# ---- design 1 ----
File: src/rtl/cla_sub16_serial.sv
// Digit-serial subtractor D = A - B - Bin, one SLICE-bit digit per clock with in-slice borrow lookahead.
// Optional build macro SUB_SAT_EN: unsigned saturating result (D forced to 0 on final borrow).
//
// state | meaning
// IDLE  | waiting for start, no result held
// RUN   | resolving one slice per clock, busy=1
// DONE  | result held, valid=1, start accepted back-to-back
module cla_sub16_serial #(
   parameter int WIDTH = 16,
   parameter int SLICE = 4
) (
   input  logic             clk,
   input  logic             rst,
   input  logic             start,
   input  logic [WIDTH-1:0] A,
   input  logic [WIDTH-1:0] B,
   input  logic             Bin,
   output logic             busy,
   output logic             valid,
   output logic [WIDTH-1:0] D,
   output logic             Bout,
   output logic             ZERO
);

   localparam int NSLICE = WIDTH / SLICE;
   localparam int CW     = (NSLICE > 1) ? $clog2(NSLICE) : 1;
   localparam logic [CW-1:0] LAST = CW'(NSLICE - 1);

   typedef enum logic [1:0] {IDLE, RUN, DONE} state_t;

   state_t           state;
   logic [WIDTH-1:0] a_r;
   logic [WIDTH-1:0] b_r;
   logic             brw;
   logic [CW-1:0]    cnt;

   logic [SLICE-1:0] sa;
   logic [SLICE-1:0] sb;
   logic [SLICE-1:0] sg;
   logic [SLICE-1:0] sp;
   logic [SLICE-1:0] sd;
   logic [SLICE:0]   sbr;
   logic             slice_bout;
   logic [WIDTH-1:0] d_next;

   // Borrow into bit j is a flat OR of (generate at k, or borrow-in) AND all propagates above it.
   always_comb begin
      logic acc;
      logic prod;
      acc  = 1'b0;
      prod = 1'b0;
      sa   = a_r[cnt*SLICE +: SLICE];
      sb   = b_r[cnt*SLICE +: SLICE];
      sg   = ~sa & sb;
      sp   = ~(sa ^ sb);
      sbr  = '0;
      sbr[0] = brw;
      for (int j = 1; j <= SLICE; j++) begin
         acc = 1'b0;
         for (int k = 0; k <= j; k++) begin
            prod = (k == 0) ? brw : sg[k-1];
            for (int m = k; m < j; m++) begin
               prod = prod & sp[m];
            end
            acc = acc | prod;
         end
         sbr[j] = acc;
      end
      sd         = sa ^ sb ^ sbr[SLICE-1:0];
      slice_bout = sbr[SLICE];
      d_next     = D;
      d_next[cnt*SLICE +: SLICE] = sd;
   end

   always_ff @(posedge clk) begin
      if (rst) begin
         state <= IDLE;
         busy  <= 1'b0;
         valid <= 1'b0;
         D     <= '0;
         Bout  <= 1'b0;
         ZERO  <= 1'b0;
         cnt   <= '0;
         brw   <= 1'b0;
         a_r   <= '0;
         b_r   <= '0;
      end else begin
         case (state)
            IDLE, DONE: begin
               if (start) begin
                  state <= RUN;
                  busy  <= 1'b1;
                  valid <= 1'b0;
                  a_r   <= A;
                  b_r   <= B;
                  brw   <= Bin;
                  cnt   <= '0;
               end
            end
            RUN: begin
               D   <= d_next;
               brw <= slice_bout;
               cnt <= cnt + 1'b1;
               if (cnt == LAST) begin
                  state <= DONE;
                  busy  <= 1'b0;
                  valid <= 1'b1;
                  Bout  <= slice_bout;
                  ZERO  <= (d_next == '0);
`ifdef SUB_SAT_EN
                  if (slice_bout) begin
                     D    <= '0;
                     ZERO <= 1'b1;
                  end
`else
`endif
               end
            end
            default: begin
               state <= IDLE;
               busy  <= 1'b0;
               valid <= 1'b0;
            end
         endcase
      end
   end

endmodule

File: config.mk
export PLATFORM = sky130hd
export DESIGN_NAME = cla_sub16_serial
export DESIGN_NICKNAME = d
export VERILOG_FILES = /design/src/rtl/cla_sub16_serial.sv
export SDC_FILE = /design/constraint.sdc
export NUM_CORES = 1
export LEC_CHECK = 0
export CAP_MARGIN = 10
export CORE_UTILIZATION = 45
export DETAILED_ROUTE_END_ITERATION = 8
export PLACE_DENSITY = 0.75
export SLEW_MARGIN = 30
export SYNTH_ARGS = -nofsm -noshare
export SYNTH_HDL_FRONTEND = slang
export SYNTH_SLANG_ARGS = --single-unit
File: constraint.sdc
create_clock -name clk -period 2.55 [get_ports clk]
set_input_delay 0.6375 -clock clk [delete_from_list [all_inputs] [get_ports clk]]
set_output_delay 0.6375 -clock clk [all_outputs]
set_load 0.005 [all_outputs]
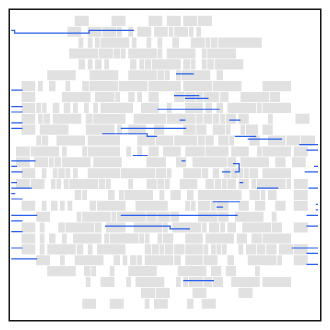
Fig. 1. M3 wires (design 1).
Drawn at 4 px/um. Cells faint in the background.
share of all routed wire = 4.6%
longest straight run = 29.0 um
nets with wire on the layer = 47
main direction = horizontal
wire length on this layer = 272 um
drt total wl: 5920 um
Via Count: 2273
routing usage on met3: 0.0435

==> Changelog: implementation <==
### Changed

- Outcome: completed
- Worst path max stage delay: 0.53 ns
- Met3 WL: 272 um
- Reg area: around 1100 sq um
- Worst setup path startpoint: cnt[0]
- Reg2reg start: cnt[0]
- Max-slew violations: 0
- Tmin final: 2.46 ns
- Simple Share, Synth: 0.226
- Switching pwr: about 0.00049 W
- MUX share of area: 0.0702
- Top cells, area: dfxtp_1 (44%), nand2_1 (11%), a21oi_1 (7.4%), mux4_2 (7.0%), ha_1 (5.4%)
- Post-layout util: 0.615
- Port buffer count: around 55
- Max VDD drop: 0.290 mV
- Pwr dens: 587 nW/um^2
- Vias in the first global route: 2258
- Ys flop type: dfxtp_1
- Leakage: roughly 1.2 nW
- Design Power: 0.00199 W
- Diode count: 0
- Initial antenna violation count: 0
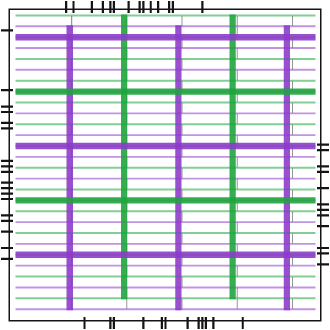
Fig. 2. Power grid (design 1).
Drawn at 4 px/um. Pins as bars on the die edge. Tap cells in gray.
VSS -> purple
VDD -> green
signal pins = 56
met1 rails = 28
met5 straps = 5
met4 straps = 5
Chip Height: 77.5 um
core area: 5510 sq um


# ---- design 2 ----
Fig. 3: design 2, signal wires on met2
Drawn at 4 px/um.
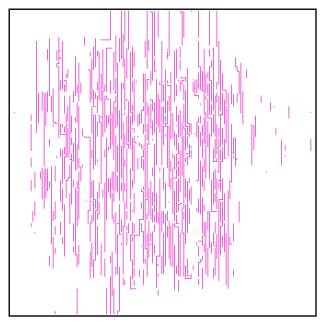
Fig. 4: design 2, power grid
Drawn at 4 px/um. Pins as bars on the die edge. Tap cells in gray.
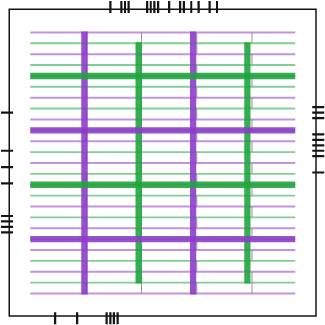
===== src/rtl/div_if.sv =====
// div_if: handshake and operand/result bundle between a requester and seq_div.
//   start       - request to begin a division (master -> slave)
//   dividend    - unsigned dividend (master -> slave)
//   divisor     - unsigned divisor (master -> slave)
//   quotient    - registered quotient of the last completed division (slave -> master)
//   remainder   - registered remainder of the last completed division (slave -> master)
//   busy        - division in progress (slave -> master)
//   done        - one-cycle result-valid pulse (slave -> master)
//   div_by_zero - results came from a zero-divisor request (slave -> master)
interface div_if #(parameter int WIDTH = 8);
    logic             start;
    logic [WIDTH-1:0] dividend;
    logic [WIDTH-1:0] divisor;
    logic [WIDTH-1:0] quotient;
    logic [WIDTH-1:0] remainder;
    logic             busy;
    logic             done;
    logic             div_by_zero;
    modport master (output start, dividend, divisor,
                    input  quotient, remainder, busy, done, div_by_zero);
    modport slave  (input  start, dividend, divisor,
                    output quotient, remainder, busy, done, div_by_zero);
endinterface


===== src/rtl/seq_div.sv =====
// seq_div: multi-cycle restoring unsigned divider, one quotient bit per clock.
//   clk   - clock, all state updates on the rising edge
//   rst_n - asynchronous active-low reset
//   bus   - div_if slave: start/dividend/divisor in; quotient/remainder/busy/done/div_by_zero out
module seq_div #(
    parameter int WIDTH = 8
) (
    input  logic  clk,
    input  logic  rst_n,
    div_if.slave  bus
);
    localparam int CW = $clog2(WIDTH);
    typedef enum logic [1:0] {IDLE, CALC, DONE} state_t;
    state_t           state_q, state_d;
    logic [CW-1:0]    cnt_q, cnt_d;
    logic [WIDTH-1:0] a_q, a_d;
    logic [WIDTH-1:0] b_q, b_d;
    logic [WIDTH-1:0] p_q, p_d;
    logic [WIDTH-1:0] quo_q, quo_d;
    logic [WIDTH-1:0] rem_q, rem_d;
    logic             dz_q, dz_d;
    logic             busy_q, busy_d;
    logic             done_q, done_d;
    logic [WIDTH:0]   sh;
    logic [WIDTH:0]   trial;
    logic             nb;
    // a_q holds the dividend and fills with quotient bits from the bottom as it shifts out,
    // so after WIDTH steps it contains the quotient. Since partial < divisor always,
    // bit WIDTH of the (WIDTH+1)-bit trial is exactly the borrow.
    always_comb begin
        sh      = {p_q, a_q[WIDTH-1]};
        trial   = sh - {1'b0, b_q};
        nb      = ~trial[WIDTH];
        state_d = state_q;
        cnt_d   = cnt_q;
        a_d     = a_q;
        b_d     = b_q;
        p_d     = p_q;
        quo_d   = quo_q;
        rem_d   = rem_q;
        dz_d    = dz_q;
        case (state_q)
            IDLE: if (bus.start) begin
                a_d   = bus.dividend;
                b_d   = bus.divisor;
                p_d   = '0;
                cnt_d = '0;
                if (bus.divisor == '0) begin
                    state_d = DONE;
                    quo_d   = '1;
                    rem_d   = bus.dividend;
                    dz_d    = 1'b1;
                end else begin
                    state_d = CALC;
                end
            end
            CALC: begin
                a_d   = {a_q[WIDTH-2:0], nb};
                p_d   = nb ? trial[WIDTH-1:0] : sh[WIDTH-1:0];
                cnt_d = cnt_q + 1'b1;
                if (cnt_q == CW'(WIDTH - 1)) begin
                    state_d = DONE;
                    quo_d   = a_d;
                    rem_d   = p_d;
                    dz_d    = 1'b0;
                end
            end
            default: state_d = IDLE;
        endcase
        busy_d = state_d == CALC;
        done_d = state_d == DONE;
    end
    always_ff @(posedge clk or negedge rst_n) begin
        if (!rst_n) begin
            state_q <= IDLE;
            cnt_q   <= '0;
            a_q     <= '0;
            b_q     <= '0;
            p_q     <= '0;
            quo_q   <= '0;
            rem_q   <= '0;
            dz_q    <= 1'b0;
            busy_q  <= 1'b0;
            done_q  <= 1'b0;
        end else begin
            state_q <= state_d;
            cnt_q   <= cnt_d;
            a_q     <= a_d;
            b_q     <= b_d;
            p_q     <= p_d;
            quo_q   <= quo_d;
            rem_q   <= rem_d;
            dz_q    <= dz_d;
            busy_q  <= busy_d;
            done_q  <= done_d;
        end
    end
    assign bus.quotient    = quo_q;
    assign bus.remainder   = rem_q;
    assign bus.div_by_zero = dz_q;
    assign bus.busy        = busy_q;
    assign bus.done        = done_q;
endmodule

===== src/flat_wrapper.sv =====
// flat-port wrapper written by rule: the top's interface ports become plain ports
module seq_div_flat 
#(
    parameter int WIDTH = 8
)
  (clk, rst_n, bus_start, bus_dividend, bus_divisor, bus_quotient, bus_remainder, bus_busy, bus_done, bus_div_by_zero);
  div_if #(.WIDTH(WIDTH)) bus_i ();
  input  logic clk;
  input  logic rst_n;
  input wire logic [$bits(bus_i.start)-1:0] bus_start;
  input wire logic [$bits(bus_i.dividend)-1:0] bus_dividend;
  input wire logic [$bits(bus_i.divisor)-1:0] bus_divisor;
  output wire logic [$bits(bus_i.quotient)-1:0] bus_quotient;
  output wire logic [$bits(bus_i.remainder)-1:0] bus_remainder;
  output wire logic [$bits(bus_i.busy)-1:0] bus_busy;
  output wire logic [$bits(bus_i.done)-1:0] bus_done;
  output wire logic [$bits(bus_i.div_by_zero)-1:0] bus_div_by_zero;
  assign bus_i.start = bus_start;
  assign bus_i.dividend = bus_dividend;
  assign bus_i.divisor = bus_divisor;
  assign bus_quotient = bus_i.quotient;
  assign bus_remainder = bus_i.remainder;
  assign bus_busy = bus_i.busy;
  assign bus_done = bus_i.done;
  assign bus_div_by_zero = bus_i.div_by_zero;
  seq_div #(.WIDTH(WIDTH)) u_core (.clk(clk), .rst_n(rst_n), .bus(bus_i));
endmodule

===== config.mk =====
export PLATFORM = sky130hd
export DESIGN_NAME = seq_div_flat
export DESIGN_NICKNAME = d
export VERILOG_FILES = /design/src/rtl/div_if.sv /design/src/rtl/seq_div.sv /design/src/flat_wrapper.sv
export SDC_FILE = /design/constraint.sdc
export NUM_CORES = 1
export LEC_CHECK = 0
export ABC_AREA = 0
export CAP_MARGIN = 20
export CORE_MARGIN = 5
export CORE_UTILIZATION = 57
export DETAILED_ROUTE_END_ITERATION = 6
export PLACE_DENSITY = 0.95
export SKIP_CTS_REPAIR_TIMING = 1
export SYNTH_ARGS = -nofsm -noshare
export SYNTH_HDL_FRONTEND = slang
export SYNTH_SLANG_ARGS = --single-unit

===== constraint.sdc =====
create_clock -name clk -period 5 [get_ports clk]
set_input_delay 1 -clock clk [delete_from_list [all_inputs] [get_ports clk]]
set_output_delay 1 -clock clk [all_outputs]
set_load 0.05 [all_outputs]

==> Changelog: implementation <==
### Changed

- Fmax achieved: around 0.32 GHz
- Clock root buffer: clkbuf_8
- Reg2reg end: u_core.bus.remainder[0]
- Fraction of layout cells with a size suffix above 1: 0.0714
- Req. time, crit path: 5.23 ns
- Vias per cell: 6.16
- Ys flop type: dfrtp_1
- CTS tree: built
- Comb_multi_in: 202
- Register fraction of the total cell area: 0.392
- IO Pins: 38
- OpenROAD warning count: 26
- Outcome: completed
- First-pass GRT wire length: 10200 um
About Fig. 3:
nets with wire on the layer = 291
share of all routed wire = 50%
wire length on this layer = 3090 um
drt total wl: 6220 um
met2 usage: 0.336
Via Count: 2219

About Fig. 4:
VSS -> purple
VDD -> green
met1 rails = 25
rows = 24
signal pins = 38
Chip Height: 76.3 um
core area: 4320 sq um


# ---- design 3 ----
`src/rtl/ppu_video_out.sv`:
```
// PPU video timing: dot/scanline counters, registered pixel output and vblank frame flag.
// Build option ODD_FRAME_SKIP_EN: drop the last dot of odd frames while rendering is enabled.
module ppu_video_out #(
  parameter int H_TOTAL  = 341,
  parameter int V_TOTAL  = 262,
  parameter int VIS_W    = 256,
  parameter int VIS_H    = 240,
  parameter int VBL_LINE = 241
) (
  input  logic       clk,
  input  logic       rst,
  input  logic [5:0] pal_idx,
  input  logic       greyscale,
  input  logic       render_en,
  output logic [8:0] dot,
  output logic [8:0] scanline,
  output logic [7:0] pixel,
  output logic       pixel_en,
  output logic       frame,
  output logic       odd
);

  localparam logic [8:0] DOT_LAST  = 9'(H_TOTAL - 1);
  localparam logic [8:0] DOT_SKIP  = 9'(H_TOTAL - 2);
  localparam logic [8:0] LINE_LAST = 9'(V_TOTAL - 1);
  localparam logic [8:0] LINE_VBL  = 9'(VBL_LINE);
  localparam logic [8:0] VIS_W_LIM = 9'(VIS_W);
  localparam logic [8:0] VIS_H_LIM = 9'(VIS_H);

  logic       last_dot;
  logic       last_line;
  logic       skip;
  logic       line_end;
  logic       visible;
  logic       frame_nxt;
  logic       odd_nxt;
  logic [8:0] dot_nxt;
  logic [8:0] line_nxt;
  logic [5:0] colour;

`ifndef ODD_FRAME_SKIP_EN
  logic unused_render_en;
  assign unused_render_en = render_en;
`endif

  always_comb begin
    last_dot  = (dot == DOT_LAST);
    last_line = (scanline == LINE_LAST);
`ifdef ODD_FRAME_SKIP_EN
    skip      = odd & render_en & last_line & (dot == DOT_SKIP);
`else
    skip      = 1'b0;
`endif
    line_end  = last_dot | skip;
    visible   = (scanline < VIS_H_LIM) && (dot >= 9'd1) && (dot <= VIS_W_LIM);
    colour    = greyscale ? (pal_idx & 6'h30) : pal_idx;
  end

  // Counters only ever wrap on an exact terminal match, so out-of-range states are unreachable.
  always_comb begin
    dot_nxt  = dot + 9'd1;
    line_nxt = scanline;
    odd_nxt  = odd;
    if (line_end) begin
      dot_nxt = 9'd0;
      if (last_line) begin
        line_nxt = 9'd0;
        odd_nxt  = ~odd;
      end else begin
        line_nxt = scanline + 9'd1;
      end
    end
  end

  always_comb begin
    frame_nxt = frame;
    if (scanline == LINE_VBL && dot == 9'd1) begin
      frame_nxt = 1'b1;
    end else if (last_line && dot == 9'd1) begin
      frame_nxt = 1'b0;
    end
  end

  always_ff @(posedge clk or negedge rst) begin
    if (!rst) begin
      dot      <= 9'd0;
      scanline <= 9'd0;
      odd      <= 1'b0;
      frame    <= 1'b0;
      pixel_en <= 1'b0;
      pixel    <= 8'h00;
    end else begin
      dot      <= dot_nxt;
      scanline <= line_nxt;
      odd      <= odd_nxt;
      frame    <= frame_nxt;
      pixel_en <= visible;
      if (visible) begin
        pixel <= {2'b00, colour};
      end
    end
  end

endmodule

```
`config.mk`:
```
export PLATFORM = sky130hd
export DESIGN_NAME = ppu_video_out
export DESIGN_NICKNAME = d
export VERILOG_FILES = /design/src/rtl/ppu_video_out.sv
export SDC_FILE = /design/constraint.sdc
export NUM_CORES = 1
export LEC_CHECK = 0
export CORE_UTILIZATION = 47
export CTS_CLUSTER_SIZE = 14
export DETAILED_ROUTE_END_ITERATION = 6
export PLACE_DENSITY = 0.83
export SLEW_MARGIN = 40
export SYNTH_ARGS = -nofsm -noshare
export SYNTH_HDL_FRONTEND = slang
export SYNTH_SLANG_ARGS = --single-unit
export TNS_END_PERCENT = 5
```
`constraint.sdc`:
```
create_clock -name clk -period 3 [get_ports clk]
set_clock_uncertainty 0.1 [all_clocks]
set_input_delay 0.75 -clock clk [delete_from_list [all_inputs] [get_ports clk]]
set_output_delay 0.75 -clock clk [all_outputs]
set_load 0.01 [all_outputs]
```
==> Changelog: implementation <==
### Changed

- DR WL met2: roughly 1400 um
- Final Hold Fails: 0
- Via Count: around 1000
- Worst path max stage delay: 0.48 ns
- Tcrit/Tclk final: 0.799
- EDFF count, synth: 0
- Met1 usage: 0.230
- Final hold slack: 0.389 ns
- CP arrival: 2.53 ns
- Diode count: 0
- Outcome: completed
- Pre-CTS setup slack: approximately 0.64 ns
- Worst Hold Launch: odd
- Non-CTS inverters: 5
- Post-DP Area: 1760 sq um
- Comb_multi_in: 87
- WP buf/inv: 2
- Yosys stat chip area: 1380 sq um
- Cell count after placement: 187
- CTS buffer count: 3
- Comb area: roughly 670 sq um
- Area grow syn2layout: 30.1%
- Dominant logic cell type in the layout: clkdlybuf4s50_1
- CP Class: register to register
- CTS resizes: 0
- Startpoint Class: register
- Fmax achieved: around 0.42 GHz
- CP max stage cell: dfrtp_1
- Reg2reg start: dot[0]
- Synth warn: 0
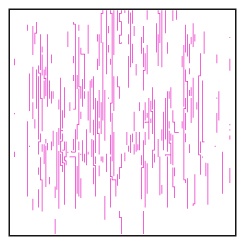
Fig. 5. Signal wires on met2 (design 3).
Drawn at 4 px/um.
share of all routed wire = 51%
wire length on this layer = 1390 um
drt total wl: 2740 um
met2 usage: 0.327

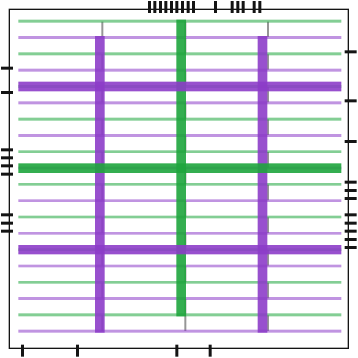
Fig. 6. Power grid (design 3).
Drawn at 6 px/um. Pins as bars on the die edge. Tap cells in gray.
VDD -> green
VSS -> purple
tap cells = 31
met1 rails = 20
Max VDD drop: 0.297 mV
core area: 2780 sq um


# ---- design 4 ----
Fig. 7: design 4, wiring by layer
Drawn at 3 px/um.
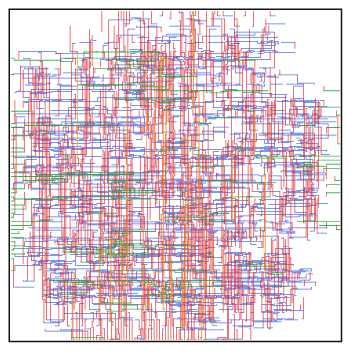
Fig. 8: design 4, M3 wires
Drawn at 2 px/um. Cells faint in the background.
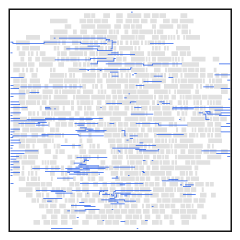
===== src/rtl/flash_arb_pkg.sv =====
// Shared types and constants for the flash read arbiter.
// No logic; state encoding and fixed values only.
// Imported by the arbiter top and its round-robin picker.
package flash_arb_pkg;

    localparam int         FLASH_ADDR_W = 24;
    localparam logic [7:0] TIMEOUT_DATA = 8'hFF;

    typedef enum logic [1:0] {
        ST_IDLE  = 2'd0,
        ST_ISSUE = 2'd1,
        ST_BUSY  = 2'd2,
        ST_RESP  = 2'd3
    } arb_state_e;

endpackage


===== src/rtl/rr_priority_picker.sv =====
// Round-robin picker: first asserted request at or after ptr_i, wrapping.
// Latency: purely combinational, zero cycles.
// Backpressure: none; the caller decides whether to act on the pick.
module rr_priority_picker
    import flash_arb_pkg::*;
#(
    parameter int NUM_REQ = 3,
    parameter int PTR_W   = 2
) (
    input  logic [NUM_REQ-1:0] req_i,
    input  logic [PTR_W-1:0]   ptr_i,
    output logic [NUM_REQ-1:0] grant_o,
    output logic [PTR_W-1:0]   idx_o,
    output logic               any_o
);

    logic [2*NUM_REQ-1:0] rot;
    int                   pos;

    // Rotate the doubled request vector so bit k is requester (ptr+k) mod N, then take the lowest set bit.
    always_comb begin
        rot   = {req_i, req_i} >> ptr_i;
        idx_o = '0;
        any_o = 1'b0;
        pos   = 0;
        for (int k = 0; k < NUM_REQ; k++) begin
            if (!any_o && rot[k]) begin
                any_o = 1'b1;
                pos   = int'(ptr_i) + k;
                if (pos >= NUM_REQ) begin
                    pos = pos - NUM_REQ;
                end
                idx_o = PTR_W'(pos);
            end
        end
    end

    // Expand the chosen index back into a one-hot grant.
    always_comb begin
        grant_o = '0;
        for (int j = 0; j < NUM_REQ; j++) begin
            grant_o[j] = any_o && (idx_o == PTR_W'(j));
        end
    end

endmodule


===== src/rtl/flash_read_arbiter.sv =====
// Shares one byte-wide QSPI flash read port among NUM_REQ requesters, round-robin, with a one-entry last-byte bypass.
// Latency: bypass hit grants in cycle 0 and responds in cycle 1; a miss responds one cycle after flash_ready returns.
// Backpressure: requests hold until granted; no grant while the controller is not ready or a transaction is in flight.
module flash_read_arbiter
    import flash_arb_pkg::*;
#(
    parameter int NUM_REQ        = 3,
    parameter int ADDR_W         = FLASH_ADDR_W,
    parameter int TIMEOUT_CYCLES = 4095
) (
    input  logic                      clk,
    input  logic                      reset,
    input  logic [NUM_REQ-1:0]        req_valid,
    input  logic [NUM_REQ*ADDR_W-1:0] req_addr,
    output logic [NUM_REQ-1:0]        req_grant,
    output logic [NUM_REQ-1:0]        resp_valid,
    output logic [7:0]                resp_data,
    output logic                      busy,
    output logic                      timeout_err,
    input  logic                      flash_ready,
    input  logic                      flash_run,
    input  logic [7:0]                flash_rdata,
    output logic                      flash_read_en,
    output logic [ADDR_W-1:0]         flash_addr
);

    localparam int PTR_W  = (NUM_REQ > 1) ? $clog2(NUM_REQ) : 1;
    localparam int WDOG_W = $clog2(TIMEOUT_CYCLES + 1);

    arb_state_e          state_q, state_d;
    logic [PTR_W-1:0]    rr_ptr_q, rr_ptr_d;
    logic [PTR_W-1:0]    cur_q, cur_d;
    logic [ADDR_W-1:0]   flash_addr_q, flash_addr_d;
    logic [7:0]          resp_data_q, resp_data_d;
    logic                last_valid_q, last_valid_d;
    logic [ADDR_W-1:0]   last_addr_q, last_addr_d;
    logic [7:0]          last_data_q, last_data_d;
    logic [WDOG_W-1:0]   wdog_q, wdog_d;
    logic                timeout_err_q, timeout_err_d;

    logic [NUM_REQ-1:0]  pick_grant;
    logic [PTR_W-1:0]    pick_idx;
    logic                pick_any;
    logic [ADDR_W-1:0]   sel_addr;
    logic [NUM_REQ-1:0]  grant_c;

    rr_priority_picker #(
        .NUM_REQ (NUM_REQ),
        .PTR_W   (PTR_W)
    ) u_picker (
        .req_i   (req_valid),
        .ptr_i   (rr_ptr_q),
        .grant_o (pick_grant),
        .idx_o   (pick_idx),
        .any_o   (pick_any)
    );

    // Mux out the address of the picked requester.
    always_comb begin
        sel_addr = '0;
        for (int i = 0; i < NUM_REQ; i++) begin
            if (pick_idx == PTR_W'(i)) begin
                sel_addr = req_addr[i*ADDR_W +: ADDR_W];
            end
        end
    end

    // Next-state and datapath updates; grants only leave IDLE while the controller is ready.
    always_comb begin
        state_d       = state_q;
        rr_ptr_d      = rr_ptr_q;
        cur_d         = cur_q;
        flash_addr_d  = flash_addr_q;
        resp_data_d   = resp_data_q;
        last_valid_d  = last_valid_q;
        last_addr_d   = last_addr_q;
        last_data_d   = last_data_q;
        wdog_d        = wdog_q;
        timeout_err_d = timeout_err_q;
        grant_c       = '0;

        case (state_q)
            ST_IDLE: begin
                if (flash_ready && pick_any) begin
                    grant_c  = pick_grant;
                    cur_d    = pick_idx;
                    rr_ptr_d = (pick_idx == PTR_W'(NUM_REQ - 1)) ? '0 : pick_idx + PTR_W'(1);
                    if (last_valid_q && (sel_addr == last_addr_q)) begin
                        resp_data_d = last_data_q;
                        state_d     = ST_RESP;
                    end else begin
                        flash_addr_d = sel_addr;
                        state_d      = ST_ISSUE;
                    end
                end
            end
            ST_ISSUE: begin
                if (flash_run) begin
                    wdog_d  = '0;
                    state_d = ST_BUSY;
                end
            end
            ST_BUSY: begin
                if (flash_ready) begin
                    resp_data_d  = flash_rdata;
                    last_addr_d  = flash_addr_q;
                    last_data_d  = flash_rdata;
                    last_valid_d = 1'b1;
                    state_d      = ST_RESP;
                end else if (wdog_q == WDOG_W'(TIMEOUT_CYCLES)) begin
                    // Hung controller: answer with the filler byte and forget the cached byte.
                    resp_data_d   = TIMEOUT_DATA;
                    timeout_err_d = 1'b1;
                    last_valid_d  = 1'b0;
                    state_d       = ST_RESP;
                end else begin
                    wdog_d = wdog_q + WDOG_W'(1);
                end
            end
            ST_RESP: begin
                state_d = ST_IDLE;
            end
            default: begin
                state_d = ST_IDLE;
            end
        endcase
    end

    // State and datapath registers with synchronous reset.
    always_ff @(posedge clk) begin
        if (reset) begin
            state_q       <= ST_IDLE;
            rr_ptr_q      <= '0;
            cur_q         <= '0;
            flash_addr_q  <= '0;
            resp_data_q   <= '0;
            last_valid_q  <= 1'b0;
            last_addr_q   <= '0;
            last_data_q   <= '0;
            wdog_q        <= '0;
            timeout_err_q <= 1'b0;
        end else begin
            state_q       <= state_d;
            rr_ptr_q      <= rr_ptr_d;
            cur_q         <= cur_d;
            flash_addr_q  <= flash_addr_d;
            resp_data_q   <= resp_data_d;
            last_valid_q  <= last_valid_d;
            last_addr_q   <= last_addr_d;
            last_data_q   <= last_data_d;
            wdog_q        <= wdog_d;
            timeout_err_q <= timeout_err_d;
        end
    end

    // One-cycle response strobe for the requester being served; grant and strobe are held low in reset.
    always_comb begin
        resp_valid = '0;
        for (int i = 0; i < NUM_REQ; i++) begin
            resp_valid[i] = !reset && (state_q == ST_RESP) && (cur_q == PTR_W'(i));
        end
        req_grant = reset ? '0 : grant_c;
    end

    assign busy          = (state_q != ST_IDLE);
    assign flash_read_en = (state_q == ST_ISSUE);
    assign flash_addr    = flash_addr_q;
    assign resp_data     = resp_data_q;
    assign timeout_err   = timeout_err_q;

endmodule

===== config.mk =====
export PLATFORM = sky130hd
export DESIGN_NAME = flash_read_arbiter
export DESIGN_NICKNAME = d
export VERILOG_FILES = /design/src/rtl/flash_arb_pkg.sv /design/src/rtl/rr_priority_picker.sv /design/src/rtl/flash_read_arbiter.sv
export SDC_FILE = /design/constraint.sdc
export NUM_CORES = 1
export LEC_CHECK = 0
export CAP_MARGIN = 20
export CORE_UTILIZATION = 46
export DETAILED_ROUTE_END_ITERATION = 16
export PLACE_DENSITY = 0.85
export SKIP_CTS_REPAIR_TIMING = 1
export SYNTH_ARGS = -nofsm -noshare
export SYNTH_HDL_FRONTEND = slang
export SYNTH_SLANG_ARGS = --single-unit

===== constraint.sdc =====
create_clock -name clk -period 4 [get_ports clk]
set_clock_uncertainty 0.2 [all_clocks]
set_input_delay 0.6 -clock clk [delete_from_list [all_inputs] [get_ports clk]]
set_output_delay 0.6 -clock clk [all_outputs]
set_load 0.01 [all_outputs]

==> Changelog: implementation <==
### Changed

- Max VDD drop: 0.393 mV
- Synthesized instance count: 680
- Sequential cell count: 84
- DR pass1 iterations: 5
- Tmin final: around 4 ns
- Fraction of layout cells with a size suffix above 1: 0.188
- Area grow syn2layout: 46.0%
- First-pass GRT wire length: 28100 um
- CTS buffer count: 9
- Tcrit/Tclk final: 1.00
- Leakage: 3.11 nW
- CP max stage cell: or4_4
- Comb. pwr: 0.00254 W
- Reg area: 1690 sq um
- Max clock buf depth: 2
- Outcome: complete, but fails checks
- Levels on crit path: 16
- Nets: 961
- Clk tree area frac: 0.0394
- Adder share: 0.0232
- Sw frac: 0.382
- OpenROAD warning count: 37
- Failing checks: setup timing
- Clock buf count: 12
- Comb_multi_in: 520
- Worst R2R Path Depth: 15
- Top logic cells by instance count in the layout: clkdlybuf4s50_1 (122), nand2_1 (91), buf_4 (85)
- Comb area share: 0.449
- WP buf/inv: 6
- Final WS setup: -0.0172 ns
- Initial antenna violation count: 0
- Final tally of setup violations: 8
- Non-CTS inverters: 29
- Post-Syn Area: 5390 sq um
- Cell total in the yosys stat output: 680
- Reg2reg start: rr_ptr_q[0]
- Crit-path max FO: 8
- Most instantiated cells after synthesis: nand2_1 (93), dfxtp_1 (84), a21oi_1 (60)
- Post-synth top area cell: dfxtp_1
- Net Count, Synth: 777
- Die Width: 110 um
- Synth warn: 0
- Die area: approximately 12000 sq um
- Ys flop type: dfxtp_1
## Picture notes: Fig. 7
metal 4 -> orange  # wire length 708 um
metal 2 -> red  # wire length 9130 um
metal 3 -> green  # wire length 1310 um
metal 1 -> blue  # wire length 7510 um
Via Count: 5968
routed len/inst: 18.4 um
GRT Overall Usage: 0.300

## Picture notes: Fig. 8
main direction = horizontal
longest straight run = 32.7 um
routing usage on met3: 0.0500
drt total wl: 18700 um


# ---- design 5 ----
Fig. 9: design 5, signal wires on met2
Drawn at 3 px/um.
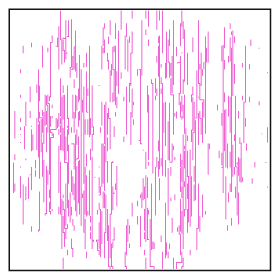
Fig. 10: design 5, M3 wires
Drawn at 3 px/um. Cells faint in the background.
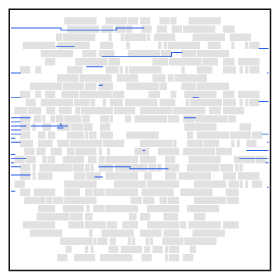
Fig. 11: design 5, power grid
Drawn at 4 px/um. Pins as bars on the die edge. Tap cells in gray.
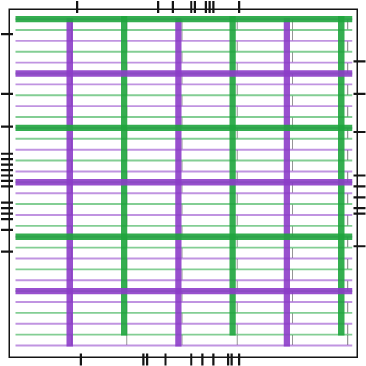
<file path="src/rtl/ram_bank_clr.sv">
// Dual-port (one write, one read) synchronous RAM with byte-lane write enables,
// registered read with valid flag, and a post-reset clear engine.
module ram_bank_clr #(
  parameter int BUS_WIDTH     = 16,
  parameter int LANE_WIDTH    = 8,
  parameter int ADDRESS_WIDTH = 2,
  parameter int WRITE_FIRST   = 0
) (
  input  logic                            clk,
  input  logic                            rst,
  input  logic [ADDRESS_WIDTH-1:0]        wa,
  input  logic                            we,
  input  logic [BUS_WIDTH/LANE_WIDTH-1:0] wbe,
  input  logic [BUS_WIDTH-1:0]            wd,
  input  logic [ADDRESS_WIDTH-1:0]        ra,
  input  logic                            re,
  output logic [BUS_WIDTH-1:0]            rd,
  output logic                            rv,
  output logic                            busy
);

  localparam int LANES = BUS_WIDTH / LANE_WIDTH;
  localparam int DEPTH = 2 ** ADDRESS_WIDTH;

  typedef enum logic [0:0] {
    CLEAR = 1'b0,
    RUN   = 1'b1
  } state_t;

  state_t                     state_q, state_d;
  logic [ADDRESS_WIDTH-1:0]   cp_q, cp_d;
  logic [BUS_WIDTH-1:0]       mem_q [DEPTH];
  logic [BUS_WIDTH-1:0]       rd_q;
  logic                       rv_q;

  logic                       clr_en_s;
  logic                       wr_en_s;
  logic                       rd_en_s;
  logic                       busy_s;
  logic [BUS_WIDTH-1:0]       wr_word_s;
  logic [BUS_WIDTH-1:0]       rd_word_s;

  always_ff @(posedge clk) begin
    if (rst) begin
      state_q <= CLEAR;
      cp_q    <= '0;
    end else begin
      state_q <= state_d;
      cp_q    <= cp_d;
    end
  end

  // The clear pointer only wraps on the edge that leaves CLEAR.
  always_comb begin
    state_d = state_q;
    cp_d    = cp_q;
    case (state_q)
      CLEAR: begin
        cp_d = cp_q + ADDRESS_WIDTH'(1);
        if (&cp_q) begin
          state_d = RUN;
        end else begin
          state_d = CLEAR;
        end
      end
      RUN: begin
        state_d = RUN;
      end
      default: begin
        state_d = CLEAR;
        cp_d    = '0;
      end
    endcase
  end

  always_comb begin
    clr_en_s = 1'b0;
    wr_en_s  = 1'b0;
    rd_en_s  = 1'b0;
    busy_s   = 1'b1;
    case (state_q)
      CLEAR: begin
        clr_en_s = 1'b1;
        busy_s   = 1'b1;
      end
      RUN: begin
        wr_en_s = we;
        rd_en_s = re;
        busy_s  = 1'b0;
      end
      default: begin
        busy_s = 1'b1;
      end
    endcase
  end

  always_comb begin
    wr_word_s = mem_q[wa];
    for (int i = 0; i < LANES; i++) begin
      if (wbe[i]) begin
        wr_word_s[i*LANE_WIDTH +: LANE_WIDTH] = wd[i*LANE_WIDTH +: LANE_WIDTH];
      end else begin
        wr_word_s[i*LANE_WIDTH +: LANE_WIDTH] = mem_q[wa][i*LANE_WIDTH +: LANE_WIDTH];
      end
    end
  end

  always_comb begin
    if ((WRITE_FIRST != 0) && wr_en_s && (wa == ra)) begin
      rd_word_s = wr_word_s;
    end else begin
      rd_word_s = mem_q[ra];
    end
  end

  // A reset edge discards both the clear step and any pending write.
  always_ff @(posedge clk) begin
    if (!rst && clr_en_s) begin
      mem_q[cp_q] <= '0;
    end else if (!rst && wr_en_s) begin
      mem_q[wa] <= wr_word_s;
    end
  end

  always_ff @(posedge clk) begin
    if (rst) begin
      rd_q <= '0;
      rv_q <= 1'b0;
    end else begin
      rv_q <= rd_en_s;
      if (rd_en_s) begin
        rd_q <= rd_word_s;
      end
    end
  end

  assign rd   = rd_q;
  assign rv   = rv_q;
  assign busy = busy_s;

endmodule

</file>
<file path="config.mk">
export PLATFORM = sky130hd
export DESIGN_NAME = ram_bank_clr
export DESIGN_NICKNAME = d
export VERILOG_FILES = /design/src/rtl/ram_bank_clr.sv
export SDC_FILE = /design/constraint.sdc
export NUM_CORES = 1
export LEC_CHECK = 0
export CORE_UTILIZATION = 49
export DETAILED_ROUTE_END_ITERATION = 7
export GPL_TIMING_DRIVEN = 0
export PLACE_DENSITY = 0.71
export SYNTH_ARGS = -nofsm -noshare
export SYNTH_HDL_FRONTEND = slang
export SYNTH_SLANG_ARGS = --single-unit
</file>
<file path="constraint.sdc">
create_clock -name clk -period 1.75 [get_ports clk]
set_input_delay 0.2625 -clock clk [delete_from_list [all_inputs] [get_ports clk]]
set_output_delay 0.2625 -clock clk [all_outputs]
set_load 0.01 [all_outputs]
</file>
==> Changelog: implementation <==
### Changed

- Hold EP: rd[7]
- Pint: 0.00328 W
- Failing checks: setup timing
- Final WS setup: -0.0209 ns
- Outcome: complete, but fails checks
- Final tally of setup violations: 8
- Global route overflow: 0
- Met1 usage: 0.251
- Yosys stat chip area: 3510 sq um
- MUX share of area: 0.123
- Net Count, Synth: 258
- Pwr dens: 953 nW/um^2
- Setup TNS: -0.0875 ns
- Adder share: 0.00357
- Insertion Delay late pin: 0.34 ns
- CTS buffer count: 9
- Synthesized instance count: 231
About Fig. 9:
main direction = vertical
wire length on this layer = 3520 um
longest straight run = 52.0 um
share of all routed wire = 53%
drt total wl: 6670 um
Via Count: 2012
met2 usage: 0.314

About Fig. 10:
share of all routed wire = 3.1%
longest straight run = 23.0 um
main direction = horizontal
wire length on this layer = 206 um
nets with wire on the layer = 31
routing usage on met3: 0.0457

About Fig. 11:
VSS -> purple
VDD -> green
signal pins = 44
met5 straps = 6
met1 rails = 31
tap cells = 96
rows = 30
Max VDD drop: 0.451 mV
Chip Height: 86.6 um
Die Width: 86.6 um
core area: 6870 sq um


# ---- design 6 ----
==> config.mk <==
export PLATFORM = sky130hd
export DESIGN_NAME = enemy_ai_ctrl
export DESIGN_NICKNAME = d
export VERILOG_FILES = /design/src/rtl/enemy_ai_ctrl.sv
export SDC_FILE = /design/constraint.sdc
export NUM_CORES = 1
export LEC_CHECK = 0
export ABC_AREA = 1
export CAP_MARGIN = 20
export CORE_ASPECT_RATIO = 0.5
export CORE_MARGIN = 4
export CORE_UTILIZATION = 35
export CTS_CLUSTER_DIAMETER = 200
export CTS_CLUSTER_SIZE = 25
export DETAILED_ROUTE_END_ITERATION = 8
export GPL_TIMING_DRIVEN = 0
export PLACE_DENSITY_LB_ADDON = 0.25
export SETUP_SLACK_MARGIN = 0.3
export SKIP_CTS_REPAIR_TIMING = 1
export SYNTH_ARGS = -nofsm -noshare
export SYNTH_HDL_FRONTEND = slang
export SYNTH_SLANG_ARGS = --single-unit
==> constraint.sdc <==
create_clock -name Clk -period 1.9 [get_ports Clk]
set_input_delay 0.57 -clock Clk [delete_from_list [all_inputs] [get_ports Clk]]
set_output_delay 0.57 -clock Clk [all_outputs]
set_load 0.02 [all_outputs]
==> src/rtl/enemy_ai_ctrl.sv <==
// Per-enemy behaviour controller: pseudo-random walk, hit points with knockback
// stun, death blanking and timed/forced respawn of one Enemy datapath instance.
module enemy_ai_ctrl #(
    parameter int          HP             = 3,
    parameter int          WALK_FRAMES    = 32,
    parameter int          STUN_FRAMES    = 16,
    parameter int          RESPAWN_FRAMES = 120,
    parameter logic [7:0]  LFSR_SEED      = 8'hA5
) (
    input  logic       Clk,
    input  logic       Reset,
    input  logic       frame_clk,
    input  logic       initialize,
    input  logic       damage,
    input  logic [1:0] player_dir,
    input  logic [2:0] room,
    output logic [1:0] dir,
    output logic       active,
    output logic       stunned,
    output logic [2:0] hp,
    output logic       enemy_reset
);

    typedef enum logic [2:0] {
        IDLE  = 3'd0,
        SPAWN = 3'd1,
        WALK  = 3'd2,
        STUN  = 3'd3,
        DEAD  = 3'd4
    } state_t;

    localparam logic [2:0] HP_INIT   = 3'(HP);
    localparam logic [7:0] WALK_CNT  = 8'(WALK_FRAMES);
    localparam logic [7:0] STUN_CNT  = 8'(STUN_FRAMES);
    localparam logic [7:0] DEAD_CNT  = 8'(RESPAWN_FRAMES);

    state_t     state;
    logic [7:0] counter;
    logic [7:0] lfsr;
    logic       frame_clk_q;
    logic       damage_q;
    logic [2:0] room_q;
    logic       tick;
    logic       hit;
    logic       room_chg;

    logic [7:0] lfsr_next;
    logic [1:0] leg_dir;
    logic       spawn_now;

    assign lfsr_next = {lfsr[6:0], lfsr[7] ^ lfsr[5] ^ lfsr[4] ^ lfsr[3]};
    // A new walk leg must never keep the current heading.
    assign leg_dir   = (lfsr[1:0] == dir) ? dir + 2'd1 : lfsr[1:0];
    // SPAWN always falls through to WALK, so a held initialize re-spawns every other cycle.
    assign spawn_now = ((initialize | room_chg) && state != SPAWN) ||
                       (state == DEAD && tick && counter == 8'd1);

    always_ff @(posedge Clk or posedge Reset) begin
        if (Reset) begin
            frame_clk_q <= 1'b0;
            damage_q    <= 1'b0;
            room_q      <= 3'd0;
            tick        <= 1'b0;
            hit         <= 1'b0;
            room_chg    <= 1'b0;
        end else begin
            frame_clk_q <= frame_clk;
            damage_q    <= damage;
            room_q      <= room;
            tick        <= frame_clk & ~frame_clk_q;
            hit         <= damage & ~damage_q;
            room_chg    <= (room != room_q);
        end
    end

    always_ff @(posedge Clk or posedge Reset) begin
        if (Reset) begin
            state       <= IDLE;
            dir         <= 2'd0;
            active      <= 1'b0;
            stunned     <= 1'b0;
            hp          <= 3'd0;
            enemy_reset <= 1'b0;
            counter     <= 8'd0;
            lfsr        <= LFSR_SEED;
        end else begin
            enemy_reset <= 1'b0;
            if (tick && state != IDLE)
                lfsr <= lfsr_next;

            if (spawn_now) begin
                state       <= SPAWN;
                enemy_reset <= 1'b1;
                hp          <= HP_INIT;
                dir         <= lfsr[1:0];
                counter     <= WALK_CNT;
                active      <= 1'b0;
                stunned     <= 1'b0;
            end else begin
                case (state)
                    IDLE: active <= 1'b0;
                    SPAWN: begin
                        state  <= WALK;
                        active <= 1'b1;
                    end
                    WALK: begin
                        if (hit) begin
                            hp <= hp - 3'd1;
                            if (hp == 3'd1) begin
                                state   <= DEAD;
                                active  <= 1'b0;
                                counter <= DEAD_CNT;
                            end else begin
                                state   <= STUN;
                                dir     <= player_dir;
                                stunned <= 1'b1;
                                counter <= STUN_CNT;
                            end
                        end else if (tick) begin
                            if (counter == 8'd1) begin
                                dir     <= leg_dir;
                                counter <= WALK_CNT;
                            end else begin
                                counter <= counter - 8'd1;
                            end
                        end
                    end
                    STUN: begin
                        if (tick) begin
                            if (counter == 8'd1) begin
                                state   <= WALK;
                                stunned <= 1'b0;
                                dir     <= lfsr[1:0];
                                counter <= WALK_CNT;
                            end else begin
                                counter <= counter - 8'd1;
                            end
                        end
                    end
                    DEAD: begin
                        if (tick)
                            counter <= counter - 8'd1;
                    end
                    default: state <= IDLE;
                endcase
            end
        end
    end

endmodule

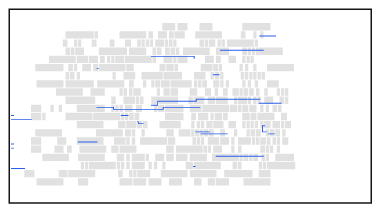
Fig. 12. M3 wires (design 6).
Drawn at 3 px/um. Cells faint in the background.
main direction = horizontal
nets with wire on the layer = 18
share of all routed wire = 3.3%
Via Count: 2008
routing usage on met3: 0.0327
drt total wl: 5340 um

==> Changelog: implementation <==
### Changed

- Outcome: completed
- Fmax achieved: a little under 0.6 GHz
- Clock buf count: 6
- Comb. pwr: 0.00248 W
- Core area: 6080 sq um
- Comb power frac: 0.540
- Nets: around 350
- CTS buffer count: 5
- Fillers: around 580
- CTS tree: built
- Comb area: 1320 sq um
- Power Sequential: ~0.0013 W
- Levels on crit path: 11
- CP max stage cell: dfrtp_1
- Die area: 7700 sq um
- Leading cell kind: multi-input combinational cells
- Insertion Delay late pin: roughly 0.28 ns
- Cell total in the yosys stat output: 294

# ---- design 7 ----
## config.mk

```make
export PLATFORM = sky130hd
export DESIGN_NAME = lpc_reg_bank
export DESIGN_NICKNAME = d
export VERILOG_FILES = /design/src/rtl/lpc_reg_pkg.sv /design/src/rtl/lpc_reg_lock.sv /design/src/rtl/lpc_reg_bank.sv
export SDC_FILE = /design/constraint.sdc
export NUM_CORES = 1
export LEC_CHECK = 0
export ABC_AREA = 1
export CORE_AREA = 2 2 326 328
export CTS_CLUSTER_DIAMETER = 120
export DETAILED_ROUTE_END_ITERATION = 8
export DIE_AREA = 0 0 328 330
export PLACE_DENSITY_LB_ADDON = 0.08
export REMOVE_ABC_BUFFERS = 1
export SLEW_MARGIN = 20
export SYNTH_ARGS = -nofsm -noshare
export SYNTH_HDL_FRONTEND = slang
export SYNTH_HIERARCHICAL = 1
export SYNTH_SLANG_ARGS = --single-unit
```

## constraint.sdc

```tcl
create_clock -name LpcClock -period 7.5 [get_ports LpcClock]
set_input_delay 1.875 -clock LpcClock [delete_from_list [all_inputs] [get_ports LpcClock]]
set_output_delay 1.875 -clock LpcClock [all_outputs]
set_load 0.02 [all_outputs]
```

## src/rtl/lpc_reg_pkg.sv

```systemverilog
// Shared types and constants for the LPC configuration/status register bank.
package lpc_reg_pkg;

    localparam int unsigned REG_W = 8;

    // Two-byte key sequence written to KEY_ADDR to open the write lock
    localparam logic [7:0] LPC_KEY1 = 8'h5A;
    localparam logic [7:0] LPC_KEY2 = 8'hA5;

    typedef enum logic [1:0] {
        StLocked,
        StKey1,
        StUnlocked
    } lockStateT;

    // Timer must hold tmo-1; never narrower than one bit
    function automatic int unsigned tmrWidth(input int unsigned tmo);
        return (tmo <= 2) ? 1 : $clog2(tmo);
    endfunction

endpackage

```

## src/rtl/lpc_reg_lock.sv

```systemverilog
// Key-sequence write lock with inactivity timeout for the LPC register bank.
// Only instantiated when LPC_REG_LOCK_EN is defined.
module lpc_reg_lock
    import lpc_reg_pkg::*;
#(
    parameter int unsigned NUM_REGS   = 32,
    parameter logic [7:0]  KEY_ADDR   = 8'hFF,
    parameter int unsigned UNLOCK_TMO = 1024
) (
    input  logic       LpcClock,
    input  logic       PciReset,
    input  logic       Wr,
    input  logic [7:0] Addr,
    input  logic [7:0] DataWrSW,
    output logic       Unlocked
);

    localparam int unsigned     TmrW    = tmrWidth(UNLOCK_TMO);
    localparam logic [TmrW-1:0] TmrLoad = TmrW'(UNLOCK_TMO - 1);

    lockStateT       lockState;
    logic [TmrW-1:0] timer;
    logic            keyWr;
    logic            regWr;

    assign keyWr = Wr && (Addr == KEY_ADDR);
    // While unlocked every in-range write is accepted, so it counts as activity
    assign regWr = Wr && (32'(Addr) < NUM_REGS);

    // Lock FSM and inactivity timer; Unlocked is a registered output
    always_ff @(posedge LpcClock or negedge PciReset) begin
        if (!PciReset) begin
            lockState <= StLocked;
            timer     <= '0;
            Unlocked  <= 1'b0;
        end else begin
            unique case (lockState)
                StLocked: begin
                    if (keyWr && (DataWrSW == LPC_KEY1)) begin
                        lockState <= StKey1;
                        timer     <= TmrLoad;
                    end
                end
                StKey1: begin
                    if (Wr) begin
                        if (keyWr && (DataWrSW == LPC_KEY2)) begin
                            lockState <= StUnlocked;
                            timer     <= TmrLoad;
                            Unlocked  <= 1'b1;
                        end else begin
                            // Broken sequence: abandon the unlock attempt
                            lockState <= StLocked;
                            timer     <= '0;
                        end
                    end else if (timer == '0) begin
                        lockState <= StLocked;
                    end else begin
                        timer <= timer - 1'b1;
                    end
                end
                StUnlocked: begin
                    if (keyWr) begin
                        lockState <= StLocked;
                        timer     <= '0;
                        Unlocked  <= 1'b0;
                    end else if (regWr) begin
                        timer <= TmrLoad;
                    end else if (timer == '0) begin
                        lockState <= StLocked;
                        Unlocked  <= 1'b0;
                    end else begin
                        timer <= timer - 1'b1;
                    end
                end
                default: begin
                    lockState <= StLocked;
                    timer     <= '0;
                    Unlocked  <= 1'b0;
                end
            endcase
        end
    end

endmodule

```

## src/rtl/lpc_reg_bank.sv

```systemverilog
// LPC-side configuration/status register bank with per-bit RW / HW / W1C typing.
// Define LPC_REG_LOCK_EN to build the key-sequence write lock for LOCK_MASK registers.
module lpc_reg_bank
    import lpc_reg_pkg::*;
#(
    parameter int unsigned                  NUM_REGS   = 32,
    parameter logic [NUM_REGS*REG_W-1:0]    RESET_VAL  = '0,
    parameter logic [NUM_REGS*REG_W-1:0]    WR_MASK    = {NUM_REGS{8'hFF}},
    parameter logic [NUM_REGS*REG_W-1:0]    HW_MASK    = '0,
    parameter logic [NUM_REGS*REG_W-1:0]    W1C_MASK   = '0,
    parameter logic [NUM_REGS-1:0]          LOCK_MASK  = '0,
    parameter logic [7:0]                   KEY_ADDR   = 8'hFF,
    parameter int unsigned                  UNLOCK_TMO = 1024
) (
    input  logic                      LpcClock,
    input  logic                      PciReset,
    input  logic [7:0]                Addr,
    input  logic                      Wr,
    input  logic [7:0]                DataWrSW,
    input  logic [NUM_REGS*REG_W-1:0] HwData,
    input  logic [NUM_REGS*REG_W-1:0] HwSet,
    output logic [7:0]                DataRd,
    output logic [NUM_REGS*REG_W-1:0] RegOut,
    output logic [NUM_REGS-1:0]       WrPulse,
    output logic                      Unlocked
);

    logic unlockedInt;

`ifdef LPC_REG_LOCK_EN
    localparam logic [NUM_REGS-1:0] LockMask = LOCK_MASK;

    lpc_reg_lock #(
        .NUM_REGS   (NUM_REGS),
        .KEY_ADDR   (KEY_ADDR),
        .UNLOCK_TMO (UNLOCK_TMO)
    ) uLock (
        .LpcClock (LpcClock),
        .PciReset (PciReset),
        .Wr       (Wr),
        .Addr     (Addr),
        .DataWrSW (DataWrSW),
        .Unlocked (unlockedInt)
    );
`else
    // No lock hardware: every register is always writable
    localparam logic [NUM_REGS-1:0] LockMask = '0;

    assign unlockedInt = 1'b1;

    logic unusedLockParams;
    assign unusedLockParams = ^{LOCK_MASK, KEY_ADDR, UNLOCK_TMO[0]};
`endif

    assign Unlocked = unlockedInt;

    for (genvar n = 0; n < NUM_REGS; n++) begin : gReg
        // Precedence HW > W1C > RW; bits in no mask are read-only
        localparam logic [REG_W-1:0] HwM  = HW_MASK[n*REG_W +: REG_W];
        localparam logic [REG_W-1:0] WrM  = WR_MASK[n*REG_W +: REG_W];
        localparam logic [REG_W-1:0] W1cM = W1C_MASK[n*REG_W +: REG_W] & ~HwM;
        localparam logic [REG_W-1:0] RwM  = WrM & ~HwM & ~W1C_MASK[n*REG_W +: REG_W];
        localparam logic [REG_W-1:0] RoM  = ~(HwM | W1C_MASK[n*REG_W +: REG_W] | WrM);

        logic             sel;
        logic [REG_W-1:0] cur;
        logic [REG_W-1:0] nxt;
        logic [REG_W-1:0] swClr;
        logic             pulseQ;

        assign sel   = Wr && (Addr == 8'(n)) && (!LockMask[n] || unlockedInt);
        assign swClr = sel ? (DataWrSW & WrM) : '0;

        // W1C: set pulse wins over a simultaneous software clear
        assign nxt = (HwM  & HwData[n*REG_W +: REG_W])
                   | (W1cM & ((cur & ~swClr) | HwSet[n*REG_W +: REG_W]))
                   | (RwM  & (sel ? DataWrSW : cur))
                   | (RoM  & cur);

        // Register contents and one-cycle write strobe per accepted write
        always_ff @(posedge LpcClock or negedge PciReset) begin
            if (!PciReset) begin
                cur    <= RESET_VAL[n*REG_W +: REG_W];
                pulseQ <= 1'b0;
            end else begin
                cur    <= nxt;
                pulseQ <= sel;
            end
        end

        assign RegOut[n*REG_W +: REG_W] = cur;
        assign WrPulse[n]               = pulseQ;
    end

    // Combinational read mux: register space, then lock status at KEY_ADDR
    always_comb begin
        DataRd = '0;
        for (int unsigned n = 0; n < NUM_REGS; n++) begin
            if (Addr == 8'(n)) begin
                DataRd = RegOut[n*REG_W +: REG_W];
            end
        end
`ifdef LPC_REG_LOCK_EN
        if (Addr == KEY_ADDR) begin
            DataRd = {7'b0, unlockedInt};
        end
`endif
    end

endmodule

```

==> Changelog: implementation <==
### Changed

- DR pass1 iterations: 5
- Top logic cells by instance count in the layout: nand2_1 (492), clkdlybuf4s50_1 (297), dfrtp_1 (288)
- First-pass GRT wire length: 107000 um
- DP Wirelength: 59200 um
- Distinct cells, synth: 26
- Max-slew violations: 0
- Switching pwr: 0.00120 W
- Pin count of the biggest net entering global routing: 138
- GRT Overall Usage: 0.143
- Sw frac: 0.282
- Vias in the first global route: 12400
- Levels on crit path: 23
- Startpoint Class: input port
- Met1 usage: 0.181
- Non-Filler Instances: 3357
- Fraction of layout cells with a size suffix above 1: 0.154
- Final tally of setup violations: 0
- Floorplan Utilization: 0.122
- Comb area: 4740 sq um
- Main logic family: simple AND/OR/NAND/NOR gates
- Reg area: 7210 sq um
- Crit. End Element: primary output
- Top cells, area: dfrtp_1 (56%), nand2_1 (15%), o21ai_0 (10%), inv_1 (3.4%), nor2_1 (2.8%)
- Max FFs per register: between 200 and 300
- Cell total in the yosys stat output: 1543
- M1 WL: 34100 um
- Comb_multi_in: 1031
- Port buffer count: between 300 and 400
- Area grow syn2layout: 54.1%
- Routing usage on met3: 0.0542
- Routed len/inst: 23.3 um
- Largest register by flop count: gReg.cur
- Outcome: completed
- CTS tree: built
- Vias per cell: between 3 and 4
- Fmax achieved: roughly 0.14 GHz
- Design Power: 0.00425 W
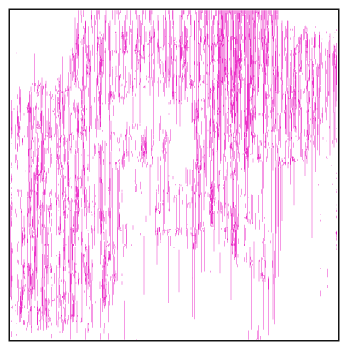
Fig. 13. Signal wires on met2 (design 7).
Drawn at 1 px/um.
main direction = vertical
nets with wire on the layer = 1528
longest straight run = 157 um
share of all routed wire = 46%
wire length on this layer = 35.9 mm
drt total wl: 78100 um
met2 usage: 0.232
Via Count: 11900


# ---- design 8 ----
Fig. 14: design 8, signal wires on met2
Drawn at 1.5 px/um.
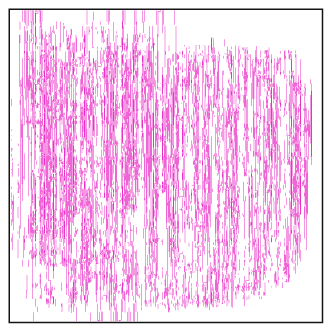
Fig. 15: design 8, the clock network
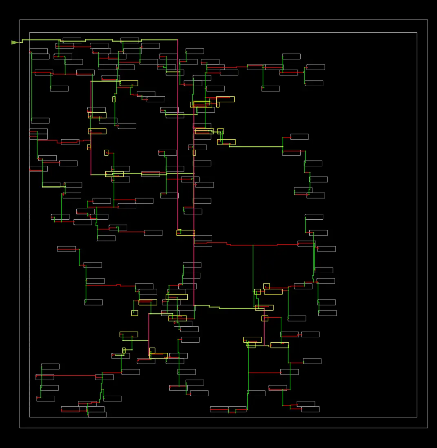
File: config.mk
export PLATFORM = sky130hd
export DESIGN_NAME = multdiv_seq
export DESIGN_NICKNAME = d
export VERILOG_FILES = /design/src/rtl/multdiv_pkg.sv /design/src/rtl/multdiv_counter.sv /design/src/rtl/multdiv_seq.sv
export SDC_FILE = /design/constraint.sdc
export NUM_CORES = 1
export LEC_CHECK = 0
export ABC_AREA = 1
export CAP_MARGIN = 20
export CORE_MARGIN = 5
export CORE_UTILIZATION = 40
export CTS_BUF_LIST = sky130_fd_sc_hd__clkbuf_16
export CTS_CLUSTER_DIAMETER = 60
export CTS_CLUSTER_SIZE = 24
export DETAILED_ROUTE_END_ITERATION = 16
export PLACE_DENSITY_LB_ADDON = 0.15
export SETUP_SLACK_MARGIN = 0.3
export SYNTH_ARGS = -nofsm -noshare
export SYNTH_HDL_FRONTEND = slang
export SYNTH_SLANG_ARGS = --single-unit
File: constraint.sdc
create_clock -name clock -period 5.6 [get_ports clock]
set_input_delay 1.12 -clock clock [delete_from_list [all_inputs] [get_ports clock]]
set_output_delay 1.12 -clock clock [all_outputs]
set_load 0.02 [all_outputs]
File: src/rtl/multdiv_pkg.sv
// Shared definitions for the sequential multiply/divide unit.
package multdiv_pkg;

  localparam int unsigned MD_WIDTH = 32;
  localparam int unsigned MD_CNT_W = 6;

  typedef enum logic [1:0] {
    ST_IDLE     = 2'd0,
    ST_MULT_RUN = 2'd1,
    ST_DIV_RUN  = 2'd2,
    ST_DONE     = 2'd3
  } md_state_t;

endpackage

File: src/rtl/multdiv_counter.sv
// Iteration counter: synchronous clear, counts while enabled, flags the last step.
module multdiv_counter #(
  parameter int unsigned WIDTH = 32,
  parameter int unsigned CNT_W = 6
) (
  input  logic clock,
  input  logic reset,
  input  logic i_clear,
  input  logic i_enable,
  output logic o_last
);

  logic [CNT_W-1:0] r_count;

  // Count iterations; a new operation restarts from zero.
  always_ff @(posedge clock or posedge reset) begin
    if (reset) begin
      r_count <= '0;
    end else if (i_clear) begin
      r_count <= '0;
    end else if (i_enable) begin
      r_count <= r_count + CNT_W'(1);
    end
  end

  assign o_last = (r_count == CNT_W'(WIDTH - 1));

endmodule

File: src/rtl/multdiv_seq.sv
// Multi-cycle signed multiplier (radix-2 Booth) / divider (restoring), one step per clock.
module multdiv_seq
  import multdiv_pkg::*;
#(
  parameter int unsigned WIDTH = MD_WIDTH,
  parameter int unsigned CNT_W = MD_CNT_W
) (
  input  logic             clock,
  input  logic             reset,
  input  logic [WIDTH-1:0] data_operandA,
  input  logic [WIDTH-1:0] data_operandB,
  input  logic             ctrl_MULT,
  input  logic             ctrl_DIV,
  output logic [WIDTH-1:0] data_result,
  output logic             data_exception,
  output logic             data_resultRDY
);

  md_state_t        r_state;
  logic [WIDTH:0]   r_acc;
  logic [WIDTH-1:0] r_q;
  logic             r_qm1;
  logic [WIDTH-1:0] r_m;
  logic             r_sign;
  logic             r_dovf;
  logic [WIDTH-1:0] r_result;
  logic             r_exc;
  logic             r_rdy;

  logic             w_start_mul;
  logic             w_start_div;
  logic             w_run;
  logic             w_last;
  logic             w_b_zero;
  logic             w_min_neg1;
  logic [WIDTH-1:0] w_abs_a;
  logic [WIDTH-1:0] w_abs_b;
  logic [WIDTH:0]   w_m_ext;
  logic [WIDTH:0]   w_sum;
  logic [WIDTH:0]   w_macc_n;
  logic [WIDTH-1:0] w_mq_n;
  logic             w_mqm1_n;
  logic [WIDTH:0]   w_mul_hi;
  logic             w_mul_exc;
  logic [WIDTH:0]   w_dshift;
  logic [WIDTH:0]   w_ddiff;
  logic [WIDTH:0]   w_dacc_n;
  logic [WIDTH-1:0] w_dq_n;
  logic [WIDTH-1:0] w_div_res;

  // Multiply has priority when both start strobes arrive together.
  assign w_start_mul = ctrl_MULT;
  assign w_start_div = ctrl_DIV & ~ctrl_MULT;
  assign w_run       = (r_state == ST_MULT_RUN) || (r_state == ST_DIV_RUN);

  assign w_b_zero   = (data_operandB == '0);
  assign w_min_neg1 = (data_operandA == {1'b1, {(WIDTH-1){1'b0}}}) && (data_operandB == '1);
  assign w_abs_a    = data_operandA[WIDTH-1] ? (WIDTH'(0) - data_operandA) : data_operandA;
  assign w_abs_b    = data_operandB[WIDTH-1] ? (WIDTH'(0) - data_operandB) : data_operandB;

  multdiv_counter #(
    .WIDTH (WIDTH),
    .CNT_W (CNT_W)
  ) u_counter (
    .clock    (clock),
    .reset    (reset),
    .i_clear  (w_start_mul | w_start_div),
    .i_enable (w_run),
    .o_last   (w_last)
  );

  // Booth step: add/subtract the multiplicand per bit pair, then arithmetic shift right.
  always_comb begin
    w_m_ext = {r_m[WIDTH-1], r_m};
    w_sum   = r_acc;
    case ({r_q[0], r_qm1})
      2'b01:   w_sum = r_acc + w_m_ext;
      2'b10:   w_sum = r_acc - w_m_ext;
      default: w_sum = r_acc;
    endcase
    {w_macc_n, w_mq_n, w_mqm1_n} = {w_sum[WIDTH], w_sum, r_q};
    w_mul_hi  = {w_macc_n[WIDTH-1:0], w_mq_n[WIDTH-1]};
    w_mul_exc = ~((&w_mul_hi) | ~(|w_mul_hi));
  end

  // Restoring step on magnitudes; quotient bits shift in from the right.
  always_comb begin
    w_dshift = {r_acc[WIDTH-1:0], r_q[WIDTH-1]};
    w_ddiff  = w_dshift - {1'b0, r_m};
    if (w_ddiff[WIDTH]) begin
      w_dacc_n = w_dshift;
      w_dq_n   = {r_q[WIDTH-2:0], 1'b0};
    end else begin
      w_dacc_n = w_ddiff;
      w_dq_n   = {r_q[WIDTH-2:0], 1'b1};
    end
    w_div_res = r_dovf ? '0 : (r_sign ? (WIDTH'(0) - w_dq_n) : w_dq_n);
  end

  // Control FSM and datapath registers; outputs update only on completion.
  always_ff @(posedge clock or posedge reset) begin
    if (reset) begin
      r_state  <= ST_IDLE;
      r_acc    <= '0;
      r_q      <= '0;
      r_qm1    <= 1'b0;
      r_m      <= '0;
      r_sign   <= 1'b0;
      r_dovf   <= 1'b0;
      r_result <= '0;
      r_exc    <= 1'b0;
      r_rdy    <= 1'b0;
    end else if (w_start_mul) begin
      r_state <= ST_MULT_RUN;
      r_acc   <= '0;
      r_q     <= data_operandB;
      r_qm1   <= 1'b0;
      r_m     <= data_operandA;
      r_rdy   <= 1'b0;
    end else if (w_start_div) begin
      r_acc  <= '0;
      r_q    <= w_abs_a;
      r_m    <= w_abs_b;
      r_sign <= data_operandA[WIDTH-1] ^ data_operandB[WIDTH-1];
      r_dovf <= w_min_neg1;
      if (w_b_zero) begin
        r_state  <= ST_DONE;
        r_result <= '0;
        r_exc    <= 1'b1;
        r_rdy    <= 1'b1;
      end else begin
        r_state <= ST_DIV_RUN;
        r_rdy   <= 1'b0;
      end
    end else begin
      case (r_state)
        ST_MULT_RUN: begin
          r_acc <= w_macc_n;
          r_q   <= w_mq_n;
          r_qm1 <= w_mqm1_n;
          if (w_last) begin
            r_state  <= ST_DONE;
            r_result <= w_mq_n;
            r_exc    <= w_mul_exc;
            r_rdy    <= 1'b1;
          end
        end
        ST_DIV_RUN: begin
          r_acc <= w_dacc_n;
          r_q   <= w_dq_n;
          if (w_last) begin
            r_state  <= ST_DONE;
            r_result <= w_div_res;
            r_exc    <= r_dovf;
            r_rdy    <= 1'b1;
          end
        end
        ST_DONE: begin
          r_state <= ST_IDLE;
          r_rdy   <= 1'b0;
        end
        default: begin
          r_state <= ST_IDLE;
          r_rdy   <= 1'b0;
        end
      endcase
    end
  end

  assign data_result    = r_result;
  assign data_exception = r_exc;
  assign data_resultRDY = r_rdy;

endmodule

==> Changelog: implementation <==
### Changed

- Outcome: completed
- Cell total in the yosys stat output: between 2000 and 3000
- Top cells, area: dfrtp_1 (23%), nand2_1 (15%), inv_1 (8.6%), nand3_1 (6.7%), ha_1 (5.9%)
- Register fraction of the total cell area: 0.201
- Die area: 43200 sq um
- Leading cell kind: multi-input combinational cells
- WHS Path Cells: 2
- Fraction of layout cells with a size suffix above 1: 0.0499
- Worst setup path startpoint: r_q[31]
- Nets: 2737
- DP Wirelength: 50900 um
- Area grow syn2layout: 13.1%
- Adder share: 0.0617
- Synth top area share: 0.227
- Yosys stat chip area: 15700 sq um
- Synthesized instance count: 2541
- Worst Setup EP: data_result[24]
- Registers, synthesis: approximately 140
- Port buffer count: slightly above 100
- Met1 usage: 0.375
- Post-layout util: 0.458
- Rows: 72
- Distinct cells, synth: 66
- Worst path max stage delay: 0.41 ns
- Tmin final: 4.79 ns
- Main logic family: simple AND/OR/NAND/NOR gates
- Max FFs per register: 33
- Iter 0 DRT Violations: approximately 1700
- Most common cell in the netlist: nand2_1
- Floorplan Utilization: 0.405
- Core area: about 39000 sq um
- Vias per cell: 5.65
Notes on Fig. 14 above:
longest straight run = 101 um
nets with wire on the layer = 2173
share of all routed wire = 46%
drt total wl: 64500 um
met2 usage: 0.482
Via Count: 17600

Notes on Fig. 15 above:
sequential cell count: 142
clock buf count: 17
CTS buffer count: 17
clk_skew: 0.0137 ns
Clock group: 0.00112 W


# ---- design 9 ----
Fig. 16: design 9, signal wires on met2
Drawn at 2 px/um.
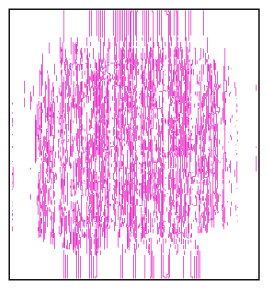
File: src/rtl/fetch_stage.sv
// Instruction-fetch stage: reset-vector load, two-word instruction assembly,
// stall/jump/interrupt handling. Optional perf counters under FETCH_PERF_CNT_EN.
module fetch_stage #(
    parameter int unsigned      PC_W           = 32,
    parameter logic [PC_W-1:0]  RESET_VEC_ADDR = '0,
    parameter logic [15:0]      NOP_WORD       = 16'h0000
) (
    input  logic            clk,
    input  logic            reset,
    output logic [PC_W-1:0] imem_addr,
    input  logic [15:0]     imem_data,
    input  logic            stall,
    input  logic            jmp_en,
    input  logic [PC_W-1:0] jmp_addr,
    input  logic            INT_in,
    output logic [PC_W-1:0] PC_out,
    output logic [15:0]     instruction_out,
    output logic [15:0]     Data_out,
    output logic            INT_out,
    output logic            valid_out,
`ifdef FETCH_PERF_CNT_EN
    output logic [31:0]     fetch_cnt,
    output logic [31:0]     stall_cnt,
`endif
    output logic [1:0]      dbg_state_o
);

    typedef enum logic [1:0] {S_VEC0, S_VEC1, S_FETCH, S_IMM} state_t;

    state_t          state_q, state_d;
    logic [PC_W-1:0] pc_q, pc_d;
    logic [15:0]     hold_q, hold_d;
    logic            int_pend_q, int_pend_d;
    logic [PC_W-1:0] pc_out_q, pc_out_d;
    logic [15:0]     instr_q, instr_d;
    logic [15:0]     data_q, data_d;
    logic            int_out_q, int_out_d;
    logic            valid_q, valid_d;
    logic            int_taken;
    logic            is_two_word;

    assign is_two_word = (imem_data[15:13] == 3'b111);

    always_comb begin
        case (state_q)
            S_VEC0:  imem_addr = RESET_VEC_ADDR;
            S_VEC1:  imem_addr = RESET_VEC_ADDR + PC_W'(1);
            default: imem_addr = pc_q;
        endcase
    end

    always_comb begin
        state_d   = state_q;
        pc_d      = pc_q;
        hold_d    = hold_q;
        pc_out_d  = pc_out_q;
        instr_d   = instr_q;
        data_d    = data_q;
        int_out_d = int_out_q;
        valid_d   = valid_q;
        int_taken = 1'b0;

        case (state_q)
            S_VEC0: begin
                // The high PC half is parked in the hold register until the low half arrives.
                hold_d    = imem_data;
                instr_d   = NOP_WORD;
                data_d    = '0;
                int_out_d = 1'b0;
                valid_d   = 1'b0;
                state_d   = S_VEC1;
            end
            S_VEC1: begin
                pc_d      = PC_W'({hold_q, imem_data});
                instr_d   = NOP_WORD;
                data_d    = '0;
                int_out_d = 1'b0;
                valid_d   = 1'b0;
                state_d   = S_FETCH;
            end
            default: begin
                if (jmp_en) begin
                    pc_d      = jmp_addr;
                    hold_d    = '0;
                    instr_d   = NOP_WORD;
                    data_d    = '0;
                    int_out_d = 1'b0;
                    valid_d   = 1'b0;
                    state_d   = S_FETCH;
                end else if (!stall) begin
                    if (state_q == S_FETCH) begin
                        if (int_pend_q) begin
                            int_taken = 1'b1;
                            pc_out_d  = pc_q;
                            instr_d   = NOP_WORD;
                            data_d    = '0;
                            int_out_d = 1'b1;
                            valid_d   = 1'b0;
                        end else if (is_two_word) begin
                            hold_d    = imem_data;
                            pc_d      = pc_q + PC_W'(1);
                            instr_d   = NOP_WORD;
                            data_d    = '0;
                            int_out_d = 1'b0;
                            valid_d   = 1'b0;
                            state_d   = S_IMM;
                        end else begin
                            pc_d      = pc_q + PC_W'(1);
                            pc_out_d  = pc_q + PC_W'(1);
                            instr_d   = imem_data;
                            data_d    = '0;
                            int_out_d = 1'b0;
                            valid_d   = 1'b1;
                        end
                    end else begin
                        pc_d      = pc_q + PC_W'(1);
                        pc_out_d  = pc_q + PC_W'(1);
                        instr_d   = hold_q;
                        data_d    = imem_data;
                        int_out_d = 1'b0;
                        valid_d   = 1'b1;
                        state_d   = S_FETCH;
                    end
                end
            end
        endcase

        // A fresh request in the same cycle a pending one is taken re-arms it.
        int_pend_d = INT_in | (int_pend_q & ~int_taken);
    end

    always_ff @(posedge clk) begin
        if (reset) begin
            state_q    <= S_VEC0;
            pc_q       <= '0;
            hold_q     <= '0;
            int_pend_q <= 1'b0;
            pc_out_q   <= '0;
            instr_q    <= NOP_WORD;
            data_q     <= '0;
            int_out_q  <= 1'b0;
            valid_q    <= 1'b0;
        end else begin
            state_q    <= state_d;
            pc_q       <= pc_d;
            hold_q     <= hold_d;
            int_pend_q <= int_pend_d;
            pc_out_q   <= pc_out_d;
            instr_q    <= instr_d;
            data_q     <= data_d;
            int_out_q  <= int_out_d;
            valid_q    <= valid_d;
        end
    end

`ifdef FETCH_PERF_CNT_EN
    logic [31:0] fetch_cnt_q;
    logic [31:0] stall_cnt_q;

    always_ff @(posedge clk) begin
        if (reset) begin
            fetch_cnt_q <= '0;
            stall_cnt_q <= '0;
        end else begin
            if (valid_d && !stall)
                fetch_cnt_q <= fetch_cnt_q + 32'd1;
            if (stall && (state_q == S_FETCH || state_q == S_IMM))
                stall_cnt_q <= stall_cnt_q + 32'd1;
        end
    end

    assign fetch_cnt = fetch_cnt_q;
    assign stall_cnt = stall_cnt_q;
`endif

    assign PC_out          = pc_out_q;
    assign instruction_out = instr_q;
    assign Data_out        = data_q;
    assign INT_out         = int_out_q;
    assign valid_out       = valid_q;
    assign dbg_state_o     = state_q;

endmodule

File: config.mk
export PLATFORM = sky130hd
export DESIGN_NAME = fetch_stage
export DESIGN_NICKNAME = d
export VERILOG_FILES = /design/src/rtl/fetch_stage.sv
export SDC_FILE = /design/constraint.sdc
export NUM_CORES = 1
export LEC_CHECK = 0
export ABC_AREA = 1
export CORE_ASPECT_RATIO = 1.1
export CORE_MARGIN = 10
export CORE_UTILIZATION = 55
export CTS_CLUSTER_SIZE = 20
export DETAILED_ROUTE_END_ITERATION = 7
export PLACE_DENSITY = 0.87
export SYNTH_ARGS = -nofsm -noshare
export SYNTH_HDL_FRONTEND = slang
export SYNTH_SLANG_ARGS = --single-unit
export TNS_END_PERCENT = 30
File: constraint.sdc
create_clock -name clk -period 3.7 [get_ports clk]
set_input_delay 0.74 -clock clk [delete_from_list [all_inputs] [get_ports clk]]
set_output_delay 0.74 -clock clk [all_outputs]
set_load 0.03 [all_outputs]
==> Changelog: implementation <==
### Changed

- Outcome: completed
- Worst Setup EP: imem_addr[8]
- Largest power group: the clock network
- Routing usage on met3: 0.0847
- Clock power share: 0.408
- Post-Synth AOI/OAI Area: 0.263
- Tcrit/Tclk final: 0.741
- Clk slew on worst S/H paths: 0.05 ns
- Power Sequential: 0.00156 W
- DR top layer: met4
- Core area: 11600 sq um
- Startpoint Class: register
- Signal buf overhead: 0.184
- Non-CTS inverters: roughly 99
- Synthesized instance count: about 1000
- Dominant logic cell type in the layout: nand2_1
- EDFF count, synth: 0
- Plain + repair buffers: 160
- Switching pwr: 0.00143 W
- Setup TNS: 0 ns
- Worst Max-Slew Pin Slew: 0.913 ns
- Hold EP: Data_out[1]
- Final Hold Fails: 0
- Cell count after placement: 1245
- Leakage: 3.69 nW
- Fin area: 8670 sq um
- Tmin final: 2.74 ns
- Final WS setup: 0.958 ns
- Port buffer count: between 150 and 200
- Non-Filler Instances: 1277
- M1 WL: 8600 um
- Pin count of the biggest net entering global routing: 58
- H-Tree Depth: 4
- Nets: 1168
- Synth async-reset ratio: 0
- Routed len/inst: between 15 and 20 um
- Taps Inserted: 150
## Picture notes: Fig. 16
longest straight run = 56.4 um
nets with wire on the layer = 965
drt total wl: 22700 um
met2 usage: 0.425


# ---- design 10 ----
<file path="src/rtl/serial_subtractor.sv">
// Bit-serial subtractor: computes a - b one bit per clock through a single full adder (a + ~b + 1).
// Optional signed-overflow output enabled by defining SUB_OVF_EN.
module serial_subtractor #(
    parameter int WIDTH = 4
) (
    input  logic             clk,
    input  logic             rst,
    input  logic             start,
    input  logic [WIDTH-1:0] a,
    input  logic [WIDTH-1:0] b,
    output logic             busy,
    output logic             done,
    output logic [WIDTH-1:0] diff,
    output logic             borrow
`ifdef SUB_OVF_EN
    ,
    output logic             ovf
`endif
);

    localparam int CW = $clog2(WIDTH);

    typedef enum logic [1:0] {
        IDLE  = 2'b00,
        SHIFT = 2'b01,
        DONE  = 2'b10
    } state_t;

    state_t           state_r;
    state_t           state_s;
    logic [WIDTH-1:0] a_sh_r;
    logic [WIDTH-1:0] b_sh_r;
    logic             carry_r;
    logic [CW-1:0]    cnt_r;
    logic             sum_s;
    logic             cout_s;
    logic             last_s;
`ifdef SUB_OVF_EN
    logic             a_msb_r;
    logic             b_msb_r;
`endif

    // Full-adder slice on the current LSBs, with the subtrahend inverted.
    always_comb begin
        sum_s  = a_sh_r[0] ^ ~b_sh_r[0] ^ carry_r;
        cout_s = (a_sh_r[0] & ~b_sh_r[0]) | (carry_r & (a_sh_r[0] ^ ~b_sh_r[0]));
        last_s = (cnt_r == CW'(WIDTH - 1));
    end

    // Next-state logic.
    always_comb begin
        state_s = state_r;
        case (state_r)
            IDLE: begin
                if (start) begin
                    state_s = SHIFT;
                end else begin
                    state_s = IDLE;
                end
            end
            SHIFT: begin
                if (last_s) begin
                    state_s = DONE;
                end else begin
                    state_s = SHIFT;
                end
            end
            DONE:    state_s = IDLE;
            default: state_s = IDLE;
        endcase
    end

    // State register.
    always_ff @(posedge clk or posedge rst) begin
        if (rst) begin
            state_r <= IDLE;
        end else begin
            state_r <= state_s;
        end
    end

    // Status flags registered from the next state so they line up with the state register.
    always_ff @(posedge clk or posedge rst) begin
        if (rst) begin
            busy <= 1'b0;
            done <= 1'b0;
        end else begin
            busy <= (state_s != IDLE);
            done <= (state_s == DONE);
        end
    end

    // Serial datapath: operand capture, shifting, and result/borrow accumulation.
    always_ff @(posedge clk or posedge rst) begin
        if (rst) begin
            a_sh_r  <= '0;
            b_sh_r  <= '0;
            carry_r <= 1'b0;
            cnt_r   <= '0;
            diff    <= '0;
            borrow  <= 1'b0;
`ifdef SUB_OVF_EN
            a_msb_r <= 1'b0;
            b_msb_r <= 1'b0;
            ovf     <= 1'b0;
`endif
        end else begin
            case (state_r)
                IDLE: begin
                    if (start) begin
                        a_sh_r  <= a;
                        b_sh_r  <= b;
                        carry_r <= 1'b1;
                        cnt_r   <= '0;
`ifdef SUB_OVF_EN
                        a_msb_r <= a[WIDTH-1];
                        b_msb_r <= b[WIDTH-1];
`endif
                    end
                end
                SHIFT: begin
                    a_sh_r  <= {1'b0, a_sh_r[WIDTH-1:1]};
                    b_sh_r  <= {1'b0, b_sh_r[WIDTH-1:1]};
                    carry_r <= cout_s;
                    cnt_r   <= cnt_r + CW'(1);
                    diff    <= {sum_s, diff[WIDTH-1:1]};
                    if (last_s) begin
                        // No final carry out means the minuend was smaller.
                        borrow <= ~cout_s;
`ifdef SUB_OVF_EN
                        ovf    <= (a_msb_r != b_msb_r) && (sum_s != a_msb_r);
`endif
                    end
                end
                DONE: begin
                    carry_r <= carry_r;
                end
                default: begin
                    carry_r <= 1'b0;
                end
            endcase
        end
    end

endmodule

</file>
<file path="config.mk">
export PLATFORM = sky130hd
export DESIGN_NAME = serial_subtractor
export DESIGN_NICKNAME = d
export VERILOG_FILES = /design/src/rtl/serial_subtractor.sv
export SDC_FILE = /design/constraint.sdc
export NUM_CORES = 1
export LEC_CHECK = 0
export ABC_AREA = 1
export CAP_MARGIN = 30
export CORE_MARGIN = 2
export CORE_UTILIZATION = 45
export CTS_CLUSTER_DIAMETER = 80
export DETAILED_ROUTE_END_ITERATION = 10
export GPL_ROUTABILITY_DRIVEN = 0
export GPL_TIMING_DRIVEN = 1
export PLACE_DENSITY = 0.71
export SYNTH_ARGS = -nofsm -noshare
export SYNTH_HDL_FRONTEND = slang
export SYNTH_SLANG_ARGS = --single-unit
</file>
<file path="constraint.sdc">
create_clock -name clk -period 1.4 [get_ports clk]
set_input_delay 0.14 -clock clk [delete_from_list [all_inputs] [get_ports clk]]
set_output_delay 0.14 -clock clk [all_outputs]
set_load 0.02 [all_outputs]
</file>
==> Changelog: implementation <==
### Changed

- Outcome: completed
- Largest power group: combinational cells
- DP Wirelength: 1210 um
- Top cells, area: dfrtp_1 (53%), nand2_1 (11%), nand3_1 (11%), inv_1 (6.8%), buf_6 (2.4%)
- Number of max-cap violations: 0
- Registers, synthesis: 20
- Worst setup path startpoint: diff[2]
- Main logic family: simple AND/OR/NAND/NOR gates
- Vias in the first global route: 659
- Fraction of layout cells with a size suffix above 1: 0.0945
- Via Count: slightly above 700
- GRT Overall Usage: 0.158
- Kind of cell adding the most delay to the critical path: flip-flops
- Crit-path max FO: 3
- Levels on crit path: 1
- Synth async-reset ratio: 1.00
- Synth warn: 0
- Port buffer count: 17
- First-pass GRT wire length: 2950 um
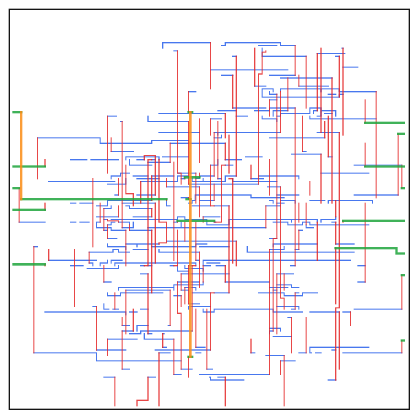
Fig. 17. Wiring by layer (design 10).
Drawn at 8 px/um.
metal 4 -> orange  # wire length 41.5 um
metal 1 -> blue  # wire length 807 um
metal 2 -> red  # wire length 771 um
metal 3 -> green  # wire length 66.5 um
routed len/inst: 10.9 um
drt total wl: 1690 um


# ---- design 11 ----
Fig. 18: design 11, the clock network
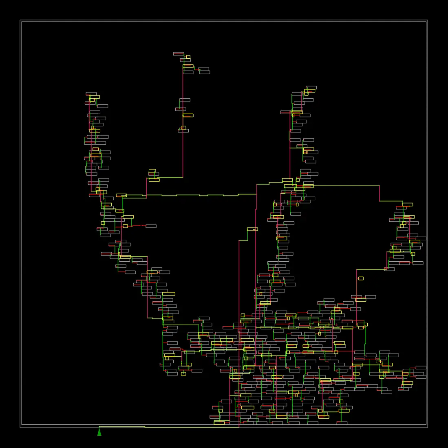
Fig. 19: design 11, signal wires on met2
Drawn at 1 px/um.
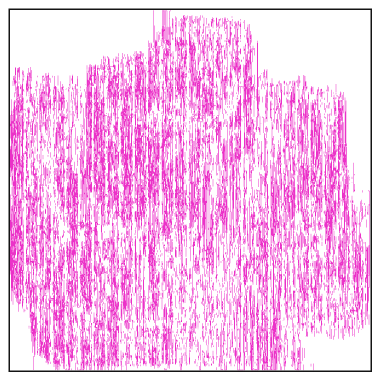
Fig. 20: design 11, wiring by layer
Drawn at 1 px/um.
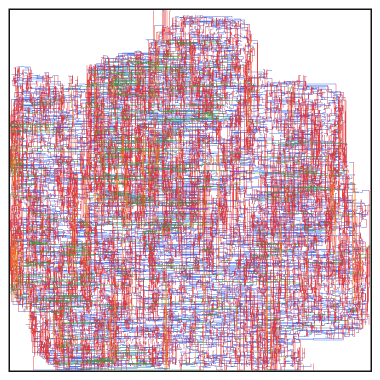
==> config.mk <==
export PLATFORM = sky130hd
export DESIGN_NAME = ex_mult_unit
export DESIGN_NICKNAME = d
export VERILOG_FILES = /design/src/rtl/sys_defs.sv /design/src/rtl/mult_stage.sv /design/src/rtl/ex_mult_unit.sv
export SDC_FILE = /design/constraint.sdc
export NUM_CORES = 2
export LEC_CHECK = 0
export CAP_MARGIN = 10
export CORE_UTILIZATION = 50
export CTS_CLUSTER_DIAMETER = 40
export DETAILED_ROUTE_END_ITERATION = 16
export DONT_BUFFER_PORTS = 1
export HOLD_SLACK_MARGIN = 0.15
export PLACE_DENSITY = 0.66
export SLEW_MARGIN = 0
export SYNTH_ARGS = -nofsm -noshare
export SYNTH_HDL_FRONTEND = slang
export SYNTH_SLANG_ARGS = --single-unit
==> constraint.sdc <==
create_clock -name clock -period 12.65 [get_ports clock]
set_clock_uncertainty 0.05 [all_clocks]
set_input_delay 1.265 -clock clock [delete_from_list [all_inputs] [get_ports clock]]
set_output_delay 1.265 -clock clock [all_outputs]
set_load 0.02 [all_outputs]
==> src/rtl/sys_defs.sv <==
// Shared execute-stage definitions: operand/tag widths, the M-extension
// funct3 codes, the default multiplier depth and the per-stage packet that
// flows down the multiplier pipeline.
//
// The issue width is a property of the execute stage, which instantiates
// one ex_mult_unit per issue lane.
`ifndef XLEN
`define XLEN 32
`endif
`ifndef CDB_BITS
`define CDB_BITS 6
`endif
`ifndef MD_MUL_FUN3
`define MD_MUL_FUN3    3'b000
`define MD_MULH_FUN3   3'b001
`define MD_MULHSU_FUN3 3'b010
`define MD_MULHU_FUN3  3'b011
`endif

package sys_defs;

  // Global default depth of the multiplier pipeline (legal: 1, 2, 4, 8).
  localparam int MULT_STAGES = 4;

  typedef struct packed {
    logic                   valid;
    logic [2:0]             funct3;
    logic [`CDB_BITS-1:0]   dest_tag;
    logic [2*`XLEN-1:0]     a_ext;
    logic [2*`XLEN-1:0]     b_ext;
    logic [2*`XLEN-1:0]     acc;
  } MULT_STAGE_PACKET;

  // Pick the architectural result out of the full double-width product.
  // Unknown funct3 codes complete normally with a zero result.
  function automatic logic [`XLEN-1:0] mult_select(input logic [2:0]         funct3,
                                                    input logic [2*`XLEN-1:0] product);
    case (funct3)
      `MD_MUL_FUN3:    return product[`XLEN-1:0];
      `MD_MULH_FUN3,
      `MD_MULHSU_FUN3,
      `MD_MULHU_FUN3:  return product[2*`XLEN-1:`XLEN];
      default:         return '0;
    endcase
  endfunction

endpackage

==> src/rtl/mult_stage.sv <==
// One combinational partial-product step: multiplies the extended A operand
// by this stage's slice of extended B, shifts it into position and adds it
// to the running accumulator. All other packet fields pass straight through.
//
// Ports:
//   stage_in  - packet arriving at this stage
//   stage_out - same packet with acc updated
module mult_stage #(
  parameter int STAGE_IDX = 0,
  parameter int SLICE_W   = 16
) (
  input  sys_defs::MULT_STAGE_PACKET stage_in,
  output sys_defs::MULT_STAGE_PACKET stage_out
);
  localparam int PW = 2*`XLEN;

  logic [SLICE_W-1:0] slice;
  logic [PW-1:0]      partial;

  always_comb begin
    slice         = stage_in.b_ext[STAGE_IDX*SLICE_W +: SLICE_W];
    // Product and shift are truncated to PW bits: accumulation is mod 2^PW.
    partial       = (stage_in.a_ext * PW'(slice)) << (STAGE_IDX*SLICE_W);
    stage_out     = stage_in;
    stage_out.acc = stage_in.acc + partial;
  end

endmodule

==> src/rtl/ex_mult_unit.sv <==
// Pipelined integer multiplier for one issue lane (MUL/MULH/MULHSU/MULHU).
// Each of MULT_STAGES register stages folds one slice of B into the
// accumulator; the last stage register is the output slot waiting for the
// CDB. The whole pipe freezes while that slot is valid and not granted.
//
// Ports:
//   clock, reset             - clock; async active-high reset
//   in_valid/in_ready        - issue handshake
//   in_rs1_value/in_rs2_value- operands
//   in_funct3, in_dest_tag   - op select and destination physical register
//   flush                    - squash everything in flight
//   cdb_grant                - CDB accepts the current output
//   out_valid/out_dest_tag/out_result - result waiting for the CDB
//   busy_count               - number of valid ops in the pipe
module ex_mult_unit #(
  parameter int MULT_STAGES = sys_defs::MULT_STAGES
) (
  input  logic                        clock,
  input  logic                        reset,
  input  logic                        in_valid,
  output logic                        in_ready,
  input  logic [`XLEN-1:0]            in_rs1_value,
  input  logic [`XLEN-1:0]            in_rs2_value,
  input  logic [2:0]                  in_funct3,
  input  logic [`CDB_BITS-1:0]        in_dest_tag,
  input  logic                        flush,
  input  logic                        cdb_grant,
  output logic                        out_valid,
  output logic [`CDB_BITS-1:0]        out_dest_tag,
  output logic [`XLEN-1:0]            out_result,
  output logic [$clog2(MULT_STAGES):0] busy_count
);
  import sys_defs::*;

  localparam int PW      = 2*`XLEN;
  localparam int SLICE_W = PW / MULT_STAGES;
  localparam int CW      = $clog2(MULT_STAGES) + 1;

  MULT_STAGE_PACKET issue_pkt;
  MULT_STAGE_PACKET stage_in   [MULT_STAGES];
  MULT_STAGE_PACKET stage_comb [MULT_STAGES];
  MULT_STAGE_PACKET stage_q    [MULT_STAGES];

  logic stall;
  logic sgn_a, sgn_b;

  assign out_valid    = stage_q[MULT_STAGES-1].valid;
  assign out_dest_tag = stage_q[MULT_STAGES-1].dest_tag;
  assign out_result   = mult_select(stage_q[MULT_STAGES-1].funct3, stage_q[MULT_STAGES-1].acc);

  // A full pipe still accepts when the output slot drains this cycle.
  assign stall    = out_valid && !cdb_grant;
  assign in_ready = !stall;

  // Stage-0 operand extension.
  always_comb begin
    sgn_a              = (in_funct3 == `MD_MULH_FUN3) || (in_funct3 == `MD_MULHSU_FUN3);
    sgn_b              = (in_funct3 == `MD_MULH_FUN3);
    issue_pkt          = '0;
    issue_pkt.valid    = in_valid;
    issue_pkt.funct3   = in_funct3;
    issue_pkt.dest_tag = in_dest_tag;
    issue_pkt.a_ext    = {{`XLEN{sgn_a & in_rs1_value[`XLEN-1]}}, in_rs1_value};
    issue_pkt.b_ext    = {{`XLEN{sgn_b & in_rs2_value[`XLEN-1]}}, in_rs2_value};
  end

  for (genvar k = 0; k < MULT_STAGES; k++) begin : g_stage
    if (k == 0) begin : g_head
      assign stage_in[k] = issue_pkt;
    end else begin : g_body
      assign stage_in[k] = stage_q[k-1];
    end
    mult_stage #(.STAGE_IDX(k), .SLICE_W(SLICE_W)) u_stage (
      .stage_in  (stage_in[k]),
      .stage_out (stage_comb[k])
    );
  end

  // Flush beats stall and grant; data registers are don't-care once their
  // valid bit is cleared, so only the valid bits are touched.
  always_ff @(posedge clock or posedge reset) begin
    if (reset) begin
      for (int k = 0; k < MULT_STAGES; k++) stage_q[k] <= '0;
    end else if (flush) begin
      for (int k = 0; k < MULT_STAGES; k++) stage_q[k].valid <= 1'b0;
    end else if (!stall) begin
      for (int k = 0; k < MULT_STAGES; k++) stage_q[k] <= stage_comb[k];
    end
  end

  always_comb begin
    busy_count = '0;
    for (int k = 0; k < MULT_STAGES; k++) busy_count = busy_count + CW'(stage_q[k].valid);
  end

endmodule

==> Changelog: implementation <==
### Changed

- IO Pins: 121
- Cell total in the yosys stat output: 7225
- CP arrival: just over 10 ns
- Final tally of setup violations: 0
- Startpoint Class: register
- H-Tree Depth: 2
- Leading cell kind: multi-input combinational cells
- Distinct cells, synth: 79
- Rows: 131
- Taps Inserted: between 1500 and 2000
- Setup TNS: 0 ns
- Simple Share, Synth: 0.161
- Vias in the first global route: 50500
- Req. time, crit path: around 13 ns
- Reg2reg start: stage_in[488]
- CTS resizes: 0
- Max-slew violations: 0
- Cell count after placement: 8629
- Detailed-route DRC error count: 0
- Outcome: completed
- Worst Setup EP: stage_in[265]
- Diode count: 1
- Slew HR: 0.223
- Final WS setup: 2.86 ns
- Global route overflow: 0
- Registers, synthesis: 382
- Top cells, area: fa_1 (39%), dfrtp_1 (15%), nand2_1 (9.5%), inv_1 (9.2%), ha_1 (8.3%)
Notes on Fig. 18 above:
sequential cell count: 382
clock buf count: 70
Insertion Delay late pin: 0.67 ns
clk sink count: 382

Notes on Fig. 19 above:
nets with wire on the layer = 7359
share of all routed wire = 48%
met2 usage: 0.467
Via Count: 46800
drt total wl: 173000 um

Notes on Fig. 20 above:
metal 4 -> orange  # wire length 5330 um
metal 1 -> blue  # wire length 73.1 mm
metal 5 -> purple  # wire length 44.2 um
metal 2 -> red  # wire length 84.1 mm
metal 3 -> green  # wire length 10900 um
GRT Overall Usage: 0.275
routed len/inst: 19.8 um


# ---- design 12 ----
`src/rtl/bt_cmd_parser.sv`:
```
// ============================================================================
//  Module      : bt_cmd_parser
//  Description : UART byte-stream command frame parser
//                (HEADER, CMD, LEN, DATA[LEN], XOR checksum) with timeout.
//  Revision    : 1.0 - initial release
// ============================================================================
`default_nettype none

module bt_cmd_parser #(
    parameter logic [7:0] HEADER      = 8'hAA,
    parameter int         MAX_LEN     = 4,
    parameter int         TIMEOUT_CYC = 50_000_000
) (
    input  logic        Clk,
    input  logic        Rst_n,
    input  logic [7:0]  RxData,
    input  logic        RxDone,
    output logic        CmdValid,
    output logic [7:0]  Cmd,
    output logic [31:0] Payload,
    output logic [2:0]  PayLen,
    output logic        FrameErr,
    output logic [1:0]  ErrCode,
    output logic        Busy
);

    localparam int               c_TMO_W    = $clog2(TIMEOUT_CYC + 1);
    localparam logic [c_TMO_W-1:0] c_TMO_LAST = c_TMO_W'(TIMEOUT_CYC - 1);
    localparam logic [7:0]       c_MAX_LEN  = 8'(MAX_LEN);

    typedef enum logic [2:0] {
        S_IDLE = 3'd0,
        S_CMD  = 3'd1,
        S_LEN  = 3'd2,
        S_DATA = 3'd3,
        S_CSUM = 3'd4
    } t_state;

    t_state              r_state, w_state_nxt;
    logic                r_rx_meta, r_rx_sync, r_rx_prev;
    logic [1:0]          r_prime;
    logic                r_armed;
    logic                r_strobe;
    logic [7:0]          r_byte;
    logic [c_TMO_W-1:0]  r_tmo_cnt;
    logic [7:0]          r_cmd, w_cmd_nxt;
    logic [7:0]          r_csum, w_csum_nxt;
    logic [31:0]         r_pay, w_pay_nxt;
    logic [2:0]          r_len, w_len_nxt;
    logic [1:0]          r_idx, w_idx_nxt;
    logic                w_ok, w_err;
    logic [1:0]          w_err_code;
    logic                w_timeout;

    // The edge detector only arms after the synchronizer has seen RxDone low,
    // so a level already high at reset release cannot masquerade as a byte.
    always_ff @(posedge Clk or negedge Rst_n) begin
        if (!Rst_n) begin
            r_rx_meta <= 1'b0;
            r_rx_sync <= 1'b0;
            r_rx_prev <= 1'b0;
            r_prime   <= 2'b00;
            r_armed   <= 1'b0;
            r_strobe  <= 1'b0;
            r_byte    <= 8'h00;
        end else begin
            r_rx_meta <= RxDone;
            r_rx_sync <= r_rx_meta;
            r_rx_prev <= r_rx_sync;
            r_prime   <= {r_prime[0], 1'b1};
            r_armed   <= r_armed | (r_prime[1] & ~r_rx_sync);
            r_strobe  <= r_rx_sync & ~r_rx_prev & r_armed;
            if (r_rx_sync && !r_rx_prev && r_armed) begin
                r_byte <= RxData;
            end
        end
    end

    assign w_timeout = (r_state != S_IDLE) && !r_strobe && (r_tmo_cnt == c_TMO_LAST);

    always_ff @(posedge Clk or negedge Rst_n) begin
        if (!Rst_n) begin
            r_tmo_cnt <= '0;
        end else if (r_state == S_IDLE || r_strobe) begin
            r_tmo_cnt <= '0;
        end else if (r_tmo_cnt != c_TMO_LAST) begin
            r_tmo_cnt <= r_tmo_cnt + 1'b1;
        end
    end

    always_comb begin
        w_state_nxt = r_state;
        w_cmd_nxt   = r_cmd;
        w_csum_nxt  = r_csum;
        w_pay_nxt   = r_pay;
        w_len_nxt   = r_len;
        w_idx_nxt   = r_idx;
        w_ok        = 1'b0;
        w_err       = 1'b0;
        w_err_code  = ErrCode;
        if (r_strobe) begin
            case (r_state)
                S_IDLE: begin
                    if (r_byte == HEADER) w_state_nxt = S_CMD;
                end
                S_CMD: begin
                    w_cmd_nxt   = r_byte;
                    w_csum_nxt  = r_byte;
                    w_pay_nxt   = 32'h0;
                    w_idx_nxt   = 2'd0;
                    w_state_nxt = S_LEN;
                end
                S_LEN: begin
                    w_csum_nxt = r_csum ^ r_byte;
                    if (r_byte == 8'h00) begin
                        w_len_nxt   = 3'd0;
                        w_state_nxt = S_CSUM;
                    end else if (r_byte > c_MAX_LEN) begin
                        w_err       = 1'b1;
                        w_err_code  = 2'd2;
                        w_state_nxt = S_IDLE;
                    end else begin
                        w_len_nxt   = r_byte[2:0];
                        w_state_nxt = S_DATA;
                    end
                end
                S_DATA: begin
                    w_csum_nxt             = r_csum ^ r_byte;
                    w_pay_nxt[8*r_idx +: 8] = r_byte;
                    w_idx_nxt              = r_idx + 2'd1;
                    if ({1'b0, r_idx} == r_len - 3'd1) w_state_nxt = S_CSUM;
                end
                S_CSUM: begin
                    if (r_byte == r_csum) begin
                        w_ok = 1'b1;
                    end else begin
                        w_err      = 1'b1;
                        w_err_code = 2'd1;
                    end
                    w_state_nxt = S_IDLE;
                end
                default: w_state_nxt = S_IDLE;
            endcase
        end else if (w_timeout) begin
            w_err       = 1'b1;
            w_err_code  = 2'd3;
            w_state_nxt = S_IDLE;
        end
    end

    always_ff @(posedge Clk or negedge Rst_n) begin
        if (!Rst_n) begin
            r_state  <= S_IDLE;
            r_cmd    <= 8'h00;
            r_csum   <= 8'h00;
            r_pay    <= 32'h0;
            r_len    <= 3'd0;
            r_idx    <= 2'd0;
            CmdValid <= 1'b0;
            FrameErr <= 1'b0;
            ErrCode  <= 2'd0;
            Cmd      <= 8'h00;
            Payload  <= 32'h0;
            PayLen   <= 3'd0;
        end else begin
            r_state  <= w_state_nxt;
            r_cmd    <= w_cmd_nxt;
            r_csum   <= w_csum_nxt;
            r_pay    <= w_pay_nxt;
            r_len    <= w_len_nxt;
            r_idx    <= w_idx_nxt;
            CmdValid <= w_ok;
            FrameErr <= w_err;
            ErrCode  <= w_err_code;
            if (w_ok) begin
                Cmd     <= r_cmd;
                Payload <= r_pay;
                PayLen  <= r_len;
            end
        end
    end

    assign Busy = (r_state != S_IDLE);

endmodule

`default_nettype wire

```
`config.mk`:
```
export PLATFORM = sky130hd
export DESIGN_NAME = bt_cmd_parser
export DESIGN_NICKNAME = d
export VERILOG_FILES = /design/src/rtl/bt_cmd_parser.sv
export SDC_FILE = /design/constraint.sdc
export NUM_CORES = 1
export LEC_CHECK = 0
export ABC_AREA = 1
export CAP_MARGIN = 20
export CORE_MARGIN = 4
export CORE_UTILIZATION = 56
export CTS_BUF_LIST = sky130_fd_sc_hd__clkbuf_16
export DETAILED_ROUTE_END_ITERATION = 8
export PLACE_DENSITY = 0.78
export SLEW_MARGIN = 20
export SYNTH_ARGS = -nofsm -noshare
export SYNTH_HDL_FRONTEND = slang
export SYNTH_SLANG_ARGS = --single-unit
```
`constraint.sdc`:
```
create_clock -name Clk -period 2.65 [get_ports Clk]
set_input_delay 0.53 -clock Clk [delete_from_list [all_inputs] [get_ports Clk]]
set_output_delay 0.53 -clock Clk [all_outputs]
set_load 0.005 [all_outputs]
```
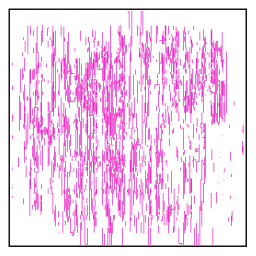
Fig. 21. Signal wires on met2 (design 12).
Drawn at 2 px/um.
nets with wire on the layer = 731
wire length on this layer = 7270 um
main direction = vertical
longest straight run = 43.2 um
drt total wl: 15500 um
Via Count: 5534
met2 usage: 0.360

==> Changelog: implementation <==
### Changed

- Top cells, area: dfrtp_1 (53%), nand2_1 (14%), inv_1 (5.3%), nor2_1 (4.8%), o21ai_0 (4.2%)
- Pint: approximately 0.0041 W
- Vias in the first global route: 5667
- Area grow syn2layout: 18.5%
- Req. time, crit path: 2.12 ns
- RSZ-0062 raised after global routing: no
- Tcrit/Tclk final: 0.905
- M1 WL: 6950 um
- Non-CTS inverters: between 100 and 150
- Final tally of setup violations: 0
- Min-Delay Path Class: register to register
- Fmax achieved: 0.417 GHz
- Post-synth top area cell: dfrtp_1
- Crit-path max FO: 5
- Comb power frac: 0.164
- CTS buffer count: 17
- Yosys stat chip area: 6750 sq um
- CP arrival: 1.87 ns
- Main logic family: simple AND/OR/NAND/NOR gates
- CP Class: register to primary output
- Met3 WL: 919 um
- Pre-CTS setup slack: 0.384 ns
- DR WL met2: 7270 um
- Rows: 39
- Worst Max-Slew Pin Slew: just over 0.9 ns
- Leading cell kind: flip-flops and latches
- Die area: 13900 sq um
- Clock power share: 0.396
- Worst setup path startpoint: r_state[0]
- Largest registers: Payload x32, r_pay x32, r_tmo_cnt x26
- Initial antenna violation count: 0
- Tmin final: 2.40 ns
- Design Power: 0.00581 W
- Outcome: completed
- Nets: 902
- Clock buf count: 17
- OpenROAD warning count: 30
- Reg2reg end: r_state[0]
- DR top layer: met4
- Cell count after placement: 1007
- Post-Synth AOI/OAI Area: 0.101
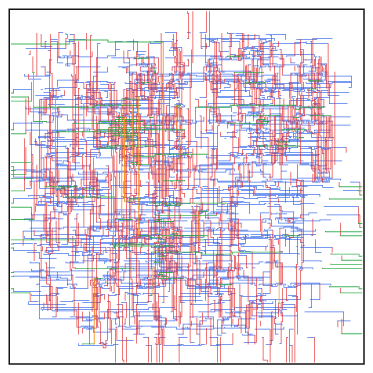
Fig. 22. Wiring by layer (design 12).
Drawn at 3 px/um.
metal 3 -> green  # wire length 920 um
metal 1 -> blue  # wire length 6950 um
metal 2 -> red  # wire length 7270 um
metal 4 -> orange  # wire length 409 um
GRT Overall Usage: 0.236
routed len/inst: 15.0 um


# ---- design 13 ----
File: config.mk
export PLATFORM = sky130hd
export DESIGN_NAME = muldiv_ctrl
export DESIGN_NICKNAME = d
export VERILOG_FILES = /design/src/rtl/muldiv_pkg.sv /design/src/rtl/muldiv_timer.sv /design/src/rtl/muldiv_ctrl.sv
export SDC_FILE = /design/constraint.sdc
export NUM_CORES = 1
export LEC_CHECK = 0
export ABC_CLOCK_PERIOD_IN_PS = 3800
export CAP_MARGIN = 40
export CORE_ASPECT_RATIO = 1.25
export CORE_UTILIZATION = 42
export DETAILED_ROUTE_END_ITERATION = 16
export GPL_ROUTABILITY_DRIVEN = 0
export PLACE_DENSITY = 0.92
export SETUP_SLACK_MARGIN = 0.15
export SYNTH_ARGS = -nofsm -noshare
export SYNTH_HDL_FRONTEND = slang
export SYNTH_SLANG_ARGS = --single-unit
export TNS_END_PERCENT = 50
File: constraint.sdc
create_clock -name clk -period 3.8 [get_ports clk]
set_clock_uncertainty 0.15 [all_clocks]
set_input_delay 0.76 -clock clk [delete_from_list [all_inputs] [get_ports clk]]
set_output_delay 0.76 -clock clk [all_outputs]
set_load 0.05 [all_outputs]
File: src/rtl/muldiv_pkg.sv
// Shared types and defaults for the multiply/divide controller.
// Holds the FSM state set, op select and timeout defaults.
package muldiv_pkg;

  typedef enum logic [2:0] {
    S_IDLE,
    S_LAUNCH,
    S_WAIT_BUSY,
    S_WAIT_DONE,
    S_WRITE
  } state_e;

  typedef enum logic {
    OP_MULT = 1'b0,
    OP_DIV  = 1'b1
  } op_e;

  localparam int unsigned START_TMO_DEF = 4;
  localparam int unsigned DONE_TMO_DEF  = 64;

  // Bits needed to hold the larger of two limits.
  function automatic int unsigned cnt_width(
    input int unsigned a,
    input int unsigned b
  );
    return $clog2(((a > b) ? a : b) + 1);
  endfunction

endpackage

File: src/rtl/muldiv_timer.sv
// Saturating cycle counter with an expiry flag.
// Reloads to zero on clear; expired once limit cycles have elapsed.
module muldiv_timer #(
  parameter int unsigned W = 7
) (
  input  logic         clk,
  input  logic         rst_n,
  input  logic         clr_i,
  input  logic [W-1:0] limit_i,
  output logic         expired_o
);

  logic [W-1:0] cnt_q;
  logic [W-1:0] cnt_d;
  logic [W:0]   cnt_p1;

  // Clear on request, otherwise count up and stick at all-ones.
  always_comb begin
    cnt_d = cnt_q;
    if (clr_i) begin
      cnt_d = '0;
    end else if (cnt_q != '1) begin
      cnt_d = cnt_q + 1'b1;
    end
  end

  // Counter register.
  always_ff @(posedge clk or negedge rst_n) begin
    if (!rst_n) begin
      cnt_q <= '0;
    end else begin
      cnt_q <= cnt_d;
    end
  end

  // The current cycle is the limit-th one spent in the state.
  assign cnt_p1    = {1'b0, cnt_q} + {{W{1'b0}}, 1'b1};
  assign expired_o = cnt_p1 >= {1'b0, limit_i};

endmodule

File: src/rtl/muldiv_ctrl.sv
// Sequencer between the control unit and the mult/div units.
// Owns HI/LO, launches one unit per op and guards it with timeouts.
module muldiv_ctrl
  import muldiv_pkg::*;
#(
  parameter int unsigned START_TMO = START_TMO_DEF,
  parameter int unsigned DONE_TMO  = DONE_TMO_DEF
) (
  input  logic        clk,
  input  logic        reset,
  input  logic        start,
  input  logic        op,
  input  logic [31:0] divisor,
  input  logic        wr_hi,
  input  logic        wr_lo,
  input  logic [31:0] wdata,
  output logic        mult_control,
  input  logic        mult_busy,
  input  logic [31:0] mult_hi,
  input  logic [31:0] mult_lo,
  output logic        div_control,
  input  logic        div_busy,
  input  logic [31:0] div_hi,
  input  logic [31:0] div_lo,
  output logic        unit_reset,
  output logic [31:0] hi,
  output logic [31:0] lo,
  output logic        stall,
  output logic        done,
  output logic        div0,
  output logic        tmo_err
);

  localparam int unsigned CW = cnt_width(START_TMO, DONE_TMO);

  state_e      state_q;
  state_e      state_d;
  op_e         op_q;
  logic [31:0] hi_q;
  logic [31:0] lo_q;
  logic        div0_q;
  logic        div0_d;
  logic        tmo_q;
  logic        tmo_d;
  logic        urst_q;
  logic        accept;
  logic        sel_busy;
  logic        expired;
  logic        tmr_clr;
  logic        idle_wr;
  logic [CW-1:0] limit;

  assign sel_busy = (op_q == OP_DIV) ? div_busy : mult_busy;
  assign tmr_clr  = state_d != state_q;
  assign limit    = (state_q == S_WAIT_BUSY) ? CW'(START_TMO)
                                             : CW'(DONE_TMO);
  assign idle_wr  = (state_q == S_IDLE) && !start;

  muldiv_timer #(
    .W(CW)
  ) u_timer (
    .clk      (clk),
    .rst_n    (reset),
    .clr_i    (tmr_clr),
    .limit_i  (limit),
    .expired_o(expired)
  );

  // Next-state logic; a zero divisor is refused without a launch.
  always_comb begin
    state_d = state_q;
    accept  = 1'b0;
    div0_d  = 1'b0;
    tmo_d   = 1'b0;
    unique case (state_q)
      S_IDLE: begin
        if (start) begin
          if ((op == OP_DIV) && (divisor == 32'd0)) begin
            div0_d = 1'b1;
          end else begin
            accept  = 1'b1;
            state_d = S_LAUNCH;
          end
        end
      end
      S_LAUNCH: begin
        state_d = S_WAIT_BUSY;
      end
      S_WAIT_BUSY: begin
        if (sel_busy) begin
          state_d = S_WAIT_DONE;
        end else if (expired) begin
          tmo_d   = 1'b1;
          state_d = S_IDLE;
        end
      end
      S_WAIT_DONE: begin
        if (!sel_busy) begin
          state_d = S_WRITE;
        end else if (expired) begin
          tmo_d   = 1'b1;
          state_d = S_IDLE;
        end
      end
      S_WRITE: begin
        state_d = S_IDLE;
      end
      default: begin
        state_d = S_IDLE;
      end
    endcase
  end

  // State, latched op and the registered pulses.
  always_ff @(posedge clk or negedge reset) begin
    if (!reset) begin
      state_q <= S_IDLE;
      op_q    <= OP_MULT;
      div0_q  <= 1'b0;
      tmo_q   <= 1'b0;
      urst_q  <= 1'b1;
    end else begin
      state_q <= state_d;
      if (accept) begin
        op_q <= op_e'(op);
      end
      div0_q <= div0_d;
      tmo_q  <= tmo_d;
      urst_q <= tmo_d;
    end
  end

  // HI/LO: unit result on completion, MTHI/MTLO only when idle.
  always_ff @(posedge clk or negedge reset) begin
    if (!reset) begin
      hi_q <= '0;
      lo_q <= '0;
    end else if (state_q == S_WRITE) begin
      hi_q <= (op_q == OP_DIV) ? div_hi : mult_hi;
      lo_q <= (op_q == OP_DIV) ? div_lo : mult_lo;
    end else if (idle_wr) begin
      if (wr_hi) begin
        hi_q <= wdata;
      end
      if (wr_lo) begin
        lo_q <= wdata;
      end
    end
  end

  assign mult_control = (state_q == S_LAUNCH) && (op_q == OP_MULT);
  assign div_control  = (state_q == S_LAUNCH) && (op_q == OP_DIV);
  assign stall        = state_q != S_IDLE;
  assign done         = state_q == S_WRITE;
  assign div0         = div0_q;
  assign tmo_err      = tmo_q;
  assign unit_reset   = urst_q;
  assign hi           = hi_q;
  assign lo           = lo_q;

endmodule

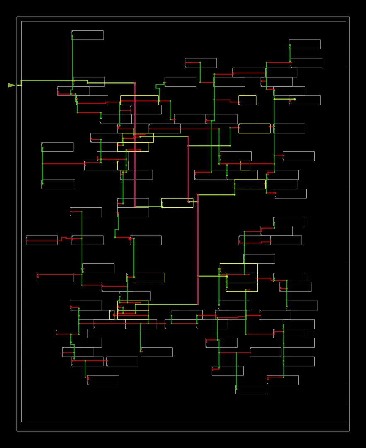
Fig. 23. The clock network (design 13).
Clock group: 0.000997 W
Insertion Delay late pin: 0.32 ns

==> Changelog: implementation <==
### Changed

- Kind of cell adding the most delay to the critical path: buffers and inverters
- Routed len/inst: 17.6 um
- Synthesized instance count: 531
- Design Power: 0.00616 W
- H-Tree Depth: 3
- Met1 usage: 0.304
- Synth warn: 0
- Gr busiest metal: met2
- Average size of a mapped cell: 8.96 sq um
- Tmin final: 3.07 ns
- Final WS setup: 0.729 ns
- Outcome: completed
- DR pass1 iterations: 4
- Sequential cell count: 78
- Fin area: slightly below 8000 sq um
- CTS tree: built
- Post-Syn Area: 4760 sq um
- Clk slew on worst S/H paths: about 0.060 ns
- Top logic cells by instance count in the layout: clkdlybuf4s50_1 (269), nand2_1 (135), dfrtp_1 (76)
- Detailed-route DRC error count: 0
- Plain + repair buffers: 280
- DP Wirelength: 12100 um
- Die Width: around 97 um
- Levels on crit path: 4
- Synth top area share: 0.405
- DR WL met2: 8170 um
- First-pass GRT wire length: about 25000 um
- Comb area: between 2000 and 3000 sq um
- DR top layer: met4
- Final Hold Fails: 0
- Port buffer count: 270
- Rows: ~43
- Max VDD drop: 0.673 mV
- Clock power share: 0.162
- Register fraction of the total cell area: 0.250
- Main logic family: AND-OR/OR-AND gates
- Slew HR: 0.444
- R2r setup slk: 0.95 ns
- Most instantiated cells after synthesis: nand2_1 (135), dfrtp_1 (77), a31oi_1 (67)
- Area grow syn2layout: 64.3%
- Reg area: 1960 sq um
- Adder share: 0.00789
- RSZ-0062 raised after global routing: no
- Pint: roughly 0.0032 W
- Final tally of setup violations: 0

# ---- design 14 ----
Fig. 24: design 14, the clock network
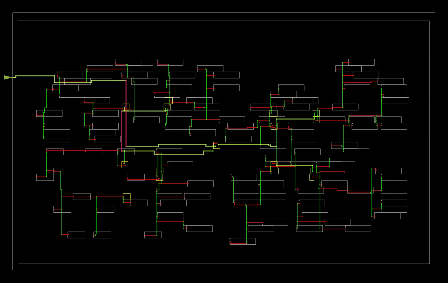
--- src/rtl/cwc_pkg.sv ---
// Shared definitions for the colour window cache.
// Holds the FSM state type, the derived-geometry functions and the
// address split helpers used by the top level and the channel storage.
package cwc_pkg;

  typedef enum logic [1:0] {
    EMPTY = 2'd0,
    LOAD  = 2'd1,
    RUN   = 2'd2
  } cwc_state_t;

  // Pixels per stored word.
  function automatic int calc_ppw(input int word_w, input int pix_w);
    return word_w / pix_w;
  endfunction

  // Pixels held per channel.
  function automatic int calc_depth_pix(input int words, input int word_w, input int pix_w);
    return words * calc_ppw(word_w, pix_w);
  endfunction

  // Index width that never collapses to zero bits.
  function automatic int clog2_min1(input int n);
    return (n > 1) ? $clog2(n) : 1;
  endfunction

  function automatic int addr_ch(input int addr, input int words);
    return addr / words;
  endfunction

  function automatic int addr_word(input int addr, input int words);
    return addr % words;
  endfunction

endpackage

--- src/rtl/color_window_cache_if.sv ---
// Store-bus / window-output bundle of the colour window cache.
// master: software/filter side (drives clr, we, addr, di, sh).
// slave : the cache (drives sh_ready, win_valid, win_data, need_refill,
//         fill_cnt, wr_err).
interface color_window_cache_if #(
  parameter int CHANNELS = 3,
  parameter int PIX_W    = 8,
  parameter int WORD_W   = 16,
  parameter int WORDS    = 2,
  parameter int WIN_PIX  = 3
) ();
  localparam int DEPTH_PIX = cwc_pkg::calc_depth_pix(WORDS, WORD_W, PIX_W);
  localparam int AW        = cwc_pkg::clog2_min1(CHANNELS * WORDS);
  localparam int FW        = $clog2(DEPTH_PIX + 1);

  logic                            clr;
  logic                            we;
  logic [AW-1:0]                   addr;
  logic [31:0]                     di;
  logic                            sh;
  logic                            sh_ready;
  logic                            win_valid;
  logic [CHANNELS*WIN_PIX*PIX_W-1:0] win_data;
  logic                            need_refill;
  logic [FW-1:0]                   fill_cnt;
  logic                            wr_err;

  modport master (
    output clr, we, addr, di, sh,
    input  sh_ready, win_valid, win_data, need_refill, fill_cnt, wr_err
  );

  modport slave (
    input  clr, we, addr, di, sh,
    output sh_ready, win_valid, win_data, need_refill, fill_cnt, wr_err
  );
endinterface

--- src/rtl/cwc_channel_shreg.sv ---
// One channel's pixel storage: word write, one-pixel shift toward pixel 0
// and a combinational window tap of pixels 0..WIN_PIX-1.
// Ports: clk, rst, we (word write), wsel (word index), wdata (word),
//        sh (shift), win (window, pixel 0 in MSBs).
module cwc_channel_shreg import cwc_pkg::*; #(
  parameter int PIX_W   = 8,
  parameter int WORD_W  = 16,
  parameter int WORDS   = 2,
  parameter int WIN_PIX = 3,
  parameter int WIDX_W  = 1
) (
  input  logic                     clk,
  input  logic                     rst,
  input  logic                     we,
  input  logic [WIDX_W-1:0]        wsel,
  input  logic [WORD_W-1:0]        wdata,
  input  logic                     sh,
  output logic [WIN_PIX*PIX_W-1:0] win
);
  localparam int PPW   = calc_ppw(WORD_W, PIX_W);
  localparam int DEPTH = calc_depth_pix(WORDS, WORD_W, PIX_W);

  logic [PIX_W-1:0] pix [DEPTH];

  always_ff @(posedge clk) begin
    if (rst) begin
      for (int i = 0; i < DEPTH; i++) pix[i] <= '0;
    end else if (sh) begin
      for (int i = 0; i < DEPTH - 1; i++) pix[i] <= pix[i+1];
      pix[DEPTH-1] <= '0;
    end else if (we) begin
      // Oldest pixel of a word sits in its MSBs.
      for (int w = 0; w < WORDS; w++) begin
        if (wsel == WIDX_W'(w)) begin
          for (int p = 0; p < PPW; p++)
            pix[w*PPW + p] <= wdata[WORD_W-1-p*PIX_W -: PIX_W];
        end
      end
    end
  end

  always_comb begin
    win = '0;
    for (int i = 0; i < WIN_PIX; i++)
      win[(WIN_PIX-i)*PIX_W-1 -: PIX_W] = pix[i];
  end

endmodule

--- src/rtl/color_window_cache.sv ---
// Per-channel pixel window buffer between the store bus and the colour
// filter. Software loads CHANNELS*WORDS words; once all are present the
// block presents a WIN_PIX-pixel window per channel and slides it one
// pixel per accepted shift, asking for a refill when it runs short.
// Ports: clk, rst (sync, active-high), bus (slave side of
//        color_window_cache_if: clr/we/addr/di/sh in; sh_ready,
//        win_valid, win_data, need_refill, fill_cnt, wr_err out).
module color_window_cache import cwc_pkg::*; #(
  parameter int CHANNELS = 3,
  parameter int PIX_W    = 8,
  parameter int WORD_W   = 16,
  parameter int WORDS    = 2,
  parameter int WIN_PIX  = 3
) (
  input  logic               clk,
  input  logic               rst,
  color_window_cache_if.slave bus
);
  localparam int N      = CHANNELS * WORDS;
  localparam int DEPTH  = calc_depth_pix(WORDS, WORD_W, PIX_W);
  localparam int AW     = clog2_min1(N);
  localparam int FW     = $clog2(DEPTH + 1);
  localparam int WB     = WIN_PIX * PIX_W;
  localparam int WIDX_W = clog2_min1(WORDS);
  localparam int CHW    = clog2_min1(CHANNELS);

  cwc_state_t        state;
  logic [N-1:0]      mask;
  logic [FW-1:0]     fill;
  logic              need_refill;
  logic              wr_err;

  logic              run;
  logic              win_ok;
  logic              addr_ok;
  logic              sh_acc;
  logic              wr_acc;
  logic              wr_rej;
  logic [CHW-1:0]    ch_sel;
  logic [WIDX_W-1:0] w_sel;
  logic [N-1:0]      mask_next;
  logic [FW-1:0]     fill_dec;

  always_comb begin
    run       = (state == RUN);
    win_ok    = (fill >= FW'(WIN_PIX));
    addr_ok   = (int'(bus.addr) < N);
    ch_sel    = CHW'(addr_ch(int'(bus.addr), WORDS));
    w_sel     = WIDX_W'(addr_word(int'(bus.addr), WORDS));
    // clr outranks both sh and we, so it also suppresses the error pulse.
    sh_acc    = run && bus.sh && win_ok && !bus.clr;
    wr_acc    = bus.we && addr_ok && !run && !bus.clr;
    wr_rej    = bus.we && !bus.clr && (run || !addr_ok);
    mask_next = mask | (N'(1) << bus.addr);
    fill_dec  = fill - FW'(1);
  end

  always_ff @(posedge clk) begin
    if (rst) begin
      state       <= EMPTY;
      mask        <= '0;
      fill        <= '0;
      need_refill <= 1'b0;
      wr_err      <= 1'b0;
    end else begin
      wr_err <= wr_rej;
      if (bus.clr) begin
        state       <= EMPTY;
        mask        <= '0;
        fill        <= '0;
        need_refill <= 1'b0;
      end else begin
        case (state)
          EMPTY, LOAD: begin
            if (wr_acc) begin
              if (&mask_next) begin
                state       <= RUN;
                fill        <= FW'(DEPTH);
                mask        <= '0;
                need_refill <= 1'b0;
              end else begin
                state <= LOAD;
                mask  <= mask_next;
              end
            end
          end
          RUN: begin
            if (sh_acc) begin
              fill <= fill_dec;
              if (fill_dec < FW'(WIN_PIX)) begin
                state       <= LOAD;
                need_refill <= 1'b1;
              end
            end
          end
          default: state <= EMPTY;
        endcase
      end
    end
  end

  for (genvar c = 0; c < CHANNELS; c++) begin : g_ch
    logic [WB-1:0] win;
    cwc_channel_shreg #(
      .PIX_W  (PIX_W),
      .WORD_W (WORD_W),
      .WORDS  (WORDS),
      .WIN_PIX(WIN_PIX),
      .WIDX_W (WIDX_W)
    ) u_ch (
      .clk  (clk),
      .rst  (rst),
      .we   (wr_acc && (ch_sel == CHW'(c))),
      .wsel (w_sel),
      .wdata(bus.di[WORD_W-1:0]),
      .sh   (sh_acc),
      .win  (win)
    );
    // Channel 0 occupies the top of the packed window bus.
    assign bus.win_data[(CHANNELS-c)*WB-1 -: WB] = win;
  end

  if (WORD_W < 32) begin : g_di_unused
    logic unused_di;
    assign unused_di = ^bus.di[31:WORD_W];
  end

  assign bus.sh_ready    = run && win_ok;
  assign bus.win_valid   = run && win_ok;
  assign bus.need_refill = need_refill;
  assign bus.fill_cnt    = fill;
  assign bus.wr_err      = wr_err;

endmodule
--- src/flat_wrapper.sv ---
// flat-port wrapper written by rule: the top's interface ports become plain ports
module color_window_cache_flat import cwc_pkg::*;
#(
  parameter int CHANNELS = 3,
  parameter int PIX_W    = 8,
  parameter int WORD_W   = 16,
  parameter int WORDS    = 2,
  parameter int WIN_PIX  = 3
)
  (clk, rst, bus_clr, bus_we, bus_addr, bus_di, bus_sh, bus_sh_ready, bus_win_valid, bus_win_data, bus_need_refill, bus_fill_cnt, bus_wr_err);
  color_window_cache_if #(.CHANNELS(CHANNELS), .PIX_W(PIX_W), .WORD_W(WORD_W), .WORDS(WORDS), .WIN_PIX(WIN_PIX)) bus_i ();
  input  logic clk;
  input  logic rst;
  input wire logic [$bits(bus_i.clr)-1:0] bus_clr;
  input wire logic [$bits(bus_i.we)-1:0] bus_we;
  input wire logic [$bits(bus_i.addr)-1:0] bus_addr;
  input wire logic [$bits(bus_i.di)-1:0] bus_di;
  input wire logic [$bits(bus_i.sh)-1:0] bus_sh;
  output wire logic [$bits(bus_i.sh_ready)-1:0] bus_sh_ready;
  output wire logic [$bits(bus_i.win_valid)-1:0] bus_win_valid;
  output wire logic [$bits(bus_i.win_data)-1:0] bus_win_data;
  output wire logic [$bits(bus_i.need_refill)-1:0] bus_need_refill;
  output wire logic [$bits(bus_i.fill_cnt)-1:0] bus_fill_cnt;
  output wire logic [$bits(bus_i.wr_err)-1:0] bus_wr_err;
  assign bus_i.clr = bus_clr;
  assign bus_i.we = bus_we;
  assign bus_i.addr = bus_addr;
  assign bus_i.di = bus_di;
  assign bus_i.sh = bus_sh;
  assign bus_sh_ready = bus_i.sh_ready;
  assign bus_win_valid = bus_i.win_valid;
  assign bus_win_data = bus_i.win_data;
  assign bus_need_refill = bus_i.need_refill;
  assign bus_fill_cnt = bus_i.fill_cnt;
  assign bus_wr_err = bus_i.wr_err;
  color_window_cache #(.CHANNELS(CHANNELS), .PIX_W(PIX_W), .WORD_W(WORD_W), .WORDS(WORDS), .WIN_PIX(WIN_PIX)) u_core (.clk(clk), .rst(rst), .bus(bus_i));
endmodule
--- config.mk ---
export PLATFORM = sky130hd
export DESIGN_NAME = color_window_cache_flat
export DESIGN_NICKNAME = d
export VERILOG_FILES = /design/src/rtl/cwc_pkg.sv /design/src/rtl/color_window_cache_if.sv /design/src/rtl/cwc_channel_shreg.sv /design/src/rtl/color_window_cache.sv /design/src/flat_wrapper.sv
export SDC_FILE = /design/constraint.sdc
export NUM_CORES = 1
export LEC_CHECK = 0
export ABC_AREA = 1
export CORE_ASPECT_RATIO = 0.6
export CORE_MARGIN = 2
export CORE_UTILIZATION = 30
export CTS_BUF_LIST = sky130_fd_sc_hd__clkbuf_4
export CTS_CLUSTER_DIAMETER = 60
export DETAILED_ROUTE_END_ITERATION = 8
export SKIP_CTS_REPAIR_TIMING = 1
export SLEW_MARGIN = 0
export SYNTH_ARGS = -nofsm -noshare
export SYNTH_HDL_FRONTEND = slang
export SYNTH_HIERARCHICAL = 1
export SYNTH_SLANG_ARGS = --single-unit
--- constraint.sdc ---
create_clock -name clk -period 6.15 [get_ports clk]
set_input_delay 1.23 -clock clk [delete_from_list [all_inputs] [get_ports clk]]
set_output_delay 1.23 -clock clk [all_outputs]
set_load 0.1 [all_outputs]
==> Changelog: implementation <==
### Changed

- Yosys xor share: 0
- Clock power share: 0.231
- Startpoint Class: register
- GRT Overall Usage: 0.154
- Routability cong.: a little over 0.8
- Die Width: 180 um
- DR WL met2: 6160 um
- Final hold slack: ~0.50 ns
- Req. time, crit path: 4.92 ns
- CP arrival: between 2 and 3 ns
- Final tally of setup violations: 0
- Chip Height: 110 um
- Registers, synthesis: 109
- Fin area: between 6000 and 7000 sq um
- Iter 0 DRT Violations: 456
- Outcome: completed
- Met1 usage: 0.239
- Setup TNS: 0 ns
- Kind of cell adding the most delay to the critical path: buffers and inverters
- Leakage: approximately 2.7 nW
- Signal buf overhead: 0.152
- Final Hold Fails: 0
- Cell count after placement: 895
- Plain + repair buffers: 103
- Hold EP: u_core/bus.need_refill
- Floorplan Utilization: 0.307
- Sequential cell count: 109
- Yosys stat chip area: about 5600 sq um
- M1 WL: between 7000 and 8000 um
- Crit. End Element: primary output
- Fillers: between 1500 and 2000
- Pin count of the biggest net entering global routing: 31
- IO Pins: about 120
About Fig. 24:
clock buf count: 9
clk sink count: 109



==> gallery <==
Wiring by layer.
shot_01.png
Drawn at 3 px/um.
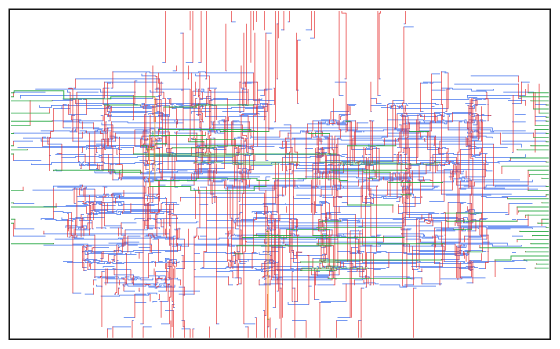
shot_02.png
Drawn at 2 px/um.
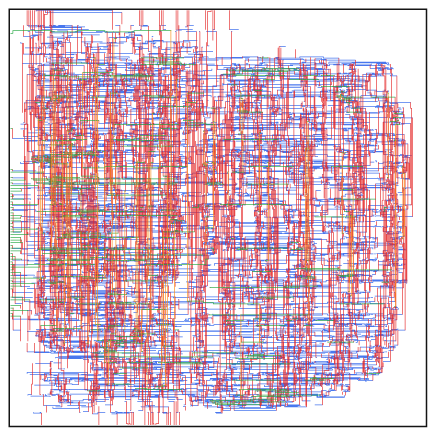
shot_03.png
Drawn at 4 px/um.
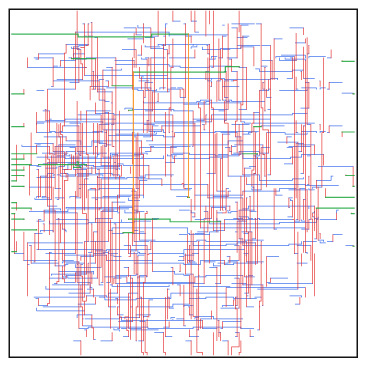
shot_04.png
Drawn at 6 px/um.
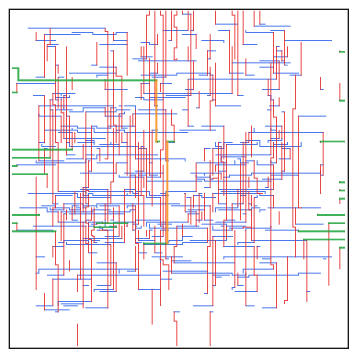
shot_05.png
Drawn at 4 px/um.
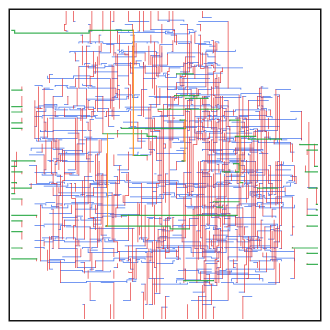
shot_06.png
Drawn at 3 px/um.
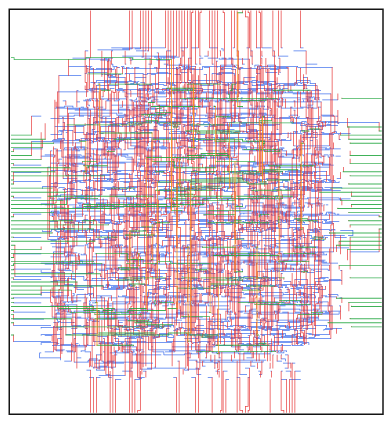
| picture | from |
|---|---|
| shot_01.png | design 14 |
| shot_05.png | design 1 |
| shot_06.png | design 9 |
| shot_04.png | design 3 |
| shot_02.png | design 8 |
| shot_03.png | design 5 |
- least wire: shot_04.png
- most wire: shot_02.png


==> notes/layouts.md <==
Pictures saved along the way, in no particular order.

Signal wires on met2.
Plate I
Drawn at 3 px/um.
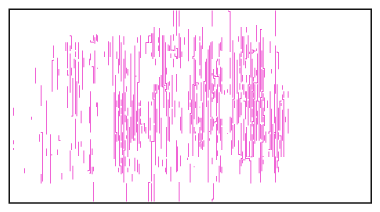
Plate II
Drawn at 4 px/um.
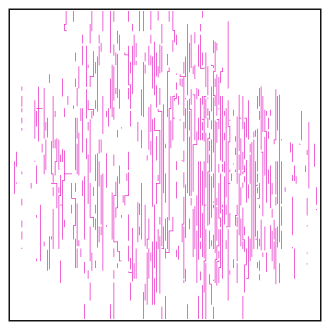
Plate III
Drawn at 2 px/um.
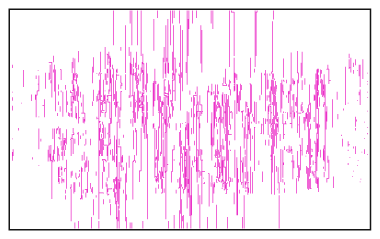
Plate IV
Drawn at 2 px/um.
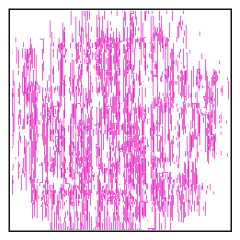
Plate V
Drawn at 2 px/um.
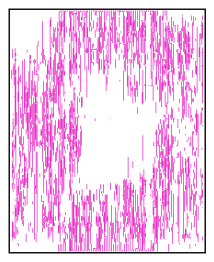
Plate VI
Drawn at 6 px/um.
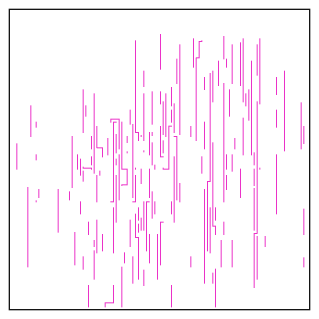
- largest die: Plate III
Design 13 is Plate V.
Design 1 is Plate II.
Design 6 is Plate I.
Design 14 is Plate III.
Design 4 is Plate IV.
Design 10 is Plate VI.

Key to Plate V:
share of all routed wire = 51%
wire length on this layer = 8170 um
main direction = vertical
nets with wire on the layer = 848
longest straight run = 45.2 um

Power is estimated from default activity; no workload was simulated.
